######## design 1 ########
==> design_1/wires.png <==
Scale bar: 20 µm. Only two layers are drawn.
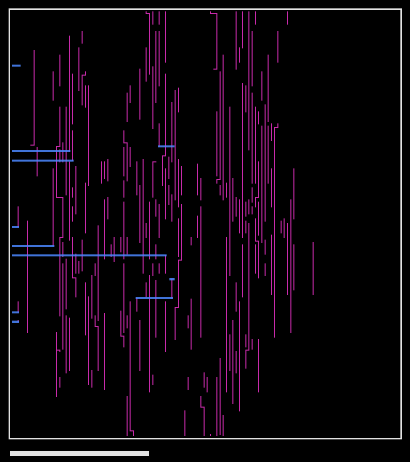

### config.mk
export PLATFORM = sky130hd
export DESIGN_NAME = sar_search
export DESIGN_NICKNAME = d
export VERILOG_FILES = /design/src/rtl/sar_search.sv
export SDC_FILE = /design/constraint.sdc
export NUM_CORES = 1
export LEC_CHECK = 0
export CELL_PAD_IN_SITES_DETAIL_PLACEMENT = 1
export CELL_PAD_IN_SITES_GLOBAL_PLACEMENT = 2
export CORE_ASPECT_RATIO = 1.1
export CORE_UTILIZATION = 31
export DETAILED_ROUTE_END_ITERATION = 8
export PLACE_DENSITY = 0.89
export SLEW_MARGIN = 25
export SYNTH_ARGS = -nofsm -noshare
export SYNTH_HDL_FRONTEND = slang
export SYNTH_SLANG_ARGS = --single-unit
### constraint.sdc
create_clock -name clk -period 3.5 [get_ports clk]
set_input_delay 0.7 -clock clk [delete_from_list [all_inputs] [get_ports clk]]
set_output_delay 0.7 -clock clk [all_outputs]
set_load 0.01 [all_outputs]
### src/rtl/sar_search.sv
// Successive-approximation search driver. Steps a trial value onto the
// comparator B operand one bit per clock, MSB first, keeping each bit
// when the comparator reports A >= trial. After WIDTH decisions the
// trial equals the unknown A operand and is published on result.
module sar_search #(
    parameter int WIDTH = 8
) (
    input  logic             clk,
    input  logic             rst_n,
    input  logic             start,
    input  logic             abort,
    input  logic             cmp_ge,
    output logic             cmp_en,
    output logic [WIDTH-1:0] trial,
    output logic             busy,
    output logic             done,
    output logic [WIDTH-1:0] result
);

    localparam int IW = (WIDTH > 1) ? $clog2(WIDTH) : 1;
    localparam logic [IW-1:0] TOP_IDX = IW'(WIDTH - 1);

    typedef enum logic {
        IDLE = 1'b0,
        TEST = 1'b1
    } state_t;

    state_t            state;
    logic [IW-1:0]     idx;
    logic [WIDTH-1:0]  decided;   // trial with the current bit resolved
    logic [WIDTH-1:0]  next_try;  // decided plus the next lower bit set
    logic [IW-1:0]     idx_m1;

    // Comparator enable and busy both mark the TEST state
    assign cmp_en = (state == TEST);
    assign busy   = (state == TEST);

    // Resolve the bit under test and prepare the next trial
    always_comb begin
        decided      = trial;
        decided[idx] = cmp_ge;
        idx_m1       = idx - IW'(1);
        next_try     = decided;
        if (idx != '0) begin
            next_try[idx_m1] = 1'b1;
        end
    end

    // Search FSM: one comparator decision per clock while in TEST
    always_ff @(posedge clk) begin
        if (!rst_n) begin
            state  <= IDLE;
            trial  <= '0;
            result <= '0;
            idx    <= TOP_IDX;
            done   <= 1'b0;
        end else begin
            done <= 1'b0;
            case (state)
                IDLE: begin
                    trial <= '0;
                    if (start) begin
                        trial          <= '0;
                        trial[TOP_IDX] <= 1'b1;
                        idx            <= TOP_IDX;
                        state          <= TEST;
                    end
                end
                TEST: begin
                    if (abort) begin
                        trial <= '0;
                        state <= IDLE;
                    end else if (idx != '0) begin
                        trial <= next_try;
                        idx   <= idx_m1;
                    end else begin
                        result <= decided;
                        done   <= 1'b1;
                        trial  <= '0;
                        state  <= IDLE;
                    end
                end
                default: begin
                    state <= IDLE;
                    trial <= '0;
                end
            endcase
        end
    end

endmodule

######## design 2 ########
--- src/rtl/aes_v1_round_seq.sv ---
// aes_v1_round_seq: drives one 32-bit aes_v1 SubBytes/MixColumn unit through a full AES round; define AES_RSEQ_PERF_CNT_EN to add the perf_fu_stall counter
module aes_v1_round_seq #(
  parameter int unsigned WATCHDOG = 64
) (
  input  logic         g_clk,
  input  logic         g_resetn,
  input  logic         req_valid,
  output logic         req_ready,
  input  logic         req_dec,
  input  logic         req_last,
  input  logic [127:0] req_state,
  input  logic [127:0] req_key,
  output logic         rsp_valid,
  input  logic         rsp_ready,
  output logic [127:0] rsp_state,
  output logic         rsp_err,
  output logic         fu_valid,
  output logic         fu_dec,
  output logic         fu_mix,
  output logic [31:0]  fu_rs1,
  input  logic         fu_ready,
  input  logic [31:0]  fu_rd
`ifdef AES_RSEQ_PERF_CNT_EN
  ,
  output logic [31:0]  perf_fu_stall
`endif
);
  typedef enum logic [1:0] {IDLE, SUB, MIX, DONE} fsm_t;
  fsm_t fsm;
  logic dec, last, hs, stall, abort;
  logic [1:0] idx;
  logic [31:0] wd;
  logic [127:0] key, st, ld, res, sub_nxt, mix_nxt;

  function automatic logic [127:0] shift_rows(input logic [127:0] s, input logic inv);
    logic [127:0] o;
    o = '0;
    for (int c = 0; c < 4; c++)
      for (int r = 0; r < 4; r++)
        o[32*c+8*r +: 8] = s[32*((inv ? c + 4 - r : c + r) % 4)+8*r +: 8];
    return o;
  endfunction

  // Merge the FU result into the current word and form each phase's exit state
  always_comb begin
    hs = fu_valid && fu_ready;
    stall = fu_valid && !fu_ready;
    abort = WATCHDOG != 0 && stall && wd == WATCHDOG - 1;
    ld = req_dec ? shift_rows(req_state, 1'b1) : req_state;
    res = st;
    res[{idx, 5'd0} +: 32] = fu_rd;
    sub_nxt = dec ? res ^ key : shift_rows(res, 1'b0) ^ (last ? key : '0);
    mix_nxt = dec ? res : res ^ key;
  end

  // Round sequencer: accept, four SubBytes ops, optional four MixColumn ops, respond
  always_ff @(posedge g_clk) begin
    if (!g_resetn) begin
      fsm <= IDLE;
      req_ready <= 1'b0;
      rsp_valid <= 1'b0;
      rsp_err <= 1'b0;
      rsp_state <= '0;
      fu_valid <= 1'b0;
      fu_dec <= 1'b0;
      fu_mix <= 1'b0;
      fu_rs1 <= '0;
      idx <= '0;
      wd <= '0;
      dec <= 1'b0;
      last <= 1'b0;
      key <= '0;
      st <= '0;
    end else begin
      wd <= hs || abort ? '0 : stall ? wd + 32'd1 : wd;
      case (fsm)
        IDLE:
          if (req_valid && req_ready) begin
            dec <= req_dec;
            last <= req_last;
            key <= req_key;
            st <= ld;
            idx <= '0;
            req_ready <= 1'b0;
            fu_valid <= 1'b1;
            fu_mix <= 1'b0;
            fu_dec <= req_dec;
            fu_rs1 <= ld[31:0];
            fsm <= SUB;
          end else begin
            req_ready <= 1'b1;
          end
        SUB, MIX:
          if (abort) begin
            fu_valid <= 1'b0;
            st <= '0;
            rsp_err <= 1'b1;
            idx <= '0;
            fsm <= DONE;
          end else if (hs) begin
            idx <= idx + 2'd1;
            if (idx == 2'd3) begin
              st <= fsm == SUB ? sub_nxt : mix_nxt;
              if (fsm == SUB && !last) begin
                fu_mix <= 1'b1;
                fu_rs1 <= sub_nxt[31:0];
                fsm <= MIX;
              end else begin
                fu_valid <= 1'b0;
                fsm <= DONE;
              end
            end else begin
              st <= res;
              fu_rs1 <= res[{idx + 2'd1, 5'd0} +: 32];
            end
          end
        DONE:
          if (!rsp_valid) begin
            rsp_valid <= 1'b1;
            rsp_state <= st;
          end else if (rsp_ready) begin
            rsp_valid <= 1'b0;
            rsp_err <= 1'b0;
            req_ready <= 1'b1;
            fsm <= IDLE;
          end
      endcase
    end
  end

`ifdef AES_RSEQ_PERF_CNT_EN
  // Saturating count of cycles an issued FU op waits for fu_ready
  always_ff @(posedge g_clk)
    perf_fu_stall <= !g_resetn ? '0 : stall && perf_fu_stall != '1 ? perf_fu_stall + 32'd1 : perf_fu_stall;
`endif
endmodule

--- config.mk ---
export PLATFORM = sky130hd
export DESIGN_NAME = aes_v1_round_seq
export DESIGN_NICKNAME = d
export VERILOG_FILES = /design/src/rtl/aes_v1_round_seq.sv
export SDC_FILE = /design/constraint.sdc
export NUM_CORES = 2
export LEC_CHECK = 0
export CORE_MARGIN = 2
export CORE_UTILIZATION = 27
export DETAILED_ROUTE_END_ITERATION = 8
export MAX_ROUTING_LAYER = met4
export REMOVE_ABC_BUFFERS = 1
export SYNTH_ARGS = -nofsm -noshare
export SYNTH_HDL_FRONTEND = slang
export SYNTH_SLANG_ARGS = --single-unit
--- constraint.sdc ---
create_clock -name g_clk -period 6.7 [get_ports g_clk]
set_input_delay 1.34 -clock g_clk [delete_from_list [all_inputs] [get_ports g_clk]]
set_output_delay 1.34 -clock g_clk [all_outputs]
set_load 0.03 [all_outputs]
######## design 3 ########
$ cat config.mk
export PLATFORM = sky130hd
export DESIGN_NAME = baud_rate_gen_flat
export DESIGN_NICKNAME = d
export VERILOG_FILES = /design/src/rtl/baud_rate_gen_if.sv /design/src/rtl/baud_rate_gen.sv /design/src/flat_wrapper.sv
export SDC_FILE = /design/constraint.sdc
export NUM_CORES = 1
export LEC_CHECK = 0
export CAP_MARGIN = 30
export CORE_MARGIN = 10
export CORE_UTILIZATION = 47
export CTS_CLUSTER_DIAMETER = 120
export CTS_CLUSTER_SIZE = 14
export DETAILED_ROUTE_END_ITERATION = 6
export PLACE_DENSITY = 0.76
export SKIP_CTS_REPAIR_TIMING = 1
export SLEW_MARGIN = 20
export SYNTH_ARGS = -nofsm -noshare
export SYNTH_HDL_FRONTEND = slang
export SYNTH_SLANG_ARGS = --single-unit
$ cat constraint.sdc
create_clock -name clk -period 1.98 [get_ports clk]
set_input_delay 0.198 -clock clk [delete_from_list [all_inputs] [get_ports clk]]
set_output_delay 0.198 -clock clk [all_outputs]
set_load 0.03 [all_outputs]
$ cat src/rtl/baud_rate_gen_if.sv
// Control and tick bundle between the baud-rate generator and its UART client.
// The master drives enable/increment/resync; the slave (generator) drives the ticks.
interface baud_rate_gen_if #(
    parameter int ACC_WIDTH = 16
);
    logic                 en;
    logic [ACC_WIDTH-1:0] inc_in;
    logic                 inc_load;
    logic                 resync;
    logic                 os_tick;
    logic                 mid_tick;
    logic                 bit_tick;
    logic [ACC_WIDTH-1:0] inc_cur;

    modport master (
        output en, inc_in, inc_load, resync,
        input  os_tick, mid_tick, bit_tick, inc_cur
    );

    modport slave (
        input  en, inc_in, inc_load, resync,
        output os_tick, mid_tick, bit_tick, inc_cur
    );
endinterface

$ cat src/rtl/baud_rate_gen.sv
// Fractional baud-rate generator: a phase accumulator produces oversample ticks,
// and an oversample counter derives mid-bit and end-of-bit ticks from them.
module baud_rate_gen #(
    parameter int ACC_WIDTH   = 16,
    parameter int OSR         = 8,
    parameter int DEFAULT_INC = 604
) (
    input  logic            clk,
    input  logic            rst,
    baud_rate_gen_if.slave  bus
);
    localparam int OS_W = $clog2(OSR);
    localparam logic [OS_W-1:0]      MID_CNT  = OS_W'(OSR / 2 - 1);
    localparam logic [OS_W-1:0]      LAST_CNT = OS_W'(OSR - 1);
    localparam logic [ACC_WIDTH-1:0] INC_RST  = ACC_WIDTH'(DEFAULT_INC);

    logic [ACC_WIDTH-1:0] acc_reg;
    logic [ACC_WIDTH-1:0] inc_reg;
    logic [OS_W-1:0]      os_cnt_reg;
    logic                 os_tick_reg;
    logic                 mid_tick_reg;
    logic                 bit_tick_reg;

    logic [ACC_WIDTH:0]   sum_next;
    logic                 carry_next;
    logic [OS_W-1:0]      os_cnt_next;

    // The add always uses the increment held before this edge, so a load never
    // jumps the phase and only affects the following add.
    always_comb begin
        sum_next    = {1'b0, acc_reg} + {1'b0, inc_reg};
        carry_next  = sum_next[ACC_WIDTH];
        os_cnt_next = os_cnt_reg;
        if (carry_next) begin
            os_cnt_next = (os_cnt_reg == LAST_CNT) ? '0 : os_cnt_reg + 1'b1;
        end
    end

    always_ff @(posedge clk) begin
        if (rst) begin
            acc_reg      <= '0;
            inc_reg      <= INC_RST;
            os_cnt_reg   <= '0;
            os_tick_reg  <= 1'b0;
            mid_tick_reg <= 1'b0;
            bit_tick_reg <= 1'b0;
        end else begin
            if (bus.inc_load) begin
                inc_reg <= bus.inc_in;
            end
            if (bus.resync) begin
                acc_reg      <= '0;
                os_cnt_reg   <= '0;
                os_tick_reg  <= 1'b0;
                mid_tick_reg <= 1'b0;
                bit_tick_reg <= 1'b0;
            end else if (bus.en) begin
                acc_reg      <= sum_next[ACC_WIDTH-1:0];
                os_cnt_reg   <= os_cnt_next;
                os_tick_reg  <= carry_next;
                mid_tick_reg <= carry_next && (os_cnt_reg == MID_CNT);
                bit_tick_reg <= carry_next && (os_cnt_reg == LAST_CNT);
            end else begin
                os_tick_reg  <= 1'b0;
                mid_tick_reg <= 1'b0;
                bit_tick_reg <= 1'b0;
            end
        end
    end

    assign bus.os_tick  = os_tick_reg;
    assign bus.mid_tick = mid_tick_reg;
    assign bus.bit_tick = bit_tick_reg;
    assign bus.inc_cur  = inc_reg;
endmodule

$ cat src/flat_wrapper.sv
// flat-port wrapper written by rule: the top's interface ports become plain ports
module baud_rate_gen_flat 
#(
    parameter int ACC_WIDTH   = 16,
    parameter int OSR         = 8,
    parameter int DEFAULT_INC = 604
)
  (clk, rst, bus_en, bus_inc_in, bus_inc_load, bus_resync, bus_os_tick, bus_mid_tick, bus_bit_tick, bus_inc_cur);
  baud_rate_gen_if #(.ACC_WIDTH(ACC_WIDTH)) bus_i ();
  input  logic clk;
  input  logic rst;
  input wire logic [$bits(bus_i.en)-1:0] bus_en;
  input wire logic [$bits(bus_i.inc_in)-1:0] bus_inc_in;
  input wire logic [$bits(bus_i.inc_load)-1:0] bus_inc_load;
  input wire logic [$bits(bus_i.resync)-1:0] bus_resync;
  output wire logic [$bits(bus_i.os_tick)-1:0] bus_os_tick;
  output wire logic [$bits(bus_i.mid_tick)-1:0] bus_mid_tick;
  output wire logic [$bits(bus_i.bit_tick)-1:0] bus_bit_tick;
  output wire logic [$bits(bus_i.inc_cur)-1:0] bus_inc_cur;
  assign bus_i.en = bus_en;
  assign bus_i.inc_in = bus_inc_in;
  assign bus_i.inc_load = bus_inc_load;
  assign bus_i.resync = bus_resync;
  assign bus_os_tick = bus_i.os_tick;
  assign bus_mid_tick = bus_i.mid_tick;
  assign bus_bit_tick = bus_i.bit_tick;
  assign bus_inc_cur = bus_i.inc_cur;
  baud_rate_gen #(.ACC_WIDTH(ACC_WIDTH), .OSR(OSR), .DEFAULT_INC(DEFAULT_INC)) u_core (.clk(clk), .rst(rst), .bus(bus_i));
endmodule

==> gallery <==
Clock network drawn from the DEF.
(a)
Scale bar: 100 µm.
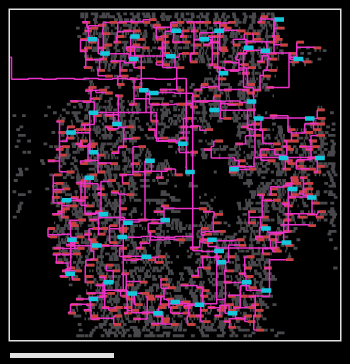
(b)
Scale bar: 20 µm.
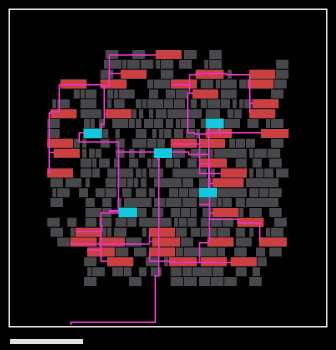
(c)
Scale bar: 20 µm.
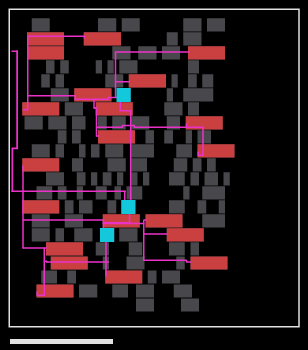
- (b) = design 3
- (a) = design 2
- (c) = design 1
Of these, smallest die: (c)
Of these, fewest sequential cells: (c)

Key to (c):
Cyan marks clock drivers, count 3. Magenta marks clock wires, length 296 µm. Red marks flip-flops, count 21.
There are 4 routed clock nets.

==> design_2/placement_by_type.png <==
Fill, decap, tap and diode cells in grey.
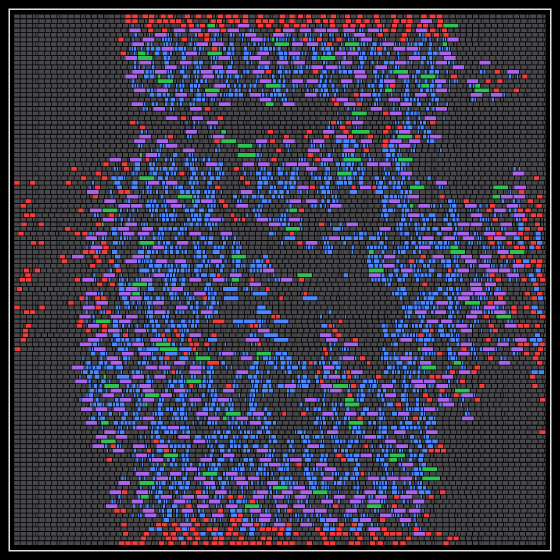
Green marks clock drivers and dummy loads, cells 98, share of their area 5.8%. Purple marks flops, cells 459, share of their area 28%. Red marks other buffers and delay cells, cells 510, share of their area 15%. Blue marks combinational and other logic, cells 2784, share of their area 50%.
Row Count: 115
Final Instance Area: 34200 µm²
sequential portion of the cell area: 26.9%
area of the core: 98000 µm²

==> design_2/wires.png <==
Scale bar: 100 µm. Only two layers are drawn.
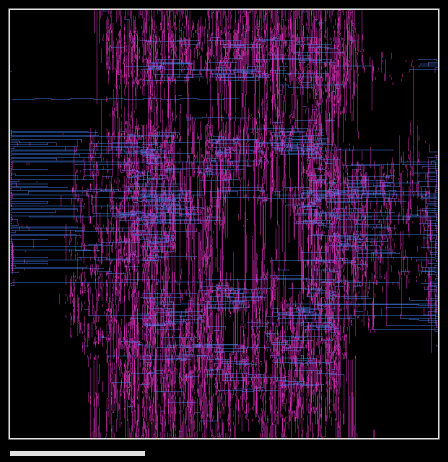
Blue marks metal 3, wire length 14200 µm. Magenta marks metal 2, wire length 55.1 mm.

==> results.json, design 2 <==
{
  "postCtsResizedCells": 0,
  "drc_errors": 0,
  "tapCellCount": 1287,
  "fmax_ghz": 0.222,
  "grt_pass1_vias": 27000,
  "cts-hold-fix-buffers": 0,
  "crit_family": "simple AND/OR/NAND/NOR gates",
  "layout-drive-gt1-share_pct": 6.26,
  "area_leaders": "dfxtp_1 35%, nand2_1 9.9%, a21oi_1 9.3%, o21ai_0 4.3%, mux2i_1 4.0%",
  "layout_top_cell": "nand2_1",
  "powerClk_w": 0.00318,
  "hold_viol_final": 0,
  "synth.distinct_cells": 77,
  "final_util_pct": 34.9,
  "synth_seq_share_pct": 34.5,
  "fin_crit_sh_pct": 67.1,
  "inv_count": 14,
  "outcome": "finished, final reports clean",
  "io_buffer_count": 460,
  "ioPinCount": 461,
  "p_sw_w": 0.00551,
  "rr_endpoint": "fu_rs1[15]",
  "grt_max_degree": 147
}
[design 2: through the flow]
stage / worst slack (ns) / instances
6_report: 2.20 / 5172
3_5_place_dp: 1.90 / 5040
5_1_grt: 2.01 / 5170
2_1_floorplan: -0.608 / 3243
4_1_cts: 2.28 / 5138
3_3_place_gp: 2.02 / 5040
[design 2: worst max path at each step]
stage / end / cells after the start / slack (ns)
finish: fu_rs1[15] / 8 / 2.20
global route: fu_rs1[15] / 8 / 2.01
CTS: fu_rs1[15] / 8 / 2.28
detailed placement: st[83] / 9 / 1.90
global placement: st[81] / 9 / 2.02
floorplan: st[16] / 4 / -0.61
[design 2: per-layer routing]
| metal | part of all wire (%) | wire, µm | GRT usage, % |
|---|---|---|---|
| met3 | 11 | 14200 | 6.87 |
| met4 | 4.2 | 5380 | 9.82 |
| met5 | 0 | 0 | - |
| met2 | 43 | 55100 | 36.5 |
| met1 | 42 | 54000 | 32.4 |
[design 2: cell families after synthesis]
logic type      Yosys count  synth area share (%)
simple gates           1216                  20.3
fa+ha+maj                13                 0.583
buf+inv                 341                  5.12
xor+xnor                200                  6.58
flops                   459                  34.5
compound gates         1216                  28.1
mux                     125                  4.79
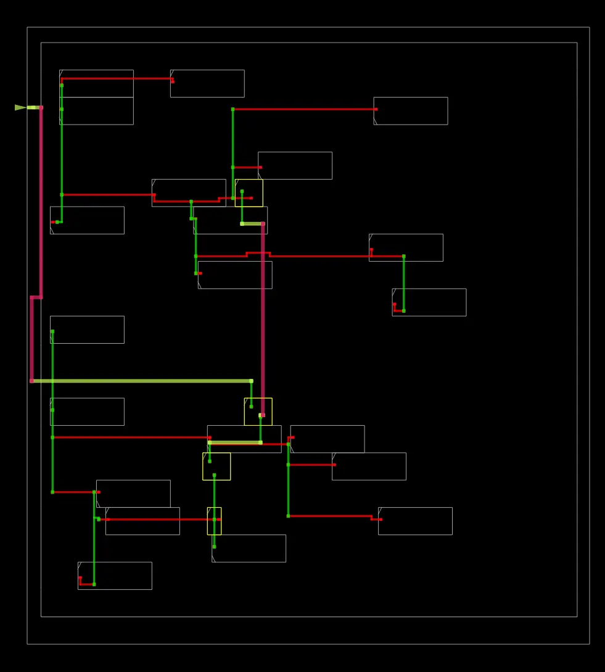
(design_1/clocks.png)
clk pwr: 0.000118 W
CTS buffer count: 3
Skew-Pair Late Insertion Delay: 0.31 ns
num sequential: 21

==> design_1/placement_by_type.png <==
Fill, decap, tap and diode cells in grey.
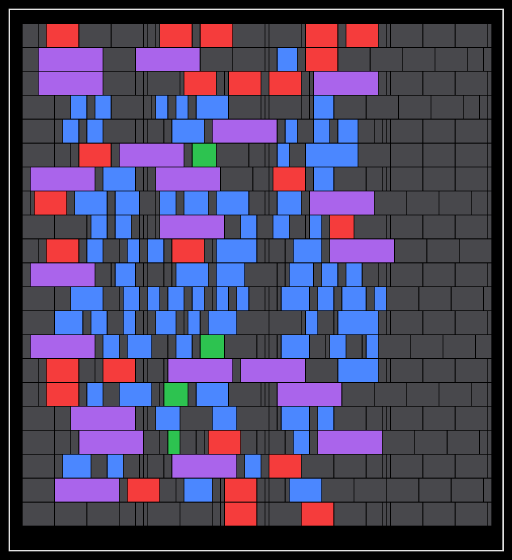
Blue marks combinational and other logic, cells 78, share of their area 43%. Green marks clock drivers and dummy loads, cells 4, share of their area 2.2%. Red marks other buffers and delay cells, cells 24, share of their area 20%. Purple marks flops, cells 21, share of their area 35%.
area of the core: 3050 µm²
Final Instance Area: 1240 µm²
Row Count: 21
sequential portion of the cell area: 33.8%
end-of-flow core utilization: 40.8%

Notes on design_1/wires.png above:
Magenta marks metal 2, wire length 1260 µm. Blue marks metal 3, wire length 54.5 µm.

==> results.json, design 1 <==
{
  "worstHoldEndpoint": "result[4]",
  "hold_path_depth": 2,
  "cts_tree": "yes",
  "max_stage_delay_ns": 0.58,
  "routed_wl_um": 2430,
  "post_synth.cell_area_avg_um2": 9.28,
  "skew_ns": 0.00915,
  "fmax_ghz": 0.495,
  "yosysTopAreaCell": "dfxtp_1",
  "relSlewSlack_pct": 64.4,
  "outcome": "finished, final reports clean",
  "crit_required_ns": 2.80,
  "worstHoldStart": "result[4]",
  "diodes": 0,
  "worstSetupEndpoint": "busy",
  "dieArea_um2": 3440,
  "grt_pass1_vias": 868,
  "fin_crit_sh_pct": 57.7,
  "area_leaders": "dfxtp_1 42%, mux2i_1 10%, a21oi_1 5.0%, a21oi_2 3.5%, nand2_1 2.6%",
  "worstPathArrival_ns": 1.32,
  "p_sw_w": 0.0000969,
  "cts-htree-levels": 1,
  "p_seq_w": 0.000247,
  "cts_buffer_depth": 2,
  "pwr-share-seq_pct": 61.6,
  "clkPwrFrac_pct": 29.6,
  "maxCapViolCount": 0,
  "drt-vias-per-instance": 5.22,
  "postCtsSetupBuffers": 0,
  "setup_viol": 0,
  "crit_start": "busy",
  "layout_top_cell": "clkdlybuf4s50_1",
  "tns_ns": 0,
  "regToRegStartpoint": "idx[0]",
  "period_needed_ns": 2.02,
  "cp_max_fo": 6
}
[design 1: final cells by class]
cell class	count	area, µm²	area share, %
Tap cell	34	42.5	3.42
Sequential cell	21	420	33.8
Timing Repair Buffer	24	238	19.1
Inverter	4	15.0	1.21
Clock buffer	4	26.3	2.11
Multi-Input combinational cell	74	502	40.3
[design 1: through the flow]
step / hold WS, ns / utilization [%]
2_1_floorplan: 0.531 / -
3_3_place_gp: 0.478 / 39.9
3_5_place_dp: 0.501 / 39.9
4_1_cts: 0.531 / 40.8
5_1_grt: 0.561 / 40.8
6_report: 0.518 / 40.8
[design 1: sequential cells by signal, indices dropped and copies added (netlist names)]
| register | flops |
|---|---|
| result | 8 |
| trial | 8 |
| idx | 3 |
| busy | 1 |
| done | 1 |
[design 1: worst register-to-register path, cell delays in order (launching register included)]
cell and delay (ns):
dfxtp_1 0.67, inv_1 0.16, ha_1 0.30, xor2_1 0.28
nand2_1 0.09, a311oi_1 0.27
[design 1: layer usage]
metal	track usage, %	share of wire (%)
met5	0	0
met4	8.36	1.9
met3	2.94	2.2
met2	28.1	52
met1	17.9	44
==> design_3/flops_by_reg.png <==
Scale bar: 20 µm. Other sequential cells in the stronger grey, the rest of the logic in the fainter grey.
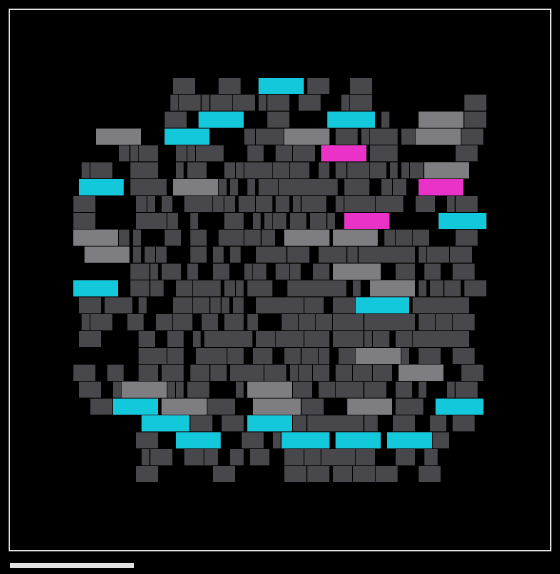
Cyan marks u_core.bus.inc_cur, flops 16. Magenta marks u_core.os_cnt_reg, flops 3.
Another 19 sequential cells are not coloured.
Flop area: 773 µm²
sequential portion of the cell area: 25.5%

==> results.json, design 3 <==
{
  "top_power_group": "sequential cells",
  "p_sw_w": 0.000534,
  "outcome": "finished with violations",
  "cellPowerDensity_nw_per_um2": 610,
  "crit_type": "reg -> reg",
  "violations": "setup timing",
  "worstSetupEndpoint": "u_core.acc_reg[14]",
  "final_cell_mix": "39 x clkdlybuf4s50_1, 31 x buf_4, 30 x dfxtp_1, 25 x nor2_1, 20 x mux2i_1",
  "switching_share_pct": 28.9,
  "io_buffer_count": 39,
  "crit_required_ns": 2.15,
  "logic_area_um2": 1430,
  "netlist_area_um2": 2110,
  "diodes": 0,
  "powerClk_w": 0.000556,
  "dpl_worst_slack_ns": -0.135,
  "ys.flop_type": "dfxtp_1",
  "n_clock_buffer": 6,
  "comb_cell_power_w": 0.000468,
  "worst_slack_ns": -0.0939,
  "rr_worst_depth": 9,
  "setup_viol": 7,
  "grt_overflow": 0,
  "wire_per_inst_um": 15.9,
  "rr_endpoint": "u_core.acc_reg[14]"
}
## design 3: cells by family after synthesis
family | synth area share, %
and+or+nand+nor | 15.2
AOI/OAI and AO/OA | 19.5
DFF | 36.0
muxes | 9.48
adders and majority gates | 12.2
buffers and inverters | 2.67
xor gates and xnor gates | 4.98
## design 3: critical path, cell delays in order, from the launching register on
cell and delay, ns:
dfxtp_4 0.36, ha_4 0.16, fa_2 0.33, a21o_1 0.20, buf_4 0.15, a22oi_2 0.17
a21boi_2 0.10, a31oi_1 0.21, mux2i_1 0.21, nor3_1 0.06
## design 3: cells in the mapped netlist, drive strengths merged, types with 3 or more instances
library cell	number	share of area, %
nand3	5	1.2
ha	19	11
xor2	3	1.2
mux2i	20	9.5
xnor2	9	3.7
inv	3	0.53
a21o	4	1.4
buf	6	1.2
nor2	25	4.4
dfxtp	38	36
clkbuf	5	0.89
a21oi	12	3.0
a211o	6	2.5
nor2b	5	1.5
o21ai	12	2.8
nand2	19	3.4
## design 3: layer usage
layer	vias to the layer above	share of wire, %	GRT usage (%)
met5	-	0	0
met4	0	2.6	5.74
met3	15	6.0	3.18
met2	53	47	21.9
met1	888	45	17.6
li1	967	-	-

######## design 4 ########
==> design_4/clocks.png <==
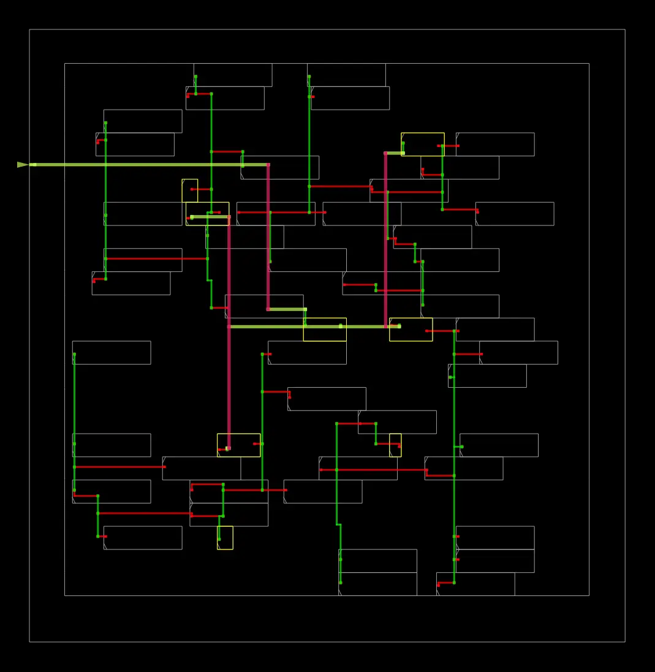

**src/rtl/mul_pkg.sv**
```systemverilog
// Shared types and helpers for the shift-and-add multiplier (shift_add_mul).
package mul_pkg;

  typedef enum logic [1:0] {IDLE, RUN, DONE} mul_state_t;

  function automatic int cnt_w(input int size);
    return $clog2(size);
  endfunction

endpackage

```
**src/rtl/shift_add_mul_rca.sv**
```systemverilog
// Ripple-carry adder: SIZE-bit operands, SIZE+1-bit result with carry out on top.
module rca #(
  parameter int SIZE = 8
) (
  input  logic [SIZE-1:0] a_i,
  input  logic [SIZE-1:0] b_i,
  output logic [SIZE:0]   sum_o
);

  logic [SIZE:0] carry;

  assign carry[0] = 1'b0;

  for (genvar i = 0; i < SIZE; i++) begin : g_fa
    assign sum_o[i]    = a_i[i] ^ b_i[i] ^ carry[i];
    assign carry[i+1]  = (a_i[i] & b_i[i]) | (carry[i] & (a_i[i] ^ b_i[i]));
  end

  assign sum_o[SIZE] = carry[SIZE];

endmodule

```
**src/rtl/shift_add_mul.sv**
```systemverilog
// Iterative unsigned shift-and-add multiplier, one partial product per cycle.
// Optional MUL_OVF_EN adds an ovf output flagging products wider than SIZE bits.
module shift_add_mul
  import mul_pkg::*;
#(
  parameter int SIZE = 8
) (
  input  logic              clk,
  input  logic              rst_n,
  input  logic              start,
  input  logic [SIZE-1:0]   a,
  input  logic [SIZE-1:0]   b,
  output logic              busy,
  output logic              done,
  output logic [2*SIZE-1:0] product,
`ifdef MUL_OVF_EN
  output logic              ovf,
`endif
  output logic [1:0]        dbg_state
);

  localparam int CW = cnt_w(SIZE);
  localparam logic [CW-1:0] CNT_LAST = CW'(SIZE - 1);

  // Handshake: start is a level request; it is taken on any rising edge where
  // the unit is not in RUN (IDLE or DONE). There is no back-pressure and no queue.
  mul_state_t        state_q, state_d;
  logic [CW-1:0]     cnt_q, cnt_d;
  logic [2*SIZE-1:0] acc_q, acc_d, acc_step;
  logic [2*SIZE-1:0] product_q, product_d;
  logic [SIZE-1:0]   mcand_q, mcand_d, addend;
  logic [SIZE:0]     sum;
  logic              accept;
`ifdef MUL_OVF_EN
  logic              ovf_q, ovf_d;
`endif

  assign accept = start && (state_q != RUN);
  assign addend = acc_q[0] ? mcand_q : '0;

  rca #(.SIZE(SIZE)) u_rca (
    .a_i   (acc_q[2*SIZE-1:SIZE]),
    .b_i   (addend),
    .sum_o (sum)
  );

  // The adder carry becomes the new MSB as the accumulator shifts right.
  assign acc_step = {sum, acc_q[SIZE-1:1]};

  always_comb begin
    state_d = state_q;
    case (state_q)
      IDLE:    if (start) state_d = RUN;
      RUN:     if (cnt_q == CNT_LAST) state_d = DONE;
      DONE:    state_d = start ? RUN : IDLE;
      default: state_d = IDLE;
    endcase
  end

  always_comb begin
    cnt_d     = cnt_q;
    acc_d     = acc_q;
    mcand_d   = mcand_q;
    product_d = product_q;
`ifdef MUL_OVF_EN
    ovf_d     = ovf_q;
`endif
    if (accept) begin
      mcand_d = a;
      acc_d   = {{SIZE{1'b0}}, b};
      cnt_d   = '0;
    end else if (state_q == RUN) begin
      acc_d = acc_step;
      cnt_d = cnt_q + CW'(1);
      if (cnt_q == CNT_LAST) begin
        product_d = acc_step;
`ifdef MUL_OVF_EN
        ovf_d     = |acc_step[2*SIZE-1:SIZE];
`endif
      end
    end
  end

  always_ff @(posedge clk or negedge rst_n) begin
    if (!rst_n) begin
      state_q   <= IDLE;
      cnt_q     <= '0;
      acc_q     <= '0;
      mcand_q   <= '0;
      product_q <= '0;
`ifdef MUL_OVF_EN
      ovf_q     <= 1'b0;
`endif
    end else begin
      state_q   <= state_d;
      cnt_q     <= cnt_d;
      acc_q     <= acc_d;
      mcand_q   <= mcand_d;
      product_q <= product_d;
`ifdef MUL_OVF_EN
      ovf_q     <= ovf_d;
`endif
    end
  end

  always_comb begin
    busy = (state_q == RUN);
    done = (state_q == DONE);
  end

  assign product   = product_q;
  assign dbg_state = state_q;
`ifdef MUL_OVF_EN
  assign ovf       = ovf_q;
`endif

endmodule

```
**config.mk**
```make
export PLATFORM = sky130hd
export DESIGN_NAME = shift_add_mul
export DESIGN_NICKNAME = d
export VERILOG_FILES = /design/src/rtl/mul_pkg.sv /design/src/rtl/shift_add_mul_rca.sv /design/src/rtl/shift_add_mul.sv
export SDC_FILE = /design/constraint.sdc
export NUM_CORES = 1
export LEC_CHECK = 0
export ABC_AREA = 0
export CORE_AREA = 4 4 66 68
export CTS_CLUSTER_DIAMETER = 200
export CTS_CLUSTER_SIZE = 16
export DETAILED_ROUTE_END_ITERATION = 6
export DIE_AREA = 0 0 70 72
export PLACE_DENSITY = 0.81
export SLEW_MARGIN = 25
export SYNTH_ARGS = -nofsm -noshare
export SYNTH_HDL_FRONTEND = slang
export SYNTH_SLANG_ARGS = --single-unit
```
**constraint.sdc**
```tcl
create_clock -name clk -period 8.6 [get_ports clk]
set_clock_uncertainty 0.1 [all_clocks]
set_input_delay 2.15 -clock clk [delete_from_list [all_inputs] [get_ports clk]]
set_output_delay 2.15 -clock clk [all_outputs]
set_load 0.005 [all_outputs]
```
######## design 5 ########
===== src/rtl/regbank_wb_queue.sv =====
// Write-back queue in front of the register bank write port, with a newest-pending-value lookup.
// Optional feature macro: WBQ_ZERO_DROP_EN (handshakes to register 0 complete without queuing).
module regbank_wb_queue #(
  parameter int unsigned DEPTH = 4,
  parameter int unsigned DW    = 32,
  parameter int unsigned AW    = 5,
  localparam int unsigned PW   = $clog2(DEPTH),
  localparam int unsigned CW   = $clog2(DEPTH + 1)
) (
  input  logic          clk,
  input  logic          reset,
  input  logic          in_valid,
  output logic          in_ready,
  input  logic [AW-1:0] in_dr,
  input  logic [DW-1:0] in_data,
  input  logic          drain_en,
  output logic          write,
  output logic [AW-1:0] dr,
  output logic [DW-1:0] wrdata,
  input  logic [AW-1:0] lk_addr,
  output logic          lk_hit,
  output logic [DW-1:0] lk_data,
  output logic [CW-1:0] count
);

  logic [AW-1:0] mem_dr   [DEPTH];
  logic [DW-1:0] mem_data [DEPTH];

  logic [PW-1:0] head_q, head_d;
  logic [PW-1:0] tail_q, tail_d;
  logic [CW-1:0] count_q, count_d;

  logic push, drop, alloc, pop;

  // Derived only from registered occupancy, so drain_en never reaches in_ready.
  assign in_ready = (count_q != CW'(DEPTH));
  assign push     = in_valid && in_ready;

`ifdef WBQ_ZERO_DROP_EN
  assign drop = (in_dr == '0);
`else
  assign drop = 1'b0;
`endif

  assign alloc = push && !drop;
  assign pop   = (count_q != '0) && drain_en;
  assign count = count_q;

  always_comb begin
    head_d  = head_q;
    tail_d  = tail_q;
    count_d = count_q + CW'(alloc) - CW'(pop);
    if (pop) begin
      head_d = head_q + PW'(1);
    end
    if (alloc) begin
      tail_d = tail_q + PW'(1);
    end
  end

  always_ff @(posedge clk or negedge reset) begin
    if (!reset) begin
      head_q  <= '0;
      tail_q  <= '0;
      count_q <= '0;
      write   <= 1'b0;
      dr      <= '0;
      wrdata  <= '0;
    end else begin
      head_q  <= head_d;
      tail_q  <= tail_d;
      count_q <= count_d;
      write   <= pop;
      if (pop) begin
        dr     <= mem_dr[head_q];
        wrdata <= mem_data[head_q];
      end
    end
  end

  // Storage needs no reset: occupancy alone decides which entries are live.
  always_ff @(posedge clk) begin
    if (alloc) begin
      mem_dr[tail_q]   <= in_dr;
      mem_data[tail_q] <= in_data;
    end
  end

  // Scan oldest to newest so the last match (newest) wins; the output register is oldest of all.
  always_comb begin
    logic [PW-1:0] idx;
    idx     = '0;
    lk_hit  = 1'b0;
    lk_data = '0;
    if (write && (dr == lk_addr)) begin
      lk_hit  = 1'b1;
      lk_data = wrdata;
    end
    for (int unsigned i = 0; i < DEPTH; i++) begin
      idx = head_q + PW'(i);
      if ((CW'(i) < count_q) && (mem_dr[idx] == lk_addr)) begin
        lk_hit  = 1'b1;
        lk_data = mem_data[idx];
      end
    end
`ifdef WBQ_ZERO_DROP_EN
    if (lk_addr == '0) begin
      lk_hit  = 1'b0;
      lk_data = '0;
    end
`endif
  end

endmodule


===== config.mk =====
export PLATFORM = sky130hd
export DESIGN_NAME = regbank_wb_queue
export DESIGN_NICKNAME = d
export VERILOG_FILES = /design/src/rtl/regbank_wb_queue.sv
export SDC_FILE = /design/constraint.sdc
export NUM_CORES = 1
export LEC_CHECK = 0
export ABC_AREA = 1
export CORE_ASPECT_RATIO = 0.75
export CORE_UTILIZATION = 62
export CTS_CLUSTER_DIAMETER = 120
export CTS_CLUSTER_SIZE = 10
export DETAILED_ROUTE_END_ITERATION = 6
export GPL_TIMING_DRIVEN = 0
export PLACE_DENSITY = 0.86
export SLEW_MARGIN = 0
export SYNTH_ARGS = -nofsm -noshare
export SYNTH_HDL_FRONTEND = slang
export SYNTH_SLANG_ARGS = --single-unit

===== constraint.sdc =====
create_clock -name clk -period 4.1 [get_ports clk]
set_input_delay 1.025 -clock clk [delete_from_list [all_inputs] [get_ports clk]]
set_output_delay 1.025 -clock clk [all_outputs]
set_load 0.005 [all_outputs]

######## design 6 ########
[src/rtl/fetch_stage_pkg.sv]
// Shared processor package.
// Holds the machine word width and the default reset PC / NOP encoding
// used by the fetch stage and any other stage that must agree on them.
package fetch_stage_pkg;

  localparam int WORD_W = 32;

  localparam logic [WORD_W-1:0] RESET_PC_DEFAULT = 32'd0;
  localparam logic [WORD_W-1:0] NOP_DEFAULT      = 32'h0000_0000;

  // Wrapping increment used by the event counters; overflow rolls to zero.
  function automatic logic [WORD_W-1:0] wrap_inc(input logic [WORD_W-1:0] v);
    return v + {{(WORD_W-1){1'b0}}, 1'b1};
  endfunction

endpackage

[src/rtl/cla_adder_32.sv]
// 32-bit carry-lookahead adder.
// Built from eight 4-bit lookahead groups; group carries are chained
// through each group's generate/propagate pair.
// Ports:
//   a, b  in  32  operands
//   cin   in  1   carry in
//   sum   out 32  a + b + cin, modulo 2^32 (carry out discarded)
module cla_adder_32 (
  input  logic [31:0] a,
  input  logic [31:0] b,
  input  logic        cin,
  output logic [31:0] sum
);

  logic [31:0] g;
  logic [31:0] p;
  logic [32:0] c;

  assign g = a & b;
  assign p = a ^ b;

  always_comb begin
    c = '0;
    c[0] = cin;
    for (int blk = 0; blk < 8; blk++) begin
      // Carries inside the group are expanded from the group carry-in so
      // no bit waits on its lower neighbour.
      c[4*blk+1] = g[4*blk] | (p[4*blk] & c[4*blk]);
      c[4*blk+2] = g[4*blk+1]
                 | (p[4*blk+1] & g[4*blk])
                 | (p[4*blk+1] & p[4*blk] & c[4*blk]);
      c[4*blk+3] = g[4*blk+2]
                 | (p[4*blk+2] & g[4*blk+1])
                 | (p[4*blk+2] & p[4*blk+1] & g[4*blk])
                 | (p[4*blk+2] & p[4*blk+1] & p[4*blk] & c[4*blk]);
      c[4*blk+4] = g[4*blk+3]
                 | (p[4*blk+3] & g[4*blk+2])
                 | (p[4*blk+3] & p[4*blk+2] & g[4*blk+1])
                 | (p[4*blk+3] & p[4*blk+2] & p[4*blk+1] & g[4*blk])
                 | (p[4*blk+3] & p[4*blk+2] & p[4*blk+1] & p[4*blk] & c[4*blk]);
    end
  end

  assign sum = p ^ c[31:0];

endmodule

[src/rtl/register_en_clr.sv]
// Register with load enable and synchronous clear.
// Clear has priority over enable and loads CLR_VAL.
// Ports:
//   clock in  1      rising-edge clock
//   clr   in  1      synchronous clear (active-high)
//   en    in  1      load enable
//   d     in  WIDTH  next value
//   q     out WIDTH  stored value
module register_en_clr #(
  parameter int               WIDTH   = 32,
  parameter logic [WIDTH-1:0] CLR_VAL = '0
) (
  input  logic             clock,
  input  logic             clr,
  input  logic             en,
  input  logic [WIDTH-1:0] d,
  output logic [WIDTH-1:0] q
);

  always_ff @(posedge clock) begin
    if (clr) begin
      q <= CLR_VAL;
    end else if (en) begin
      q <= d;
    end
  end

endmodule

[src/rtl/fetch_stage.sv]
// Instruction-fetch stage.
// Owns the PC, presents it to instruction memory and loads the F/D latch
// with the fetched word, its PC+1 and a valid bit. A redirect from execute
// replaces the PC and inserts a bubble; a stall freezes PC and F/D.
// Priority on every edge: reset > redirect > stall > advance.
// Ports:
//   clock           in  1   clock, all updates on rising edge
//   reset           in  1   synchronous active-high reset
//   stall           in  1   hold PC and F/D
//   redirect        in  1   taken branch/jump from execute
//   redirect_target in  32  next PC when redirect=1
//   address_imem    out 32  PC (word address to imem)
//   q_imem          in  32  instruction at address_imem
//   fd_pc           out 32  PC+1 of the F/D instruction
//   fd_insn         out 32  F/D instruction
//   fd_valid        out 1   F/D holds a real instruction
//   fetch_count     out 32  valid instructions loaded into F/D
//   bubble_count    out 32  bubbles inserted by redirect
module fetch_stage
  import fetch_stage_pkg::*;
#(
  parameter logic [31:0] RESET_PC = RESET_PC_DEFAULT,
  parameter logic [31:0] NOP      = NOP_DEFAULT
) (
  input  logic        clock,
  input  logic        reset,
  input  logic        stall,
  input  logic        redirect,
  input  logic [31:0] redirect_target,
  output logic [31:0] address_imem,
  input  logic [31:0] q_imem,
  output logic [31:0] fd_pc,
  output logic [31:0] fd_insn,
  output logic        fd_valid,
  output logic [31:0] fetch_count,
  output logic [31:0] bubble_count
);

  logic [31:0] pc_p0;
  logic [31:0] pc_plus1_p0;
  logic [31:0] pc_next_p0;
  logic [31:0] fd_insn_next_p0;
  logic [31:0] fd_pc_next_p0;
  logic        vld_next_p0;
  logic        load_p0;
  logic        advance_p0;

  // ---- stage p0: PC, next-PC selection and F/D input mux ----
  cla_adder_32 u_pc_inc (
    .a   (pc_p0),
    .b   (32'd1),
    .cin (1'b0),
    .sum (pc_plus1_p0)
  );

  // Redirect overrides stall, so the state registers load whenever either
  // a redirect is present or the pipe is free to advance.
  assign load_p0    = redirect | ~stall;
  assign advance_p0 = ~redirect & ~stall;

  // The word on q_imem during a redirect belongs to the wrong path and is
  // replaced by a bubble.
  assign pc_next_p0      = redirect ? redirect_target : pc_plus1_p0;
  assign fd_insn_next_p0 = redirect ? NOP : q_imem;
  assign fd_pc_next_p0   = redirect ? 32'd0 : pc_plus1_p0;
  assign vld_next_p0     = ~redirect;

  register_en_clr #(.WIDTH(32), .CLR_VAL(RESET_PC)) u_pc_reg (
    .clock (clock),
    .clr   (reset),
    .en    (load_p0),
    .d     (pc_next_p0),
    .q     (pc_p0)
  );

  assign address_imem = pc_p0;

  // ---- stage p1: F/D latch ----
  register_en_clr #(.WIDTH(32), .CLR_VAL(NOP)) u_fd_insn_reg (
    .clock (clock),
    .clr   (reset),
    .en    (load_p0),
    .d     (fd_insn_next_p0),
    .q     (fd_insn)
  );

  register_en_clr #(.WIDTH(32), .CLR_VAL(32'd0)) u_fd_pc_reg (
    .clock (clock),
    .clr   (reset),
    .en    (load_p0),
    .d     (fd_pc_next_p0),
    .q     (fd_pc)
  );

  register_en_clr #(.WIDTH(1), .CLR_VAL(1'b0)) u_fd_vld_reg (
    .clock (clock),
    .clr   (reset),
    .en    (load_p0),
    .d     (vld_next_p0),
    .q     (fd_valid)
  );

  // Performance counters follow the same edge as the F/D latch.
  always_ff @(posedge clock) begin
    if (reset) begin
      fetch_count  <= '0;
      bubble_count <= '0;
    end else begin
      if (redirect) begin
        bubble_count <= wrap_inc(bubble_count);
      end
      if (advance_p0) begin
        fetch_count <= wrap_inc(fetch_count);
      end
    end
  end

endmodule
[config.mk]
export PLATFORM = sky130hd
export DESIGN_NAME = fetch_stage
export DESIGN_NICKNAME = d
export VERILOG_FILES = /design/src/rtl/fetch_stage_pkg.sv /design/src/rtl/cla_adder_32.sv /design/src/rtl/register_en_clr.sv /design/src/rtl/fetch_stage.sv
export SDC_FILE = /design/constraint.sdc
export NUM_CORES = 1
export LEC_CHECK = 0
export CAP_MARGIN = 5
export CORE_MARGIN = 5
export CORE_UTILIZATION = 30
export CTS_CLUSTER_SIZE = 28
export DETAILED_ROUTE_END_ITERATION = 6
export GPL_ROUTABILITY_DRIVEN = 1
export HOLD_SLACK_MARGIN = 0.02
export PLACE_DENSITY = 0.6
export SLEW_MARGIN = 20
export SYNTH_ARGS = -nofsm -noshare
export SYNTH_HDL_FRONTEND = slang
export SYNTH_HIERARCHICAL = 1
export SYNTH_SLANG_ARGS = --single-unit
[constraint.sdc]
create_clock -name clock -period 5.35 [get_ports clock]
set_input_delay 0.8025 -clock clock [delete_from_list [all_inputs] [get_ports clock]]
set_output_delay 0.8025 -clock clock [all_outputs]
set_load 0.005 [all_outputs]
==> design_5/clocks.png <==
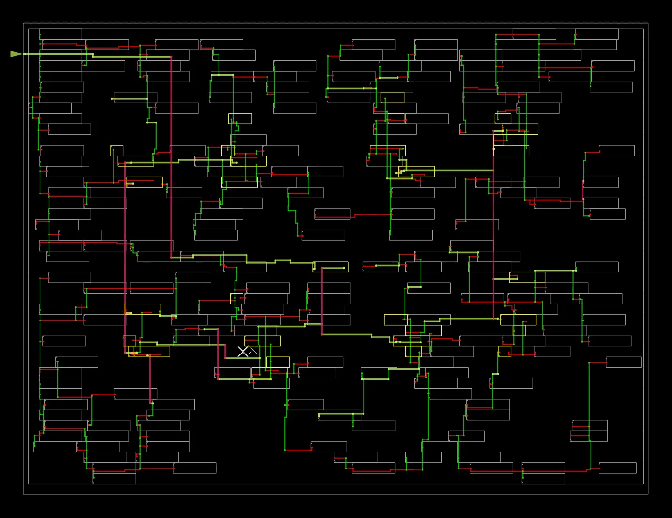
CTS Sinks: 193
Skew-Pair Late Insertion Delay: 0.45 ns
num sequential: 193

==> results.json, design 5 <==
{
  "outcome": "finished with violations",
  "violations": "DRC, setup timing",
  "numPlacedInstances": 1891,
  "reg_top3": "mem_data: 128 flops, wrdata: 32 flops, mem_dr: 20 flops",
  "ant_nets": 0,
  "switching_share_pct": 48.9,
  "worstHoldStart": "wrdata[15]",
  "cts_tree": "yes",
  "synth_flops": 193,
  "rr_endpoint": "count[2]",
  "routed_wl_um": 39600,
  "grt_max_degree": 27,
  "whs_ns": 0.525,
  "wire_per_inst_um": 20.4,
  "regMostFlops": "mem_data",
  "synth.distinct_cells": 28,
  "globalplace.congestion": 0.936,
  "final_cells": 1941,
  "path_buffers": 4,
  "fillers": 1277,
  "top_power_group": "combinational logic",
  "setup_viol": 14,
  "worst_slack_ns": -0.108,
  "worstSetupEndpoint": "lk_data[3]",
  "regToRegStartpoint": "count[2]",
  "netlist_area_um2": 11700,
  "final_util_pct": 78.6,
  "post_synth.cell_area_avg_um2": 7.72,
  "synth.yosys.num_cells": 1520,
  "layout_top_cell": "nand2_1",
  "logic_area_um2": 5440,
  "drc_errors": 4,
  "powerClk_w": 0.00168,
  "hold_path.class": "reg -> reg",
  "antenna_found_initial": 0,
  "comb_cell_power_w": 0.00750,
  "simple_gate_area_share_pct": 27.6,
  "fa_ha_area_share_pct": 1.02
}
[design 5: routing by layer]
layer  share of wire, %  wire (µm)  track usage [%]  vias to the layer above
met5                  0          0                0                        -
li1                   -          -                -                     5331
met4                4.3       1690             15.7                        0
met1                 37      14600             56.3                     5538
met3                 16       6440             11.4                      194
met2                 43      16800             59.9                     1109
[design 5: layout make-up]
cell class / instances / share of cell area (%)
Antenna cell: 1 / 0.0172
Buffer: 100 / 5.42
Clock buffer: 18 / 2.95
Clock inverter: 14 / 1.09
Inverter: 94 / 2.46
Multi-Input combinational cell: 1131 / 37.4
Sequential cell: 193 / 38.3
Tap cell: 247 / 2.13
Timing Repair Buffer: 143 / 10.2
[design 5: synth_stat cells, drive strengths merged]
cell / n / area, µm²
a21oi: 5 / 25.0
and3: 1 / 6.26
buf: 69 / 393
clkbuf: 33 / 124
dfrtp: 45 / 1130
edfxtp: 148 / 4440
fa: 1 / 20.0
ha: 8 / 100
inv: 94 / 353
mux2i: 64 / 641
nand2: 551 / 2070
nand3: 69 / 355
nand4: 34 / 213
nor2: 149 / 582
o21ai: 238 / 1190
o31ai: 1 / 7.51
or2: 2 / 12.5
xnor2: 1 / 8.76
xor2: 7 / 61.3
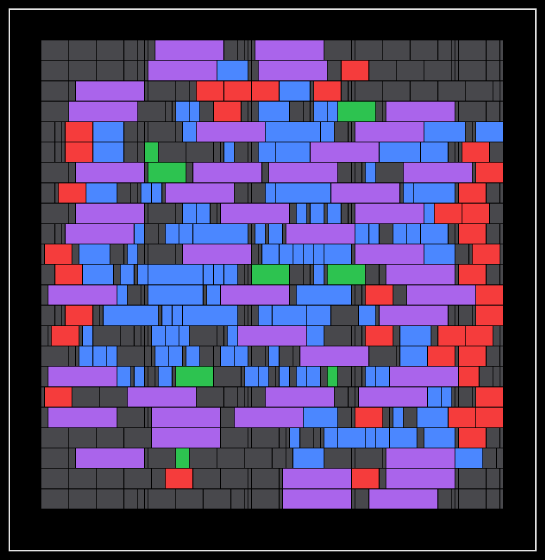
(design_4/placement_by_type.png)
Fill, decap, tap and diode cells in grey.
Green marks clock drivers and dummy loads, cells 8, share of their area 3.4%. Blue marks combinational and other logic, cells 114, share of their area 34%. Purple marks flops, cells 45, share of their area 47%. Red marks other buffers and delay cells, cells 38, share of their area 16%.

==> design_4/clk_routes.png <==
Scale bar: 20 µm.
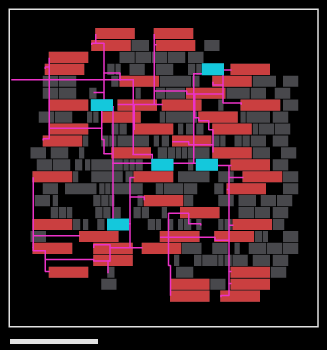
Red marks flip-flops, count 45. Magenta marks clock wires, length 475 µm. Cyan marks clock drivers, count 5.
There are 6 routed clock nets.

Notes on design_4/clocks.png above:
CTS Sinks: 45
clock buffers: 6
clk pwr: 0.000122 W

==> results.json, design 4 <==
{
  "postCtsSetupBuffers": 0,
  "logic_family": "multiplexers",
  "hold_path_depth": 2,
  "relSlewSlack_pct": 59.8,
  "edf_count": 0,
  "ant_nets": 0,
  "via_count": 1320,
  "crit_required_ns": 6.35,
  "rsz0062_at_grt": "false",
  "antenna_found_initial": 0,
  "outcome": "finished, final reports clean",
  "rrSetupSlack_ns": 4.55,
  "startpoint_type": "register",
  "fp.dieW_um": 70,
  "crit_start": "dbg_state[1]",
  "synthToLayoutAreaGrowth_pct": 24.0,
  "worstPathArrival_ns": 1.97,
  "dr.pass1.iters": 4,
  "ff_latch_area_um2": 1130,
  "grt_max_degree": 46
}
==> design 4: cell usage in the layout (no fill, tap or decap), drive strengths merged <==
master         instances
nand3                 11
clkbuf                 6
o21ai                 25
clkinv                 2
nand3b                 1
o22ai                  1
inv                   11
mux2i                  8
clkdlybuf4s50         37
and2                   1
nand2                 28
ha                     3
nand2b                 1
nor2b                  1
fa                     7
buf                    1
dfrtp                 45
mux2                  16
==> design 4: registers in the layout, indices dropped and copies added, names as in the netlist <==
register and cells:
acc_q 16, product 16, mcand_q 8, cnt_q 3
dbg_state 2
==> design 4: critical path, cell delays in order, from the launching register on <==
cell and delay (ns):
dfrtp_1 0.40, nand2b_2 0.38, inv_2 0.33, clkdlybuf4s50_1 0.56
==> design 4: per-stage QoR <==
stage | cells | setup slack [ns] | hold WS, ns | cell area [µm²]
after floorplan | 167 | 4.69 | 0.366 | 2000
after global placement | 247 | 4.72 | 0.371 | 2390
after detailed placement | 247 | 4.55 | 0.377 | 2390
after CTS | 255 | 4.39 | 0.399 | 2470
after global routing | 255 | 4.28 | 0.425 | 2470
final | 255 | 4.38 | 0.386 | 2470
==> design_6/clk_routes.png <==
Scale bar: 50 µm.
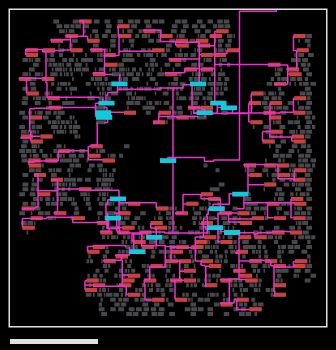
Cyan marks clock drivers, count 17. Red marks flip-flops, count 161. Magenta marks clock wires, length 2370 µm.
Position of the flops: spread over the die.

==> results.json, design 6 <==
{
  "postCtsSetupBuffers": 0,
  "grt_overflow": 0,
  "drc_errors": 0,
  "maxCapViolCount": 0,
  "p_comb_share_pct": 20.5,
  "fillers": 2878,
  "worst_slack_ns": 1.87,
  "p_seq_w": 0.00131,
  "powerClk_w": 0.00125,
  "startpoint_type": "input pin",
  "synth_seq_share_pct": 37.5,
  "critPathCaptureType": "register",
  "clk_pin_slew_worst_paths_ns": 0.07,
  "cts.sinks": 161,
  "aoi_share_pct": 12.2,
  "synthCells": 935,
  "layout_top_cell": "clkdlybuf4s50_1",
  "hold_path_depth": 2,
  "switching_share_pct": 29.7,
  "cts-hold-fix-buffers": 0,
  "final_cells": 1573,
  "regToRegStartpoint": "u_pc_reg/q[1]",
  "crit_required_ns": 5.71,
  "ioPinCount": 229,
  "cellPowerDensity_nw_per_um2": 273,
  "rrSetupSlack_ns": 2.12,
  "wire_per_inst_um": 15.0,
  "rr_worst_depth": 14,
  "yosysTopAreaCell": "dfxtp_1",
  "edf_count": 0,
  "coreArea_um2": 28500,
  "diodes": 0,
  "root_buffer": "clkbuf_16",
  "outcome": "finished, final reports clean",
  "highest_layer": "met4",
  "ys.warnings.count": 6,
  "dr_wl_met2_um": 11000,
  "pwr-share-seq_pct": 40.8,
  "cts_made_buffers": 17,
  "die_h_um": 179,
  "fp.dieW_um": 179
}
[design 6: state kept, by name, summed over array words and instances, names as in the netlist]
| signal | flops |
|---|---|
| bubble_count | 32 |
| fetch_count | 32 |
| u_fd_insn_reg/q | 32 |
| u_fd_pc_reg/q | 32 |
| u_pc_reg/q | 32 |
| u_fd_vld_reg/q | 1 |
[design 6: critical path, stage by stage]
cell and delay [ns]:
clkdlybuf4s50_1 0.55, nor4bb_2 0.70, nand4_1 0.86, or4_1 0.77
a21oi_1 0.16
[design 6: layout make-up]
| class | count | area (µm²) | share of cell area (%) |
|---|---|---|---|
| multi-input combinational | 745 | 5090 | 43.1 |
| sequential | 161 | 3220 | 27.3 |
| timing repair buffer | 233 | 2330 | 19.7 |
| tap | 384 | 480 | 4.07 |
| clock buffer | 17 | 425 | 3.60 |
| clock inverter | 15 | 186 | 1.58 |
| inverter | 18 | 67.6 | 0.573 |
[design 6: metal layers]
metal | vias to the layer above | track usage (%)
li1 | 3753 | -
met1 | 3478 | 17.9
met2 | 161 | 24.2
met3 | 9 | 4.01
met4 | 0 | 3.55
met5 | - | 0

==> notes/layouts.md <==
Pictures saved along the way, in no particular order.

Signal wires by layer.
Plate I
Scale bar: 50 µm. Only two layers are drawn.
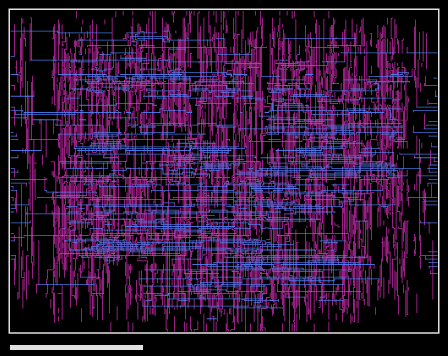
Plate II
Scale bar: 50 µm. Only two layers are drawn.
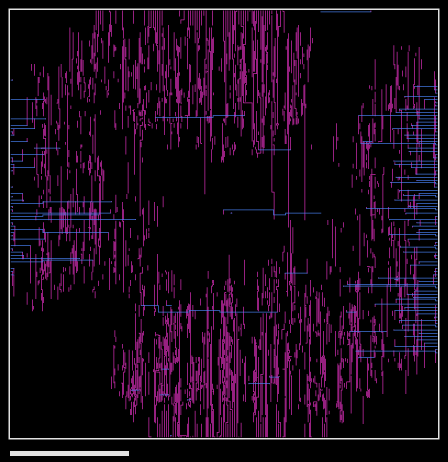
Plate III
Scale bar: 20 µm. Only two layers are drawn.
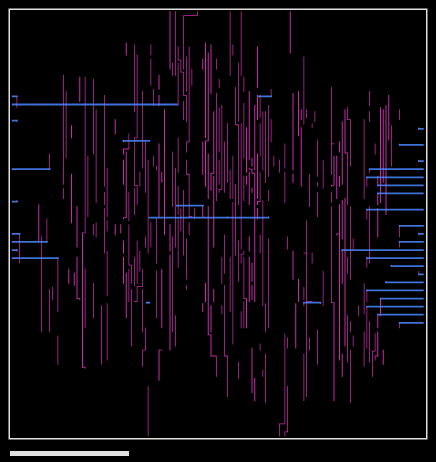
Of these, most wire: Plate I
Of these, least wire: Plate III
- Plate I = design 5
- Plate III = design 4
- Plate II = design 6


######## design 7 ########
==> design_7/wires.png <==
Scale bar: 50 µm. Only two layers are drawn.
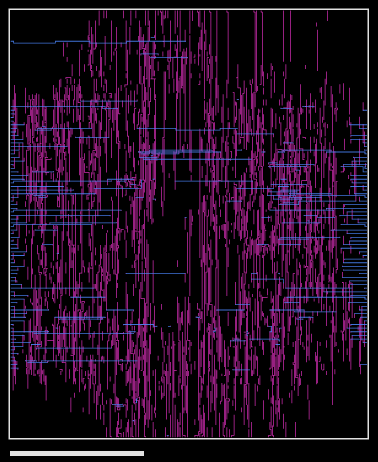

<file path="config.mk">
export PLATFORM = sky130hd
export DESIGN_NAME = alu_op_issue
export DESIGN_NICKNAME = d
export VERILOG_FILES = /design/src/rtl/riscv_pkg.sv /design/src/rtl/alu_op_decode.sv /design/src/rtl/alu_op_issue.sv
export SDC_FILE = /design/constraint.sdc
export NUM_CORES = 1
export LEC_CHECK = 0
export ABC_AREA = 1
export CORE_ASPECT_RATIO = 1.2
export CORE_MARGIN = 1
export CORE_UTILIZATION = 40
export DETAILED_ROUTE_END_ITERATION = 10
export HOLD_SLACK_MARGIN = 0.06
export PLACE_DENSITY = 0.74
export SLEW_MARGIN = 20
export SYNTH_ARGS = -nofsm -noshare
export SYNTH_HDL_FRONTEND = slang
export SYNTH_SLANG_ARGS = --single-unit
export TNS_END_PERCENT = 50
</file>
<file path="constraint.sdc">
create_clock -name clk -period 5 [get_ports clk]
set_clock_uncertainty 0.05 [all_clocks]
set_input_delay 1 -clock clk [delete_from_list [all_inputs] [get_ports clk]]
set_output_delay 1 -clock clk [all_outputs]
set_load 0.01 [all_outputs]
</file>
<file path="src/rtl/riscv_pkg.sv">
// Shared RV32I ALU-issue types: command enum, opcode/funct constants and the issue record.
package riscv_pkg;

  localparam int ISSUE_XLEN = 32;

  typedef enum logic [3:0] {
    ALU_ADD  = 4'd0,
    ALU_SUB  = 4'd1,
    ALU_SLL  = 4'd2,
    ALU_SLT  = 4'd3,
    ALU_SLTU = 4'd4,
    ALU_XOR  = 4'd5,
    ALU_SRL  = 4'd6,
    ALU_SRA  = 4'd7,
    ALU_OR   = 4'd8,
    ALU_AND  = 4'd9
  } alu_cmd_t;

  localparam logic [6:0] OPC_OP    = 7'b0110011;
  localparam logic [6:0] OPC_OPIMM = 7'b0010011;
  localparam logic [6:0] OPC_LUI   = 7'b0110111;
  localparam logic [6:0] OPC_AUIPC = 7'b0010111;

  localparam logic [2:0] F3_ADD  = 3'b000;
  localparam logic [2:0] F3_SLL  = 3'b001;
  localparam logic [2:0] F3_SLT  = 3'b010;
  localparam logic [2:0] F3_SLTU = 3'b011;
  localparam logic [2:0] F3_XOR  = 3'b100;
  localparam logic [2:0] F3_SR   = 3'b101;
  localparam logic [2:0] F3_OR   = 3'b110;
  localparam logic [2:0] F3_AND  = 3'b111;

  localparam logic [6:0] F7_BASE = 7'b0000000;
  localparam logic [6:0] F7_ALT  = 7'b0100000;

  typedef struct packed {
    alu_cmd_t               cmd;
    logic [ISSUE_XLEN-1:0]  a;
    logic [ISSUE_XLEN-1:0]  b;
    logic [4:0]             rd;
    logic                   we;
    logic                   illegal;
  } alu_issue_t;

  // alt selects SUB over ADD and SRA over SRL; ignored for other funct3 values
  function automatic alu_cmd_t f3_cmd(input logic [2:0] f3, input logic alt);
    alu_cmd_t cmd;
    case (f3)
      F3_ADD:  cmd = alt ? ALU_SUB : ALU_ADD;
      F3_SLL:  cmd = ALU_SLL;
      F3_SLT:  cmd = ALU_SLT;
      F3_SLTU: cmd = ALU_SLTU;
      F3_XOR:  cmd = ALU_XOR;
      F3_SR:   cmd = alt ? ALU_SRA : ALU_SRL;
      F3_OR:   cmd = ALU_OR;
      default: cmd = ALU_AND;
    endcase
    return cmd;
  endfunction

endpackage

</file>
<file path="src/rtl/alu_op_decode.sv">
// Combinational decode of OP / OP-IMM / LUI / AUIPC into an ALU issue record.
module alu_op_decode
  import riscv_pkg::*;
(
  input  logic [31:0]           instr,
  input  logic [ISSUE_XLEN-1:0] pc,
  input  logic [ISSUE_XLEN-1:0] rs1_data,
  input  logic [ISSUE_XLEN-1:0] rs2_data,
  output alu_issue_t            issue
);

  logic [6:0]            opcode;
  logic [6:0]            f7;
  logic [2:0]            f3;
  logic                  is_shift;
  logic [ISSUE_XLEN-1:0] imm_i;
  logic [ISSUE_XLEN-1:0] imm_u;
  logic [ISSUE_XLEN-1:0] shamt_imm;
  logic [ISSUE_XLEN-1:0] shamt_reg;

  assign opcode    = instr[6:0];
  assign f3        = instr[14:12];
  assign f7        = instr[31:25];
  assign is_shift  = (f3 == F3_SLL) || (f3 == F3_SR);
  assign imm_i     = ISSUE_XLEN'($signed(instr[31:20]));
  assign imm_u     = ISSUE_XLEN'($signed({instr[31:12], 12'b0}));
  assign shamt_imm = ISSUE_XLEN'(instr[24:20]);
  assign shamt_reg = ISSUE_XLEN'(rs2_data[4:0]);

  always_comb begin
    issue         = '0;
    issue.cmd     = ALU_ADD;
    issue.rd      = instr[11:7];
    issue.illegal = 1'b1;
    case (opcode)
      OPC_OP: begin
        if (f7 == F7_BASE || (f7 == F7_ALT && (f3 == F3_ADD || f3 == F3_SR))) begin
          issue.illegal = 1'b0;
          issue.cmd     = f3_cmd(f3, f7[5]);
          issue.a       = rs1_data;
          issue.b       = is_shift ? shamt_reg : rs2_data;
        end
      end
      OPC_OPIMM: begin
        // only shifts carry a funct7 field; f3=000 is always ADDI
        if (!is_shift || f7 == F7_BASE || (f7 == F7_ALT && f3 == F3_SR)) begin
          issue.illegal = 1'b0;
          issue.cmd     = f3_cmd(f3, is_shift & f7[5]);
          issue.a       = rs1_data;
          issue.b       = is_shift ? shamt_imm : imm_i;
        end
      end
      OPC_LUI: begin
        issue.illegal = 1'b0;
        issue.b       = imm_u;
      end
      OPC_AUIPC: begin
        issue.illegal = 1'b0;
        issue.a       = pc;
        issue.b       = imm_u;
      end
      default: ;
    endcase
    issue.we = !issue.illegal && (issue.rd != 5'd0);
  end

endmodule

</file>
<file path="src/rtl/alu_op_issue.sv">
// ID/EX issue stage: decode plus output register and one-entry skid buffer.
// Optional macro ALU_ISSUE_ILLEGAL_TRAP_EN issues illegal encodings flagged instead of dropping them.
module alu_op_issue
  import riscv_pkg::*;
#(
  parameter int XLEN = 32
) (
  input  logic            clk,
  input  logic            rst,
  input  logic            in_valid,
  output logic            in_ready,
  input  logic [31:0]     in_instr,
  input  logic [XLEN-1:0] in_pc,
  input  logic [XLEN-1:0] rs1_data,
  input  logic [XLEN-1:0] rs2_data,
  input  logic            flush,
  output logic            out_valid,
  input  logic            out_ready,
  output alu_cmd_t        out_cmd,
  output logic [XLEN-1:0] out_a,
  output logic [XLEN-1:0] out_b,
  output logic [4:0]      out_rd,
  output logic            out_we,
  output logic            out_illegal
);

`ifdef ALU_ISSUE_ILLEGAL_TRAP_EN
  localparam logic TRAP_EN = 1'b1;
`else
  localparam logic TRAP_EN = 1'b0;
`endif

  alu_issue_t dec;
  alu_issue_t out_q, out_d;
  alu_issue_t skid_q, skid_d;
  logic       out_valid_q, out_valid_d;
  logic       skid_valid_q, skid_valid_d;
  logic       ready_q;
  logic       accept, drain, push;

  alu_op_decode u_decode (
    .instr    (in_instr),
    .pc       (in_pc),
    .rs1_data (rs1_data),
    .rs2_data (rs2_data),
    .issue    (dec)
  );

  assign accept = in_valid & ready_q;
  assign drain  = out_valid_q & out_ready;
  // without the trap option an illegal word is consumed but never enters storage
  assign push   = accept & (TRAP_EN | ~dec.illegal);

  always_comb begin
    out_valid_d  = out_valid_q;
    skid_valid_d = skid_valid_q;
    out_d        = out_q;
    skid_d       = skid_q;
    if (flush) begin
      out_valid_d  = 1'b0;
      skid_valid_d = 1'b0;
    end else if (skid_valid_q) begin
      if (drain) begin
        out_d        = skid_q;
        skid_valid_d = 1'b0;
      end
    end else if (push) begin
      if (!out_valid_q || out_ready) begin
        out_d       = dec;
        out_valid_d = 1'b1;
      end else begin
        skid_d       = dec;
        skid_valid_d = 1'b1;
      end
    end else if (drain) begin
      out_valid_d = 1'b0;
    end
  end

  always_ff @(posedge clk or posedge rst) begin
    if (rst) begin
      out_q        <= '0;
      skid_q       <= '0;
      out_valid_q  <= 1'b0;
      skid_valid_q <= 1'b0;
      ready_q      <= 1'b0;
    end else begin
      out_q        <= out_d;
      skid_q       <= skid_d;
      out_valid_q  <= out_valid_d;
      skid_valid_q <= skid_valid_d;
      ready_q      <= ~skid_valid_d;
    end
  end

  assign in_ready    = ready_q;
  assign out_valid   = out_valid_q;
  assign out_cmd     = out_q.cmd;
  assign out_a       = out_q.a;
  assign out_b       = out_q.b;
  assign out_rd      = out_q.rd;
  assign out_we      = out_q.we;
  assign out_illegal = out_q.illegal & TRAP_EN;

endmodule
</file>
######## design 8 ########
## src/rtl/pmod_io_pkg.sv

```systemverilog
// Shared definitions for the PMOD switch/LED controller: LED mode encoding
// and a ceiling-log2 helper used to size the debounce counters.
package pmod_io_pkg;

   typedef enum logic [1:0] {
      MODE_DIRECT = 2'd0,
      MODE_TOGGLE = 2'd1,
      MODE_LATCH  = 2'd2,
      MODE_COUNT  = 2'd3
   } mode_e;

   // Number of bits needed to hold the values 0 .. value-1 (at least 1).
   function automatic int clog2(input int value);
      int result;
      int remaining;
      result    = 0;
      remaining = value - 1;
      while (remaining > 0) begin
         result    = result + 1;
         remaining = remaining >> 1;
      end
      if (result == 0) begin
         result = 1;
      end
      return result;
   endfunction

endpackage

```

## src/rtl/sw_debounce.sv

```systemverilog
// Single switch channel: multi-flop synchroniser, debounce counter, stable
// pressed state and one-cycle press/release pulses.
module sw_debounce
   import pmod_io_pkg::*;
#(
   parameter int DEBOUNCE_CYCLES = 120000,
   parameter int SYNC_STAGES     = 2,
   parameter int SW_ACTIVE_LOW   = 1
) (
   input  logic CLK,
   input  logic RST_N,
   input  logic sw_pin,
   output logic state,
   output logic rise,
   output logic fall
);

   localparam int               CNT_W          = clog2(DEBOUNCE_CYCLES);
   localparam logic [CNT_W-1:0] CNT_LAST       = CNT_W'(DEBOUNCE_CYCLES - 1);
   localparam logic             RELEASED_LEVEL = (SW_ACTIVE_LOW != 0);

   logic [SYNC_STAGES-1:0] sync;
   logic [CNT_W-1:0]       cnt;
   logic                   pressed_raw;

   // Pin level as a "pressed" flag, taken from the last synchroniser flop.
   assign pressed_raw = sync[SYNC_STAGES-1] ^ RELEASED_LEVEL;

   // Synchroniser chain; reset fills it with the released pin level so no edge appears out of reset.
   always_ff @(posedge CLK or negedge RST_N) begin
      if (!RST_N) begin
         sync <= {SYNC_STAGES{RELEASED_LEVEL}};
      end else begin
         sync <= {sync[SYNC_STAGES-2:0], sw_pin};
      end
   end

   // Count consecutive mismatch cycles; any agreement restarts the count, a full count flips the state.
   always_ff @(posedge CLK or negedge RST_N) begin
      if (!RST_N) begin
         cnt   <= '0;
         state <= 1'b0;
         rise  <= 1'b0;
         fall  <= 1'b0;
      end else begin
         rise <= 1'b0;
         fall <= 1'b0;
         if (pressed_raw != state) begin
            if (cnt == CNT_LAST) begin
               state <= pressed_raw;
               rise  <= pressed_raw;
               fall  <= ~pressed_raw;
               cnt   <= '0;
            end else begin
               cnt <= cnt + CNT_W'(1);
            end
         end else begin
            cnt <= '0;
         end
      end
   end

endmodule

```

## src/rtl/pmod_switch_led_ctrl.sv

```systemverilog
// PMOD switch-to-LED controller: debounces N_CH switches and drives N_CH LEDs
// in direct, toggle, sticky-latch or press-counter mode.
// Optional PWM brightness control is enabled by defining PMOD_LED_PWM_EN.
module pmod_switch_led_ctrl
   import pmod_io_pkg::*;
#(
   parameter int N_CH            = 8,
   parameter int DEBOUNCE_CYCLES = 120000,
   parameter int SYNC_STAGES     = 2,
   parameter int SW_ACTIVE_LOW   = 1,
   parameter int LED_ACTIVE_LOW  = 0,
   parameter int REVERSE         = 1
) (
   input  logic            CLK,
   input  logic            RST_N,
   input  logic [N_CH-1:0] sw_in,
   input  logic [1:0]      mode,
   input  logic            clr,
`ifdef PMOD_LED_PWM_EN
   input  logic [7:0]      brightness,
`endif
   output logic [N_CH-1:0] led_out,
   output logic [N_CH-1:0] sw_state,
   output logic [N_CH-1:0] sw_rise,
   output logic [N_CH-1:0] sw_fall
);

   localparam logic LED_POL = (LED_ACTIVE_LOW != 0);

   mode_e           mode_q;
   logic            clear;
   logic [N_CH-1:0] m;
   logic [N_CH-1:0] m_next;
   logic [N_CH-1:0] count;
   logic [N_CH-1:0] count_next;
   logic [N_CH-1:0] rise_pop;
   logic [N_CH-1:0] lit;
   logic [N_CH-1:0] lit_drive;
   logic [N_CH-1:0] led_next;

   for (genvar g = 0; g < N_CH; g++) begin : g_ch
      sw_debounce #(
         .DEBOUNCE_CYCLES (DEBOUNCE_CYCLES),
         .SYNC_STAGES     (SYNC_STAGES),
         .SW_ACTIVE_LOW   (SW_ACTIVE_LOW)
      ) u_debounce (
         .CLK    (CLK),
         .RST_N  (RST_N),
         .sw_pin (sw_in[g]),
         .state  (sw_state[g]),
         .rise   (sw_rise[g]),
         .fall   (sw_fall[g])
      );
   end

   // A mode change behaves exactly like clr, and either one discards a same-cycle press.
   assign clear = clr | (mode != mode_q);

   // Registered mode plus per-channel mode state and the shared press counter.
   always_ff @(posedge CLK or negedge RST_N) begin
      if (!RST_N) begin
         mode_q <= MODE_DIRECT;
         m      <= '0;
         count  <= '0;
      end else begin
         mode_q <= mode_e'(mode);
         m      <= m_next;
         count  <= count_next;
      end
   end

   // Number of channels that saw a debounced press this cycle.
   always_comb begin
      rise_pop = '0;
      for (int i = 0; i < N_CH; i++) begin
         rise_pop = rise_pop + N_CH'(sw_rise[i]);
      end
   end

   // Next mode state: clear has priority, otherwise the active mode consumes the press pulses.
   always_comb begin
      m_next     = m;
      count_next = count;
      if (clear) begin
         m_next     = '0;
         count_next = '0;
      end else begin
         case (mode_q)
            MODE_TOGGLE: m_next     = m ^ sw_rise;
            MODE_LATCH:  m_next     = m | sw_rise;
            MODE_COUNT:  count_next = count + rise_pop;
            default:     m_next     = m;
         endcase
      end
   end

   // Select which per-channel value lights the LEDs in the current mode.
   always_comb begin
      lit = sw_state;
      case (mode_q)
         MODE_DIRECT: lit = sw_state;
         MODE_TOGGLE: lit = m;
         MODE_LATCH:  lit = m;
         MODE_COUNT:  lit = count;
         default:     lit = sw_state;
      endcase
   end

`ifdef PMOD_LED_PWM_EN
   logic [7:0] pwm_cnt;

   // Free-running PWM phase counter shared by all channels.
   always_ff @(posedge CLK or negedge RST_N) begin
      if (!RST_N) begin
         pwm_cnt <= 8'd0;
      end else begin
         pwm_cnt <= pwm_cnt + 8'd1;
      end
   end

   assign lit_drive = lit & {N_CH{pwm_cnt < brightness}};
`else
   assign lit_drive = lit;
`endif

   // Apply LED polarity and the optional bit reversal between channel and pin.
   always_comb begin
      led_next = '0;
      for (int i = 0; i < N_CH; i++) begin
         led_next[(REVERSE != 0) ? (N_CH - 1 - i) : i] = lit_drive[i] ^ LED_POL;
      end
   end

   // LED pins are registered; reset leaves every LED unlit.
   always_ff @(posedge CLK or negedge RST_N) begin
      if (!RST_N) begin
         led_out <= {N_CH{LED_POL}};
      end else begin
         led_out <= led_next;
      end
   end

endmodule

```

## config.mk

```make
export PLATFORM = sky130hd
export DESIGN_NAME = pmod_switch_led_ctrl
export DESIGN_NICKNAME = d
export VERILOG_FILES = /design/src/rtl/pmod_io_pkg.sv /design/src/rtl/sw_debounce.sv /design/src/rtl/pmod_switch_led_ctrl.sv
export SDC_FILE = /design/constraint.sdc
export NUM_CORES = 1
export LEC_CHECK = 0
export CAP_MARGIN = 20
export CELL_PAD_IN_SITES_DETAIL_PLACEMENT = 1
export CELL_PAD_IN_SITES_GLOBAL_PLACEMENT = 1
export CORE_ASPECT_RATIO = 0.75
export CORE_MARGIN = 2
export CORE_UTILIZATION = 48
export CTS_CLUSTER_SIZE = 12
export DETAILED_ROUTE_END_ITERATION = 16
export PLACE_DENSITY = 0.76
export SLEW_MARGIN = 5
export SYNTH_ARGS = -nofsm -noshare
export SYNTH_HDL_FRONTEND = slang
export SYNTH_HIERARCHICAL = 1
export SYNTH_SLANG_ARGS = --single-unit
```

## constraint.sdc

```tcl
create_clock -name CLK -period 4.2 [get_ports CLK]
set_input_delay 0.63 -clock CLK [delete_from_list [all_inputs] [get_ports CLK]]
set_output_delay 0.63 -clock CLK [all_outputs]
set_load 0.02 [all_outputs]
```

######## design 9 ########
## src/rtl/pe_pipe.sv

```systemverilog
// Pipelined SMA processing element: shadow/active configuration with explicit commit,
// 1- or 2-stage ALU pipeline with valid tag, and routed/diagonal outputs.
// Optional saturation on ADD/SUB/ACC is enabled by defining PE_PIPE_SAT_EN.
module pe_pipe #(
    parameter int DATA_W = 25,
    parameter int STAGES = 1,
    parameter int CONF_W = 17
) (
    input  logic              CLK,
    input  logic              RST_N,
    input  logic              EN,
    input  logic              IN_VALID,
    input  logic [CONF_W-1:0] CONF_IN,
    input  logic              CONF_WE,
    input  logic              COMMIT,
    input  logic              DL_N_REQ,
    input  logic              DL_NE_REQ,
    input  logic              DL_NW_REQ,
    input  logic [DATA_W-1:0] IN_NORTH,
    input  logic [DATA_W-1:0] IN_SOUTH,
    input  logic [DATA_W-1:0] IN_EAST,
    input  logic [DATA_W-1:0] IN_WEST,
    input  logic [DATA_W-1:0] IN_DL_S,
    input  logic [DATA_W-1:0] IN_DL_SE,
    input  logic [DATA_W-1:0] IN_DL_SW,
    input  logic [DATA_W-1:0] IN_CONST_A,
    input  logic [DATA_W-1:0] IN_CONST_B,
    output logic [DATA_W-1:0] OUT_NORTH,
    output logic [DATA_W-1:0] OUT_SOUTH,
    output logic [DATA_W-1:0] OUT_EAST,
    output logic [DATA_W-1:0] OUT_WEST,
    output logic [DATA_W-1:0] OUT_DL_N,
    output logic [DATA_W-1:0] OUT_DL_NE,
    output logic [DATA_W-1:0] OUT_DL_NW,
    output logic              OUT_VALID,
    output logic              SHADOW_FULL
);

    localparam logic [2:0] OP_ADD   = 3'd0;
    localparam logic [2:0] OP_SUB   = 3'd1;
    localparam logic [2:0] OP_AND   = 3'd2;
    localparam logic [2:0] OP_OR    = 3'd3;
    localparam logic [2:0] OP_XOR   = 3'd4;
    localparam logic [2:0] OP_PASS  = 3'd5;
    localparam logic [2:0] OP_MAX   = 3'd6;
    localparam logic [2:0] OP_ACC   = 3'd7;

    localparam logic [1:0] RT_ZERO  = 2'd0;
    localparam logic [1:0] RT_RES   = 2'd1;
    localparam logic [1:0] RT_BYP   = 2'd2;
    localparam logic [1:0] RT_CONST = 2'd3;

    localparam int SEL_A_LSB = 3;
    localparam int SEL_B_LSB = 6;
    localparam int ROUTE_LSB = 9;

    typedef enum logic {
        CFG_EMPTY = 1'b0,
        CFG_FULL  = 1'b1
    } cfg_state_t;

    cfg_state_t        state_q, state_d;
    logic [CONF_W-1:0] shadow_q, shadow_d;
    logic [CONF_W-1:0] active_q, active_d;
    logic              commit_acc;

    logic [DATA_W-1:0] res_q, res_d;
    logic              valid_q, valid_d;

    // ------------------------------------------------------------------
    // Configuration double buffer (not gated by EN)
    // ------------------------------------------------------------------
    always_ff @(posedge CLK or negedge RST_N) begin
        if (!RST_N) begin
            state_q  <= CFG_EMPTY;
            shadow_q <= '0;
            active_q <= '0;
        end else begin
            state_q  <= state_d;
            shadow_q <= shadow_d;
            active_q <= active_d;
        end
    end

    always_comb begin
        state_d    = state_q;
        shadow_d   = shadow_q;
        active_d   = active_q;
        commit_acc = 1'b0;
        case (state_q)
            CFG_EMPTY: begin
                if (CONF_WE) begin
                    shadow_d = CONF_IN;
                    state_d  = CFG_FULL;
                end
            end
            CFG_FULL: begin
                // Simultaneous write and commit: active gets the old shadow word.
                if (COMMIT) begin
                    active_d   = shadow_q;
                    commit_acc = 1'b1;
                    state_d    = CFG_EMPTY;
                end
                if (CONF_WE) begin
                    shadow_d = CONF_IN;
                    state_d  = CFG_FULL;
                end
            end
            default: state_d = CFG_EMPTY;
        endcase
    end

    assign SHADOW_FULL = (state_q == CFG_FULL);

    // ------------------------------------------------------------------
    // Operand selection
    // ------------------------------------------------------------------
    logic [DATA_W-1:0] a_src [0:7];
    logic [DATA_W-1:0] b_src [0:7];
    logic [DATA_W-1:0] opnd_a, opnd_b;

    always_comb begin
        a_src[0] = IN_SOUTH;
        a_src[1] = IN_EAST;
        a_src[2] = IN_WEST;
        a_src[3] = IN_DL_S;
        a_src[4] = IN_DL_SE;
        a_src[5] = IN_DL_SW;
        a_src[6] = IN_CONST_A;
        a_src[7] = res_q;
        b_src    = a_src;
        b_src[6] = IN_CONST_B;
    end

    assign opnd_a = a_src[active_q[SEL_A_LSB +: 3]];
    assign opnd_b = b_src[active_q[SEL_B_LSB +: 3]];

    // ------------------------------------------------------------------
    // ALU
    // ------------------------------------------------------------------
    function automatic logic [DATA_W-1:0] alu(
        input logic [2:0]        op,
        input logic [DATA_W-1:0] a,
        input logic [DATA_W-1:0] b,
        input logic [DATA_W-1:0] r
    );
        logic [DATA_W-1:0] y;
`ifdef PE_PIPE_SAT_EN
        logic [DATA_W:0] wide;
        wide = '0;
`endif
        y = '0;
        case (op)
`ifdef PE_PIPE_SAT_EN
            OP_ADD: begin
                wide = {1'b0, a} + {1'b0, b};
                y    = wide[DATA_W] ? '1 : wide[DATA_W-1:0];
            end
            OP_SUB: begin
                wide = {1'b0, a} - {1'b0, b};
                y    = wide[DATA_W] ? '0 : wide[DATA_W-1:0];
            end
            OP_ACC: begin
                wide = {1'b0, r} + {1'b0, a};
                y    = wide[DATA_W] ? '1 : wide[DATA_W-1:0];
            end
`else
            OP_ADD:  y = a + b;
            OP_SUB:  y = a - b;
            OP_ACC:  y = r + a;
`endif
            OP_AND:  y = a & b;
            OP_OR:   y = a | b;
            OP_XOR:  y = a ^ b;
            OP_PASS: y = a;
            OP_MAX:  y = (a > b) ? a : b;
            default: y = '0;
        endcase
        return y;
    endfunction

    // ------------------------------------------------------------------
    // Pipeline front end: either direct (1 stage) or registered (2 stages)
    // ------------------------------------------------------------------
    logic [DATA_W-1:0] fin_a, fin_b, fin_r;
    logic [2:0]        fin_op;
    logic              fin_v;

    generate
        if (STAGES == 2) begin : g_two_stage
            logic [DATA_W-1:0] s1_a_q, s1_a_d;
            logic [DATA_W-1:0] s1_b_q, s1_b_d;
            logic [DATA_W-1:0] s1_r_q, s1_r_d;
            logic [2:0]        s1_op_q, s1_op_d;
            logic              s1_v_q, s1_v_d;

            // RES is sampled at launch, so ACC/FB see the value current at issue.
            always_comb begin
                s1_a_d  = s1_a_q;
                s1_b_d  = s1_b_q;
                s1_r_d  = s1_r_q;
                s1_op_d = s1_op_q;
                s1_v_d  = s1_v_q;
                if (EN) begin
                    s1_a_d  = opnd_a;
                    s1_b_d  = opnd_b;
                    s1_r_d  = res_q;
                    s1_op_d = active_q[2:0];
                    s1_v_d  = IN_VALID;
                end
            end

            always_ff @(posedge CLK or negedge RST_N) begin
                if (!RST_N) begin
                    s1_a_q  <= '0;
                    s1_b_q  <= '0;
                    s1_r_q  <= '0;
                    s1_op_q <= '0;
                    s1_v_q  <= 1'b0;
                end else begin
                    s1_a_q  <= s1_a_d;
                    s1_b_q  <= s1_b_d;
                    s1_r_q  <= s1_r_d;
                    s1_op_q <= s1_op_d;
                    s1_v_q  <= s1_v_d;
                end
            end

            assign fin_a  = s1_a_q;
            assign fin_b  = s1_b_q;
            assign fin_r  = s1_r_q;
            assign fin_op = s1_op_q;
            assign fin_v  = s1_v_q;
        end else begin : g_one_stage
            assign fin_a  = opnd_a;
            assign fin_b  = opnd_b;
            assign fin_r  = res_q;
            assign fin_op = active_q[2:0];
            assign fin_v  = IN_VALID;
        end
    endgenerate

    // ------------------------------------------------------------------
    // Result register
    // ------------------------------------------------------------------
    always_comb begin
        res_d   = res_q;
        valid_d = valid_q;
        if (EN) begin
            valid_d = fin_v;
            if (fin_v) begin
                res_d = alu(fin_op, fin_a, fin_b, fin_r);
            end
        end
        if (commit_acc) begin
            res_d   = '0;
            valid_d = 1'b0;
        end
    end

    always_ff @(posedge CLK or negedge RST_N) begin
        if (!RST_N) begin
            res_q   <= '0;
            valid_q <= 1'b0;
        end else begin
            res_q   <= res_d;
            valid_q <= valid_d;
        end
    end

    assign OUT_VALID = valid_q;

    // ------------------------------------------------------------------
    // Routed outputs, index order N, S, E, W
    // ------------------------------------------------------------------
    logic [DATA_W-1:0] byp_src   [0:3];
    logic [DATA_W-1:0] route_out [0:3];

    assign byp_src[0] = IN_SOUTH;
    assign byp_src[1] = IN_NORTH;
    assign byp_src[2] = IN_WEST;
    assign byp_src[3] = IN_EAST;

    genvar gi;
    generate
        for (gi = 0; gi < 4; gi++) begin : g_route
            always_comb begin
                route_out[gi] = '0;
                case (active_q[ROUTE_LSB + 2*gi +: 2])
                    RT_ZERO:  route_out[gi] = '0;
                    RT_RES:   route_out[gi] = res_q;
                    RT_BYP:   route_out[gi] = byp_src[gi];
                    RT_CONST: route_out[gi] = IN_CONST_A;
                    default:  route_out[gi] = '0;
                endcase
            end
        end
    endgenerate

    assign OUT_NORTH = route_out[0];
    assign OUT_SOUTH = route_out[1];
    assign OUT_EAST  = route_out[2];
    assign OUT_WEST  = route_out[3];

    assign OUT_DL_N  = DL_N_REQ  ? res_q : '0;
    assign OUT_DL_NE = DL_NE_REQ ? res_q : '0;
    assign OUT_DL_NW = DL_NW_REQ ? res_q : '0;

endmodule

```

## config.mk

```make
export PLATFORM = sky130hd
export DESIGN_NAME = pe_pipe
export DESIGN_NICKNAME = d
export VERILOG_FILES = /design/src/rtl/pe_pipe.sv
export SDC_FILE = /design/constraint.sdc
export NUM_CORES = 1
export LEC_CHECK = 0
export CORE_UTILIZATION = 44
export DETAILED_ROUTE_END_ITERATION = 10
export MAX_ROUTING_LAYER = met4
export PLACE_DENSITY = 0.8
export SYNTH_ARGS = -nofsm -noshare
export SYNTH_HDL_FRONTEND = slang
export SYNTH_SLANG_ARGS = --single-unit
```

## constraint.sdc

```tcl
create_clock -name CLK -period 4.2 [get_ports CLK]
set_clock_uncertainty 0.15 [all_clocks]
set_input_delay 0.84 -clock CLK [delete_from_list [all_inputs] [get_ports CLK]]
set_output_delay 0.84 -clock CLK [all_outputs]
set_load 0.005 [all_outputs]
```


==> screenshots <==
Clock routing.
shot_01.png
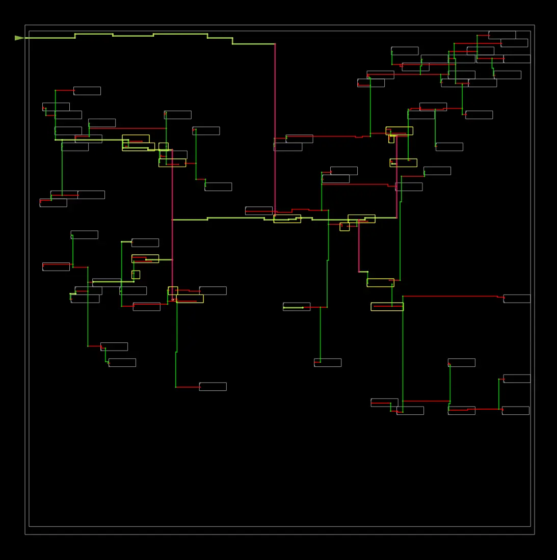
shot_02.png
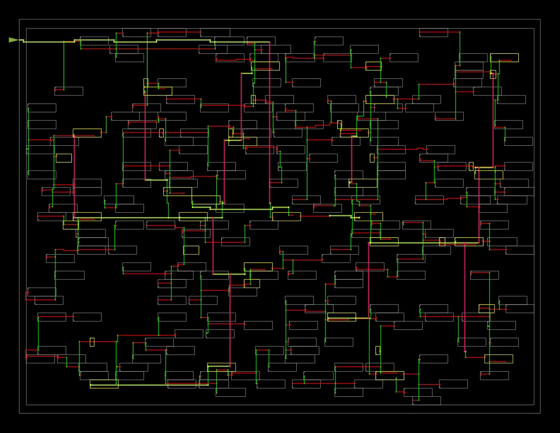
shot_03.png
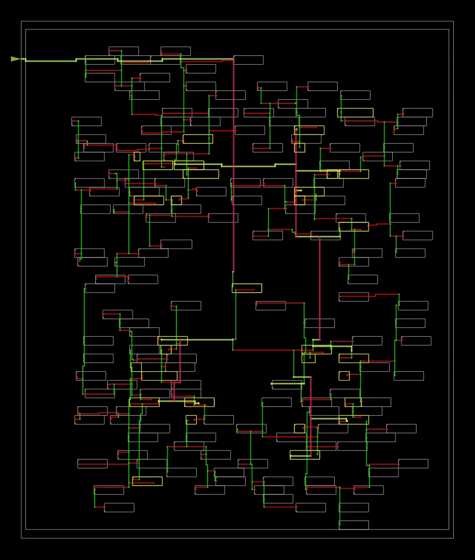
shot_02.png: design 8
shot_03.png: design 7
shot_01.png: design 9
The one with the most sequential cells is shot_02.png.

==> design_9/placement_by_type.png <==
Fill, decap, tap and diode cells in grey.
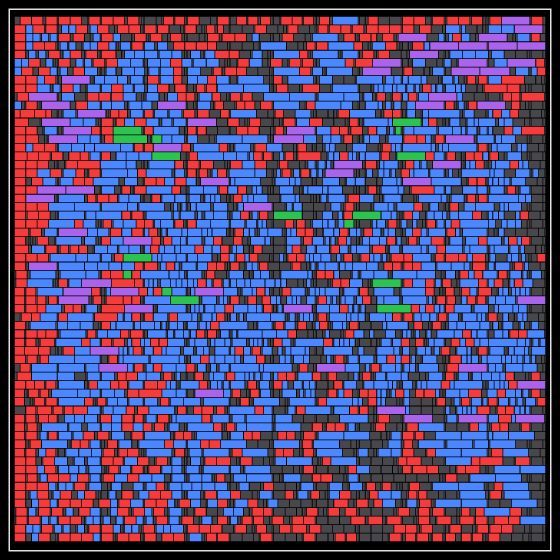
Blue marks combinational and other logic, cells 1241, share of their area 56%. Red marks other buffers and delay cells, cells 855, share of their area 36%. Green marks clock drivers and dummy loads, cells 16, share of their area 1.5%. Purple marks flops, cells 61, share of their area 7.1%.
area of the core: 28800 µm²
sequential portion of the cell area: 6.98%
Row Count: 62
end-of-flow core utilization: 76.2%
Final Instance Area: 21900 µm²

==> design_9/wires.png <==
Scale bar: 50 µm. Only two layers are drawn.
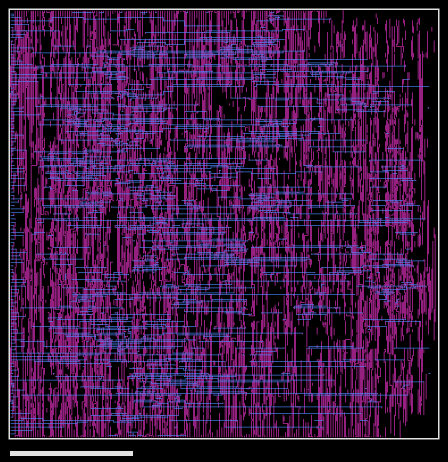
Magenta marks metal 2, wire length 31.1 mm. Blue marks metal 3, wire length 9590 µm.
Via Count: 16700
post-DR wirelength/cell: 28.3 µm

==> results.json, design 9 <==
{
  "outcome": "finished with violations",
  "violations": "setup timing",
  "tightest_slew_ns": 1.16,
  "crit_start": "IN_WEST[20]",
  "simple_gate_area_share_pct": 11.5,
  "power.total_w": 0.0137,
  "met1_usage_pct": 66.1,
  "cp_max_fo": 4,
  "regToRegStartpoint": "active_q[3]",
  "grt.total_usage_pct": 47.4,
  "fa_ha_area_share_pct": 9.89,
  "worst_slack_ns": -0.0466,
  "layout-drive-gt1-share_pct": 39.5,
  "crit_required_ns": 4.28,
  "grt.met2_usage_pct": 68.2,
  "wl_met3_um": 9590,
  "drt-met1-wl_um": 29200,
  "worstPathArrival_ns": 4.32,
  "muxShareOfSynthArea_pct": 33.3,
  "cellPowerDensity_nw_per_um2": 626,
  "top_cell_area_share_pct": 17.4,
  "setup_viol": 3,
  "netlist_area_um2": 12900,
  "ioPinCount": 428,
  "synthCells": 1445,
  "critPathCaptureType": "register",
  "hold_path.class": "in -> async",
  "dpl_worst_slack_ns": -0.929,
  "warnings": 78,
  "grtUsageMet3_pct": 10.9,
  "synth.yosys.num_cells": 1445,
  "post_synth.cell_area_avg_um2": 8.95,
  "drc_errors": 0,
  "numPlacedInstances": 2511,
  "io_buffer_count": 427,
  "initCoreUtil_pct": 44.9,
  "rr_worst_depth": 16,
  "ys.warnings.count": 0,
  "relSlewSlack_pct": 22.7,
  "crit_family": "simple AND/OR/NAND/NOR gates"
}
design 9: final cells by class:
type | instances | area, µm²
diodes | 7 | 17.5
clock buffers | 9 | 225
fillers | 2010 | 6850
well taps | 384 | 480
repair buffers | 855 | 7670
clock inverters | 7 | 98.8
multi-input cells | 1160 | 11600
flip-flops and latches | 61 | 1530
inverters | 81 | 314
design 9: synth_stat cells, types with 5 or more instances:
library cell / count
inv_1: 80
xnor2_1: 30
nor4_1: 8
nor2_1: 77
nor2b_1: 13
nand2_1: 52
dfrtp_1: 61
nand3_1: 5
a221oi_1: 8
a21o_1: 14
mux4_2: 100
clkbuf_1: 108
a21oi_1: 156
ha_1: 99
mux2i_1: 44
a211oi_1: 22
nor3_1: 7
o31ai_1: 11
buf_2: 14
o21ai_0: 49
xor2_1: 8
nand2b_1: 8
o221ai_1: 23
o21bai_1: 6
o211ai_1: 8
and2_1: 79
or3_1: 5
a22o_1: 101
buf_1: 18
mux2_2: 143
and3_1: 8
a31oi_1: 6
design 9: where the power goes:
group	internal [W]	leakage, nW	total, W	switching (W)
clock	0.000524	0.156	0.000888	0.000363
sequential	0.000708	0.755	0.000894	0.000185
combinational	0.00599	8.77	0.0120	0.00597
total	0.00722	9.68	0.0137	0.00652
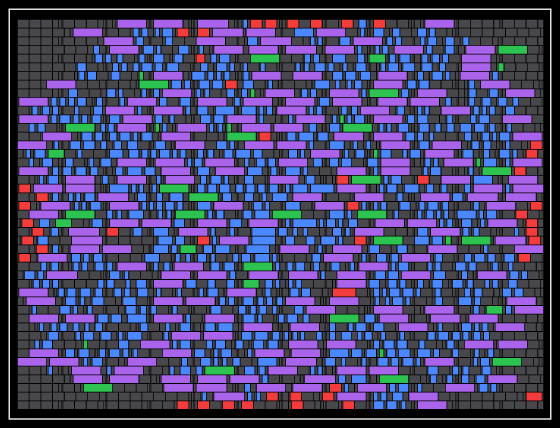
(design_8/placement_by_type.png)
Fill, decap, tap and diode cells in grey.
Green marks clock drivers and dummy loads, cells 40, share of their area 6.5%. Red marks other buffers and delay cells, cells 46, share of their area 4.4%. Purple marks flops, cells 202, share of their area 47%. Blue marks combinational and other logic, cells 703, share of their area 42%.
area of the core: 20200 µm²
Row Count: 45

==> results.json, design 8 <==
{
  "largest_reg_flops": 136,
  "crit_type": "reg -> reg",
  "outcome": "finished, final reports clean",
  "sh_comb_area_pct": 40.3,
  "cellPowerDensity_nw_per_um2": 363,
  "hold_path.class": "in -> async",
  "cts.sinks": 202,
  "fa_ha_area_share_pct": 4.32,
  "drt-vias-per-instance": 5.76,
  "regMostFlops": "g_ch.u_debounce/cnt",
  "synth.yosys.num_cells": 939,
  "hpwl_um": 15500,
  "initCoreUtil_pct": 48.8,
  "startpoint_type": "register",
  "simple_gate_area_share_pct": 22.9,
  "crit_chain": "fa_1 -> inv_1 -> fa_1 -> fa_1 -> fa_1 -> fa_1 -> nor2b_1 -> o21ai_0 -> a2111o_1 -> o21ai_2",
  "flops": 202,
  "tapCellCount": 258,
  "grt.total_usage_pct": 22.4,
  "layout-drive-gt1-share_pct": 10.1,
  "skew_ns": 0.00834
}
-- design 8: synthesized netlist by cell type, types with 16 or more instances --
library cell,count,area (µm²)
nor3_1,17,85.1
or4_1,16,120
ha_1,26,325
nand3_1,65,325
dfrtp_1,186,4650
inv_1,24,90.1
xor2_1,75,657
dfstp_2,16,420
or3_1,17,106
nor2_1,116,435
o31ai_1,18,135
nand4_1,25,156
xnor2_1,25,219
a21oi_1,36,180
o21ai_0,41,205
a211oi_1,18,135
nand2_1,52,195
and4_1,24,210
-- design 8: worst paths after layout --
path / start / to / slack, ns / depth (start not counted)
max in group asynchronous: RST_N / g_ch[7].u_debounce/sync[1] / 2.94 / 2
hold reg to reg: g_ch[0].u_debounce/sync[0] / g_ch[0].u_debounce/sync[1] / 0.35 / 0
setup reg to reg: g_ch[0].u_debounce/rise / count[6] / 0.44 / 10
min in group CLK: g_ch[0].u_debounce/sync[0] / g_ch[0].u_debounce/sync[1] / 0.35 / 0
setup / recovery: g_ch[0].u_debounce/rise / count[6] / 0.44 / 10
hold / removal: RST_N / g_ch[0].u_debounce/cnt[15] / 0.30 / 1
==> design_7/clk_routes.png <==
Scale bar: 50 µm.
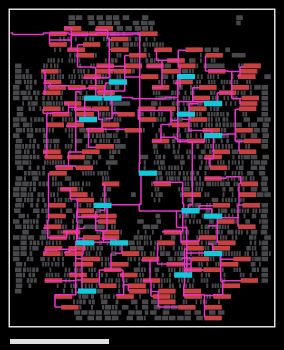
Red marks flip-flops, count 151. Cyan marks clock drivers, count 17. Magenta marks clock wires, length 2050 µm.
Position of the flops: spread over the die.
Skew-Pair Late Insertion Delay: 0.44 ns
Clock Power Share: 48.4%
clk pwr: 0.00138 W

==> design_7/placement_by_type.png <==
Fill, decap, tap and diode cells in grey.
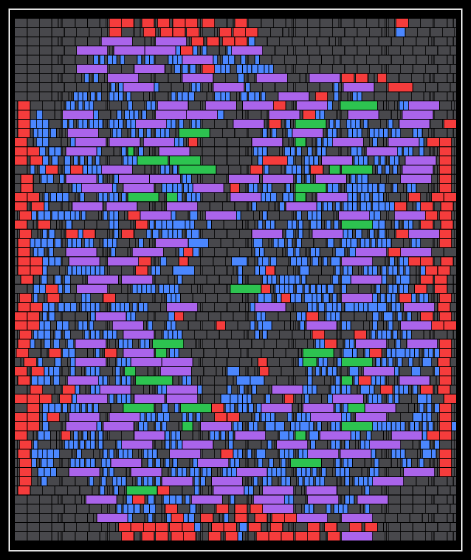
Blue marks combinational and other logic, cells 1009, share of their area 39%. Red marks other buffers and delay cells, cells 224, share of their area 21%. Purple marks flops, cells 151, share of their area 35%. Green marks clock drivers and dummy loads, cells 32, share of their area 5.8%.
sequential portion of the cell area: 33.9%
area of the core: 20300 µm²

Notes on design_7/wires.png above:
Blue marks metal 3, wire length 2010 µm. Magenta marks metal 2, wire length 12700 µm.
post-DR wirelength/cell: 15.4 µm
Tot GR Track Use: 25.1%
Via Count: 8550
DRT Wirelength: 25900 µm

==> results.json, design 7 <==
{
  "worstPathArrival_ns": 3.94,
  "cts_buffer_depth": 2,
  "die_h_um": 160,
  "postCtsSetupBuffers": 0,
  "outcome": "finished, final reports clean",
  "antenna_found_initial": 0,
  "relSlewSlack_pct": 38.4,
  "fp.dieW_um": 134,
  "crit_required_ns": 5.32,
  "crit_family": "simple AND/OR/NAND/NOR gates",
  "regToRegStartpoint": "skid_valid_q",
  "tns_ns": 0,
  "drtIter0Drc": 828,
  "grt_max_degree": 100,
  "ys.warnings.count": 0,
  "io_buffer_count": 208,
  "cp_max_fo": 46,
  "synthToLayoutAreaGrowth_pct": 33.5,
  "slew_viol_final": 0,
  "grt.met2_usage_pct": 42.9,
  "power.total_w": 0.00285,
  "diodes": 0,
  "rr_endpoint": "out_b[30]",
  "worstHoldEndpoint": "out_rd[3]",
  "critPathCaptureType": "register",
  "post_synth.cell_area_avg_um2": 6.75,
  "synthCells": 1237,
  "logic_area_um2": 4060
}
## design 7: area by class of cell
cell class / instances / area share [%]
tap: 265 / 2.98
clock inverter: 14 / 1.66
sequential: 151 / 33.9
timing repair buffer: 224 / 20.0
clock buffer: 18 / 3.94
multi-input combinational: 978 / 36.4
inverter: 31 / 1.09
## design 7: cells by family after synthesis
| group | count (synthesis) | synth area share, % |
|---|---|---|
| DFF | 151 | 45.3 |
| other | 1 | 0.0449 |
| buffers and inverters | 108 | 6.55 |
| and+or+nand+nor | 933 | 44.8 |
| AOI/OAI and AO/OA | 44 | 3.31 |
## design 7: registers in the layout (all words and copies together) (netlist names), 4 cells and up
name,count
out_rd,5
out_cmd,4
out_a,32
out_b,32
skid_q,74
## design 7: report_power, final
part           internal, W  switching, W
Clock             0.000813      0.000564
Combinational     0.000127      0.000105
Sequential         0.00123    0.00000584
## design 7: through the flow
step	worst slack (ns)	utilization, %
2_1_floorplan	2.05	-
3_3_place_gp	0.906	51.8
3_5_place_dp	0.820	51.8
4_1_cts	1.27	54.8
5_1_grt	1.13	54.8
6_report	1.39	54.8

######## design 10 ########
==> design_10/placement_by_type.png <==
Fill, decap, tap and diode cells in grey.
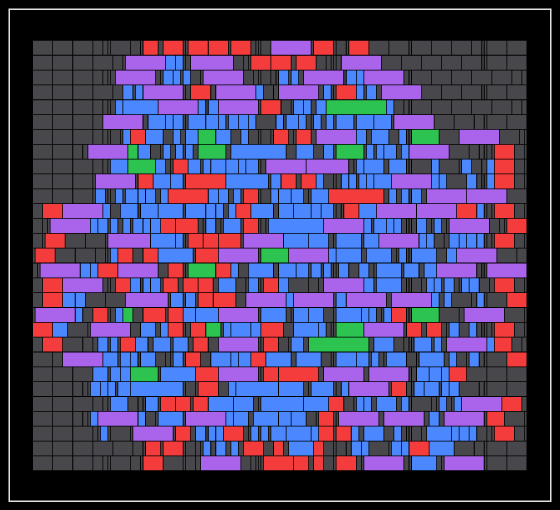

### src/rtl/sine_wave_analyzer.sv
// Period/peak/trough analyzer for an unsigned sine stream with a valid/ready result slot.
// Optional peak_index result field enabled by defining SINE_ANALYZER_PEAK_INDEX_EN.
module sine_wave_analyzer #(
  parameter int unsigned SINE_SIZE = 8,
  parameter int unsigned MIDPOINT  = 128,
  parameter int unsigned HYST      = 4,
  parameter int unsigned PERIOD_W  = 16
) (
  input  logic                 clock,
  input  logic                 reset_n,
  input  logic                 sample_valid,
  input  logic [SINE_SIZE-1:0] sample,
  output logic                 result_valid,
  input  logic                 result_ready,
  output logic [PERIOD_W-1:0]  period,
  output logic [SINE_SIZE-1:0] peak,
  output logic [SINE_SIZE-1:0] trough,
  output logic                 locked,
  output logic                 overrun,
  output logic                 lost
`ifdef SINE_ANALYZER_PEAK_INDEX_EN
  ,
  output logic [PERIOD_W-1:0]  peak_index
`endif
);

  localparam logic [SINE_SIZE:0] HI = (SINE_SIZE+1)'(MIDPOINT + HYST);
  localparam logic [SINE_SIZE:0] LO = (SINE_SIZE+1)'(MIDPOINT - HYST);

  // The *_FIRST states carry the "no crossing since ARM" flag alongside LOW/HIGH.
  typedef enum logic [2:0] {
    ARM, LOW_FIRST, HIGH_FIRST, LOW, HIGH
  } state_t;

  state_t state, state_nx;

  logic [SINE_SIZE:0]   sample_x;
  logic                 above, below;
  logic                 rise, emit, counting, timeout;
  logic [PERIOD_W-1:0]  count, count_inc;
  logic [SINE_SIZE-1:0] run_max, run_min;
`ifdef SINE_ANALYZER_PEAK_INDEX_EN
  logic [PERIOD_W-1:0]  run_idx;
`endif

  assign sample_x  = {1'b0, sample};
  assign above     = sample_x > HI;
  assign below     = sample_x < LO;
  assign count_inc = count + PERIOD_W'(1);

  always_ff @(posedge clock) begin
    if (!reset_n) state <= ARM;
    else          state <= state_nx;
  end

  always_comb begin
    state_nx = state;
    if (timeout) begin
      state_nx = ARM;
    end else if (sample_valid) begin
      unique case (state)
        ARM:        if (below) state_nx = LOW_FIRST;
        LOW_FIRST:  if (above) state_nx = HIGH_FIRST;
        HIGH_FIRST: if (below) state_nx = LOW;
        LOW:        if (above) state_nx = HIGH;
        HIGH:       if (below) state_nx = LOW;
        default:    state_nx = ARM;
      endcase
    end
  end

  always_comb begin
    rise     = 1'b0;
    emit     = 1'b0;
    counting = 1'b0;
    timeout  = 1'b0;
    if (sample_valid) begin
      rise     = above && (state == LOW_FIRST || state == LOW);
      emit     = above && (state == LOW);
      counting = !rise && (state == HIGH_FIRST || state == LOW || state == HIGH);
    end
    // Stop one short of all-ones so the period counter can never wrap.
    timeout = counting && (count_inc == '1);
  end

  always_ff @(posedge clock) begin
    if (!reset_n || timeout) begin
      count   <= '0;
      run_max <= '0;
      run_min <= '1;
`ifdef SINE_ANALYZER_PEAK_INDEX_EN
      run_idx <= '0;
`endif
    end else if (rise) begin
      count   <= PERIOD_W'(1);
      run_max <= sample;
      run_min <= sample;
`ifdef SINE_ANALYZER_PEAK_INDEX_EN
      run_idx <= PERIOD_W'(1);
`endif
    end else if (counting) begin
      count <= count_inc;
      if (sample > run_max) begin
        run_max <= sample;
`ifdef SINE_ANALYZER_PEAK_INDEX_EN
        run_idx <= count_inc;
`endif
      end
      if (sample < run_min) run_min <= sample;
    end
  end

  always_ff @(posedge clock) begin
    if (!reset_n) begin
      result_valid <= 1'b0;
      period       <= '0;
      peak         <= '0;
      trough       <= '0;
      locked       <= 1'b0;
      overrun      <= 1'b0;
      lost         <= 1'b0;
`ifdef SINE_ANALYZER_PEAK_INDEX_EN
      peak_index   <= '0;
`endif
    end else begin
      lost <= timeout;
      if (timeout) locked <= 1'b0;
      if (emit) begin
        locked <= 1'b1;
        if (result_valid && !result_ready) begin
          overrun <= 1'b1;
        end else begin
          result_valid <= 1'b1;
          period       <= count;
          peak         <= run_max;
          trough       <= run_min;
`ifdef SINE_ANALYZER_PEAK_INDEX_EN
          peak_index   <= run_idx;
`endif
        end
      end else if (result_valid && result_ready) begin
        result_valid <= 1'b0;
      end
    end
  end

endmodule

### config.mk
export PLATFORM = sky130hd
export DESIGN_NAME = sine_wave_analyzer
export DESIGN_NICKNAME = d
export VERILOG_FILES = /design/src/rtl/sine_wave_analyzer.sv
export SDC_FILE = /design/constraint.sdc
export NUM_CORES = 1
export LEC_CHECK = 0
export CAP_MARGIN = 40
export CORE_ASPECT_RATIO = 0.9
export CORE_MARGIN = 4
export CORE_UTILIZATION = 45
export DETAILED_ROUTE_END_ITERATION = 7
export PLACE_DENSITY = 0.71
export SYNTH_ARGS = -nofsm -noshare
export SYNTH_HDL_FRONTEND = slang
export SYNTH_SLANG_ARGS = --single-unit
### constraint.sdc
create_clock -name clock -period 2.35 [get_ports clock]
set_clock_uncertainty 0.1 [all_clocks]
set_input_delay 0.5875 -clock clock [delete_from_list [all_inputs] [get_ports clock]]
set_output_delay 0.5875 -clock clock [all_outputs]
set_load 0.02 [all_outputs]
######## design 11 ########
[src/rtl/mul_bcd_pkg.sv]
// Shared types and constants for the signed multiply / BCD display sequencer.
// The BCD_LEADING_BLANK_EN macro is consumed by bcd_window_sel, not by this package.
package mul_bcd_pkg;

    typedef enum logic [1:0] {
        IDLE = 2'd0,
        MUL  = 2'd1,
        BCD  = 2'd2,
        DONE = 2'd3
    } state_e;

    localparam int BCD_DIGITS = 5;
    localparam int WIN_DIGITS = 4;
    localparam int BCD_W      = 4 * BCD_DIGITS;

    localparam logic [3:0] BLANK_CODE    = 4'hF;
    localparam logic [3:0] DABBLE_ADD    = 4'd3;
    localparam logic [3:0] DABBLE_THRESH = 4'd5;

    // Pre-shift correction of one double-dabble step: every digit >= 5 gets +3.
    function automatic logic [BCD_W-1:0] dabble_adjust(input logic [BCD_W-1:0] v);
        logic [BCD_W-1:0] r;
        r = v;
        for (int i = 0; i < BCD_DIGITS; i++) begin
            if (v[4*i +: 4] >= DABBLE_THRESH) begin
                r[4*i +: 4] = v[4*i +: 4] + DABBLE_ADD;
            end
        end
        return r;
    endfunction

endpackage

[src/rtl/bcd_window_sel.sv]
// Combinational 4-of-5 digit rotation window over the held BCD result.
// Optional macro BCD_LEADING_BLANK_EN replaces leading-zero digits (never d0) with the blank code.
module bcd_window_sel
    import mul_bcd_pkg::*;
(
    input  logic [BCD_W-1:0]        bcd,
    input  logic [2:0]              pos,
    output logic [4*WIN_DIGITS-1:0] window
);

`ifdef BCD_LEADING_BLANK_EN
    logic [BCD_DIGITS-1:0] lead_zero;

    // A digit is leading-zero when it and every digit above it are zero.
    always_comb begin
        lead_zero = '0;
        lead_zero[BCD_DIGITS-1] = (bcd[4*(BCD_DIGITS-1) +: 4] == 4'd0);
        for (int i = BCD_DIGITS - 2; i >= 1; i--) begin
            lead_zero[i] = lead_zero[i+1] & (bcd[4*i +: 4] == 4'd0);
        end
        lead_zero[0] = 1'b0;
    end
`endif

    always_comb begin
        logic [3:0] idx;
        window = '0;
        idx    = '0;
        for (int j = 0; j < WIN_DIGITS; j++) begin
            idx = {1'b0, pos} + 4'(j);
            if (idx >= 4'(BCD_DIGITS)) idx = idx - 4'(BCD_DIGITS);
            if (idx >= 4'(BCD_DIGITS)) idx = 4'd0;
`ifdef BCD_LEADING_BLANK_EN
            window[4*j +: 4] = lead_zero[idx[2:0]] ? BLANK_CODE : bcd[4*int'(idx) +: 4];
`else
            window[4*j +: 4] = bcd[4*int'(idx) +: 4];
`endif
        end
    end

endmodule

[src/rtl/mul_bcd_sequencer.sv]
// Signed shift-add multiplier followed by bit-serial double-dabble into a held 5-digit BCD result.
// Display window scrolls mod 5; BCD_LEADING_BLANK_EN (in bcd_window_sel) enables leading-zero blanking.
module mul_bcd_sequencer
    import mul_bcd_pkg::*;
#(
    parameter int WIDTH = 8
) (
    input  logic             clk,
    input  logic             rst,
    input  logic             start,
    input  logic [WIDTH-1:0] multiplicand,
    input  logic [WIDTH-1:0] multiplier,
    input  logic             scroll_left,
    input  logic             scroll_right,
    output logic             busy,
    output logic             done,
    output logic             negative,
    output logic [19:0]      bcd,
    output logic [15:0]      window,
    output logic [2:0]       window_pos
);

    localparam int PROD_W = 2 * WIDTH;
    localparam int CNT_W  = $clog2(PROD_W) + 1;

    // Two's-complement magnitude; the most negative value maps to 2^(WIDTH-1) without overflow.
    function automatic logic [WIDTH-1:0] magnitude(input logic [WIDTH-1:0] v);
        return v[WIDTH-1] ? (~v + WIDTH'(1)) : v;
    endfunction

    state_e             state_q, state_d;
    logic [WIDTH-1:0]   mcand_q, mcand_d;
    logic [WIDTH-1:0]   mplier_q, mplier_d;
    logic               sign_q, sign_d;
    logic [PROD_W-1:0]  acc_q, acc_d;
    logic [PROD_W-1:0]  prod_q, prod_d;
    logic [CNT_W-1:0]   cnt_q, cnt_d;
    logic [BCD_W-1:0]   dd_q, dd_d;
    logic [BCD_W-1:0]   bcd_q, bcd_d;
    logic               neg_q, neg_d;
    logic [2:0]         pos_q, pos_d;
    logic               load;
    logic [BCD_W-1:0]   dd_adj;
    logic [PROD_W-1:0]  mcand_ext;

    assign dd_adj    = dabble_adjust(dd_q);
    assign mcand_ext = {{(PROD_W-WIDTH){1'b0}}, mcand_q};

    always_ff @(posedge clk) begin
        if (rst) begin
            state_q  <= IDLE;
            mcand_q  <= '0;
            mplier_q <= '0;
            sign_q   <= 1'b0;
            acc_q    <= '0;
            prod_q   <= '0;
            cnt_q    <= '0;
            dd_q     <= '0;
            bcd_q    <= '0;
            neg_q    <= 1'b0;
            pos_q    <= '0;
        end else begin
            state_q  <= state_d;
            mcand_q  <= mcand_d;
            mplier_q <= mplier_d;
            sign_q   <= sign_d;
            acc_q    <= acc_d;
            prod_q   <= prod_d;
            cnt_q    <= cnt_d;
            dd_q     <= dd_d;
            bcd_q    <= bcd_d;
            neg_q    <= neg_d;
            pos_q    <= pos_d;
        end
    end

    always_comb begin
        state_d  = state_q;
        mcand_d  = mcand_q;
        mplier_d = mplier_q;
        sign_d   = sign_q;
        acc_d    = acc_q;
        prod_d   = prod_q;
        cnt_d    = cnt_q;
        dd_d     = dd_q;
        bcd_d    = bcd_q;
        neg_d    = neg_q;
        load     = 1'b0;

        case (state_q)
            IDLE: begin
                if (start) begin
                    mcand_d  = magnitude(multiplicand);
                    mplier_d = magnitude(multiplier);
                    sign_d   = multiplicand[WIDTH-1] ^ multiplier[WIDTH-1];
                    acc_d    = '0;
                    cnt_d    = '0;
                    state_d  = MUL;
                end
            end
            MUL: begin
                acc_d    = acc_q + (mplier_q[0] ? (mcand_ext << cnt_q) : '0);
                mplier_d = mplier_q >> 1;
                cnt_d    = cnt_q + CNT_W'(1);
                if (cnt_q == CNT_W'(WIDTH - 1)) begin
                    prod_d  = acc_d;
                    dd_d    = '0;
                    cnt_d   = '0;
                    state_d = BCD;
                end
            end
            BCD: begin
                // Product is fed MSB first; acc_q keeps the full product for the zero test.
                dd_d   = {dd_adj[BCD_W-2:0], prod_q[PROD_W-1]};
                prod_d = prod_q << 1;
                cnt_d  = cnt_q + CNT_W'(1);
                if (cnt_q == CNT_W'(PROD_W - 1)) begin
                    bcd_d   = dd_d;
                    neg_d   = sign_q & (acc_q != '0);
                    load    = 1'b1;
                    state_d = DONE;
                end
            end
            DONE: begin
                state_d = IDLE;
            end
            default: begin
                state_d = IDLE;
            end
        endcase
    end

    // Loading a fresh result recentres the window and wins over any scroll that cycle.
    always_comb begin
        pos_d = pos_q;
        if (load) begin
            pos_d = '0;
        end else if (scroll_left && !scroll_right) begin
            pos_d = (pos_q >= 3'd4) ? 3'd0 : pos_q + 3'd1;
        end else if (scroll_right && !scroll_left) begin
            pos_d = (pos_q == 3'd0) ? 3'd4 : pos_q - 3'd1;
        end
    end

    bcd_window_sel u_window_sel (
        .bcd    (bcd_q),
        .pos    (pos_q),
        .window (window)
    );

    assign busy       = (state_q == MUL) || (state_q == BCD);
    assign done       = (state_q == DONE);
    assign negative   = neg_q;
    assign bcd        = bcd_q;
    assign window_pos = pos_q;

endmodule

[config.mk]
export PLATFORM = sky130hd
export DESIGN_NAME = mul_bcd_sequencer
export DESIGN_NICKNAME = d
export VERILOG_FILES = /design/src/rtl/mul_bcd_pkg.sv /design/src/rtl/bcd_window_sel.sv /design/src/rtl/mul_bcd_sequencer.sv
export SDC_FILE = /design/constraint.sdc
export NUM_CORES = 1
export LEC_CHECK = 0
export CORE_MARGIN = 4
export CORE_UTILIZATION = 40
export CTS_CLUSTER_SIZE = 14
export DETAILED_ROUTE_END_ITERATION = 8
export GPL_TIMING_DRIVEN = 0
export PLACE_DENSITY_LB_ADDON = 0.2
export SYNTH_ARGS = -nofsm -noshare
export SYNTH_HDL_FRONTEND = slang
export SYNTH_SLANG_ARGS = --single-unit
[constraint.sdc]
create_clock -name clk -period 10.45 [get_ports clk]
set_input_delay 1.045 -clock clk [delete_from_list [all_inputs] [get_ports clk]]
set_output_delay 1.045 -clock clk [all_outputs]
set_load 0.005 [all_outputs]

## Gallery

Clock network drawn from the DEF.
panel A
Scale bar: 50 µm.
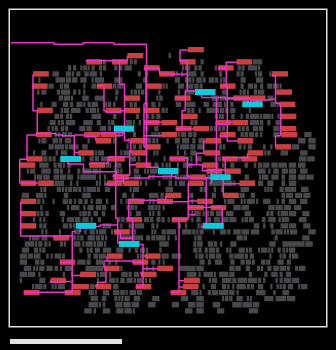
panel B
Scale bar: 20 µm.
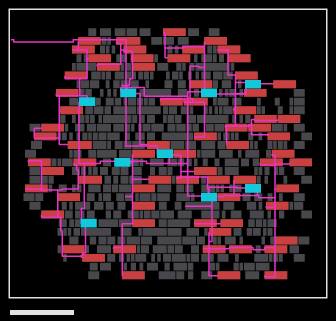
Panel B is design 10.
Panel A is design 11.
- largest die: panel A

==> design_10/clocks.png <==
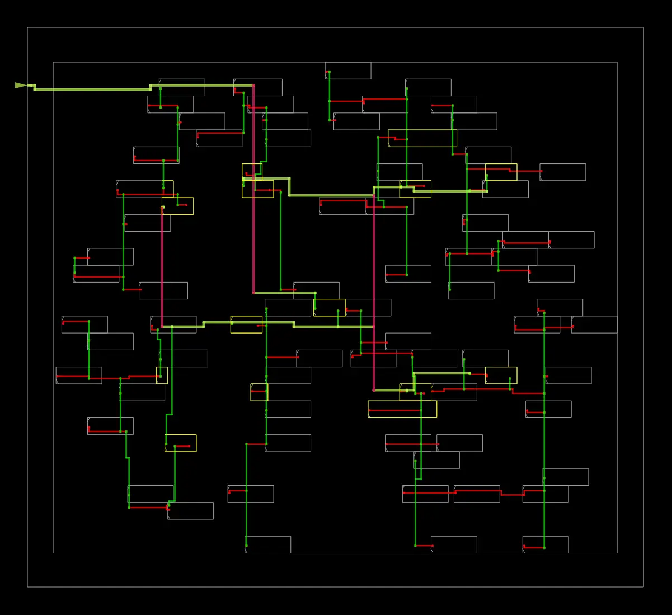
CTS buffer count: 9
Skew-Pair Late Insertion Delay: 0.35 ns
clk pwr: 0.00105 W
num sequential: 71
CTS Sinks: 71

Notes on design_10/placement_by_type.png above:
Purple marks flops, cells 71, share of their area 31%. Red marks other buffers and delay cells, cells 107, share of their area 22%. Blue marks combinational and other logic, cells 306, share of their area 43%. Green marks clock drivers and dummy loads, cells 15, share of their area 4.6%.
area of the core: 7150 µm²
sequential portion of the cell area: 30.3%
Row Count: 29

==> results.json, design 10 <==
{
  "clk_pin_slew_worst_paths_ns": 0.07,
  "clkPwrFrac_pct": 41.8,
  "initCoreUtil_pct": 46.9,
  "globalplace.congestion": 0.873,
  "fillers": 566,
  "switching_share_pct": 23.8,
  "inv_count": 19,
  "cp.depth": 8,
  "peakVddDrop_v": 0.000339,
  "dominant_cells": "logic gates",
  "nets": 524,
  "ys.warnings.count": 0,
  "worstHoldEndpoint": "peak[5]",
  "hold_path_depth": 2,
  "worstHoldStart": "peak[5]",
  "pwr-share-seq_pct": 48.7,
  "cts-htree-levels": 3,
  "cts_tree": "yes",
  "top_cell_area_share_pct": 42.4,
  "grt_pass1_wl_um": 14900,
  "n_clock_buffer": 9,
  "multi_input_comb_cells": 287,
  "final-nonclk-buf-share_pct": 21.1,
  "grt_pass1_vias": 3197,
  "outcome": "finished, final reports clean"
}
[design 10: through the flow]
step / util, % / cells / instance area (µm²) / setup TNS [ns] / hold slack [ns]
detailed placement: 59.5 / 566 / 4260 / -39.44 / 0.349
floorplan: - / 394 / 3380 / -0.186 / 0.332
global route: 65.8 / 592 / 4700 / -0.161 / 0.374
CTS: 65.3 / 592 / 4670 / 0 / 0.358
finish: 65.8 / 592 / 4700 / 0 / 0.354
global placement: 59.5 / 566 / 4260 / -35.71 / 0.343
[design 10: cells by family after synthesis]
logic type | count (synthesis)
compound gates | 88
buf+inv | 36
fa+ha+maj | 17
xor+xnor | 17
simple gates | 157
mux | 8
flops | 71
[design 10: per-layer routing]
metal	part of all wire (%)	up-vias	global-route usage, %
met3	4.6	17	5.11
met2	48	73	33.6
li1	-	1560	-
met4	2.2	0	7.85
met1	45	1503	25.9
met5	0	-	0
[design 10: sequential cells by signal, indices dropped and copies added, names as in the netlist]
name          flops
state             3
run_min           8
lost              1
peak              8
overrun           1
period           16
result_valid      1
trough            8
locked            1
run_max           8
count            16
==> design_11/flops_by_reg.png <==
Scale bar: 50 µm. Other sequential cells in the stronger grey, the rest of the logic in the fainter grey.
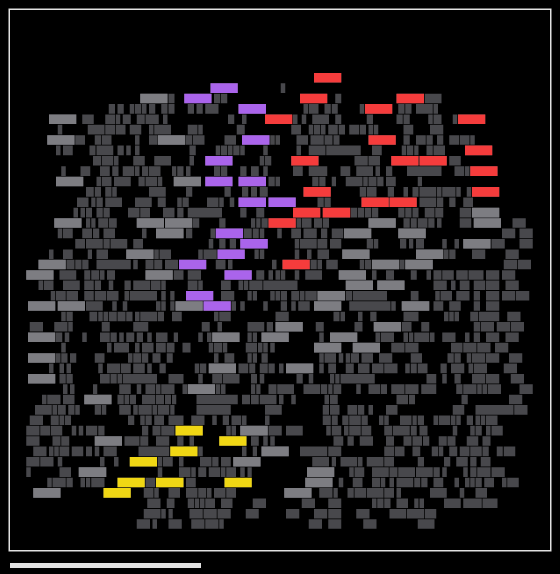
Yellow marks mcand_q, flops 8. Purple marks prod_q, flops 16. Red marks dd_q, flops 20.
Another 56 sequential cells are not coloured.

==> results.json, design 11 <==
{
  "outcome": "finished, final reports clean",
  "tightest_slew_ns": 0.717,
  "synthCells": 924,
  "rr_worst_depth": 15,
  "root_buffer": "clkbuf_16",
  "critPathCaptureType": "primary output",
  "netlist_area_um2": 7130,
  "synth.yosys.num_cells": 924,
  "cts-htree-levels": 3,
  "ioPinCount": 63,
  "p_sw_w": 0.000542,
  "crit_start": "window_pos[0]",
  "antenna_found_initial": 0,
  "cp_max_fo": 11,
  "crit_type": "reg -> out",
  "worstSetupEndpoint": "window[1]",
  "ant_nets": 0,
  "peakVddDrop_v": 0.000108
}
[design 11: flip-flops by register name (all words and copies together), names as in the netlist]
name	count
window_pos	3
state_q	2
mcand_q	8
cnt_q	5
prod_q	16
bcd	20
mplier_q	8
dd_q	20
sign_q	1
acc_q	16
negative	1
[design 11: logic make-up (layout without fill, tap and decap cells)]
logic type / count (synthesis) / count (layout) / share of synthesized area (%)
compound gates: 279 / 279 / 25.9
xor+xnor: 33 / 33 / 4.05
fa+ha+maj: 49 / 49 / 8.81
buf+inv: 96 / 170 / 5.25
flops: 100 / 100 / 28.1
mux: 51 / 51 / 7.49
simple gates: 316 / 316 / 20.4
[design 11: final cells by class]
type                    count  area share, %
well taps                 225           3.38
clock buffers              10           2.87
flip-flops and latches    100           24.0
plain buffers              50           2.42
multi-input cells         728           57.1
clock inverters             5           1.02
inverters                  46           2.07
repair buffers             59           7.09
[design 11: stage by stage]
stage	instance area, µm²	util (%)
6_report	8330	48.0
2_1_floorplan	7130	-
3_3_place_gp	8000	46.1
4_1_cts	8330	48.0
3_5_place_dp	8000	46.1
5_1_grt	8330	48.0


==> gallery <==
Clock network drawn from the DEF.
Scale bar: 50 µm.
image #1
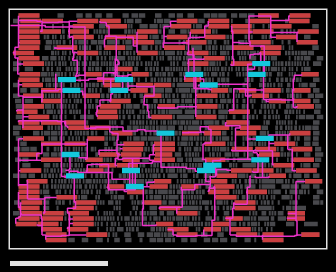
image #2
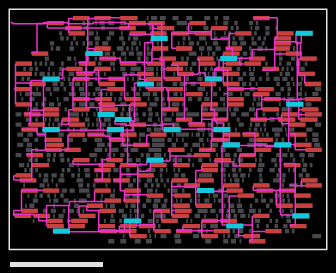
image #3
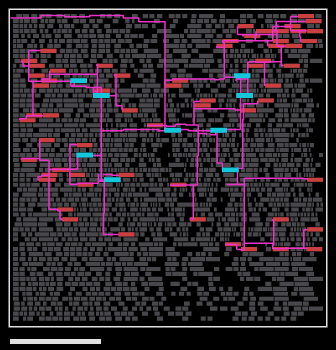
image #2 -> design 8
image #1 -> design 5
image #3 -> design 9
- fewest sequential cells: image #3

Key to image #3:
Magenta marks clock wires, length 1440 µm. Cyan marks clock drivers, count 9. Red marks flip-flops, count 61.
There are 10 routed clock nets.


## Gallery

Clock routing.
picture 1
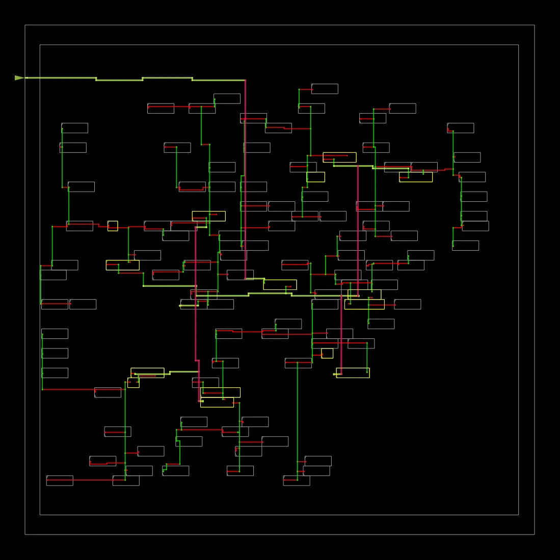
picture 2
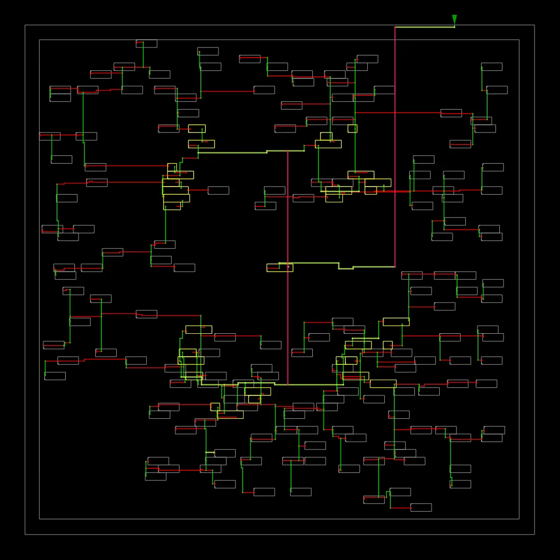
picture 3
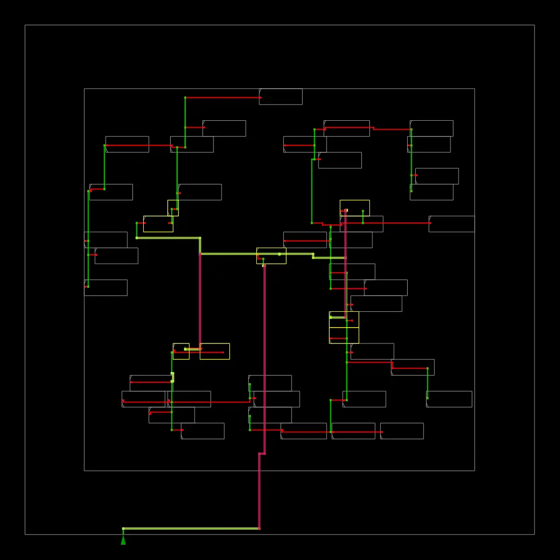
picture 4
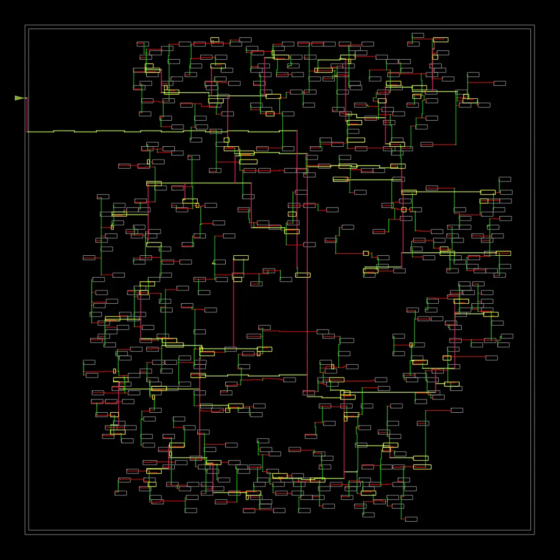
Of these, fewest clock buffers: picture 3
Of these, most sequential cells: picture 4
design 11: picture 1
design 6: picture 2
design 2: picture 4
design 3: picture 3

Power and IR drop assume default switching activity.
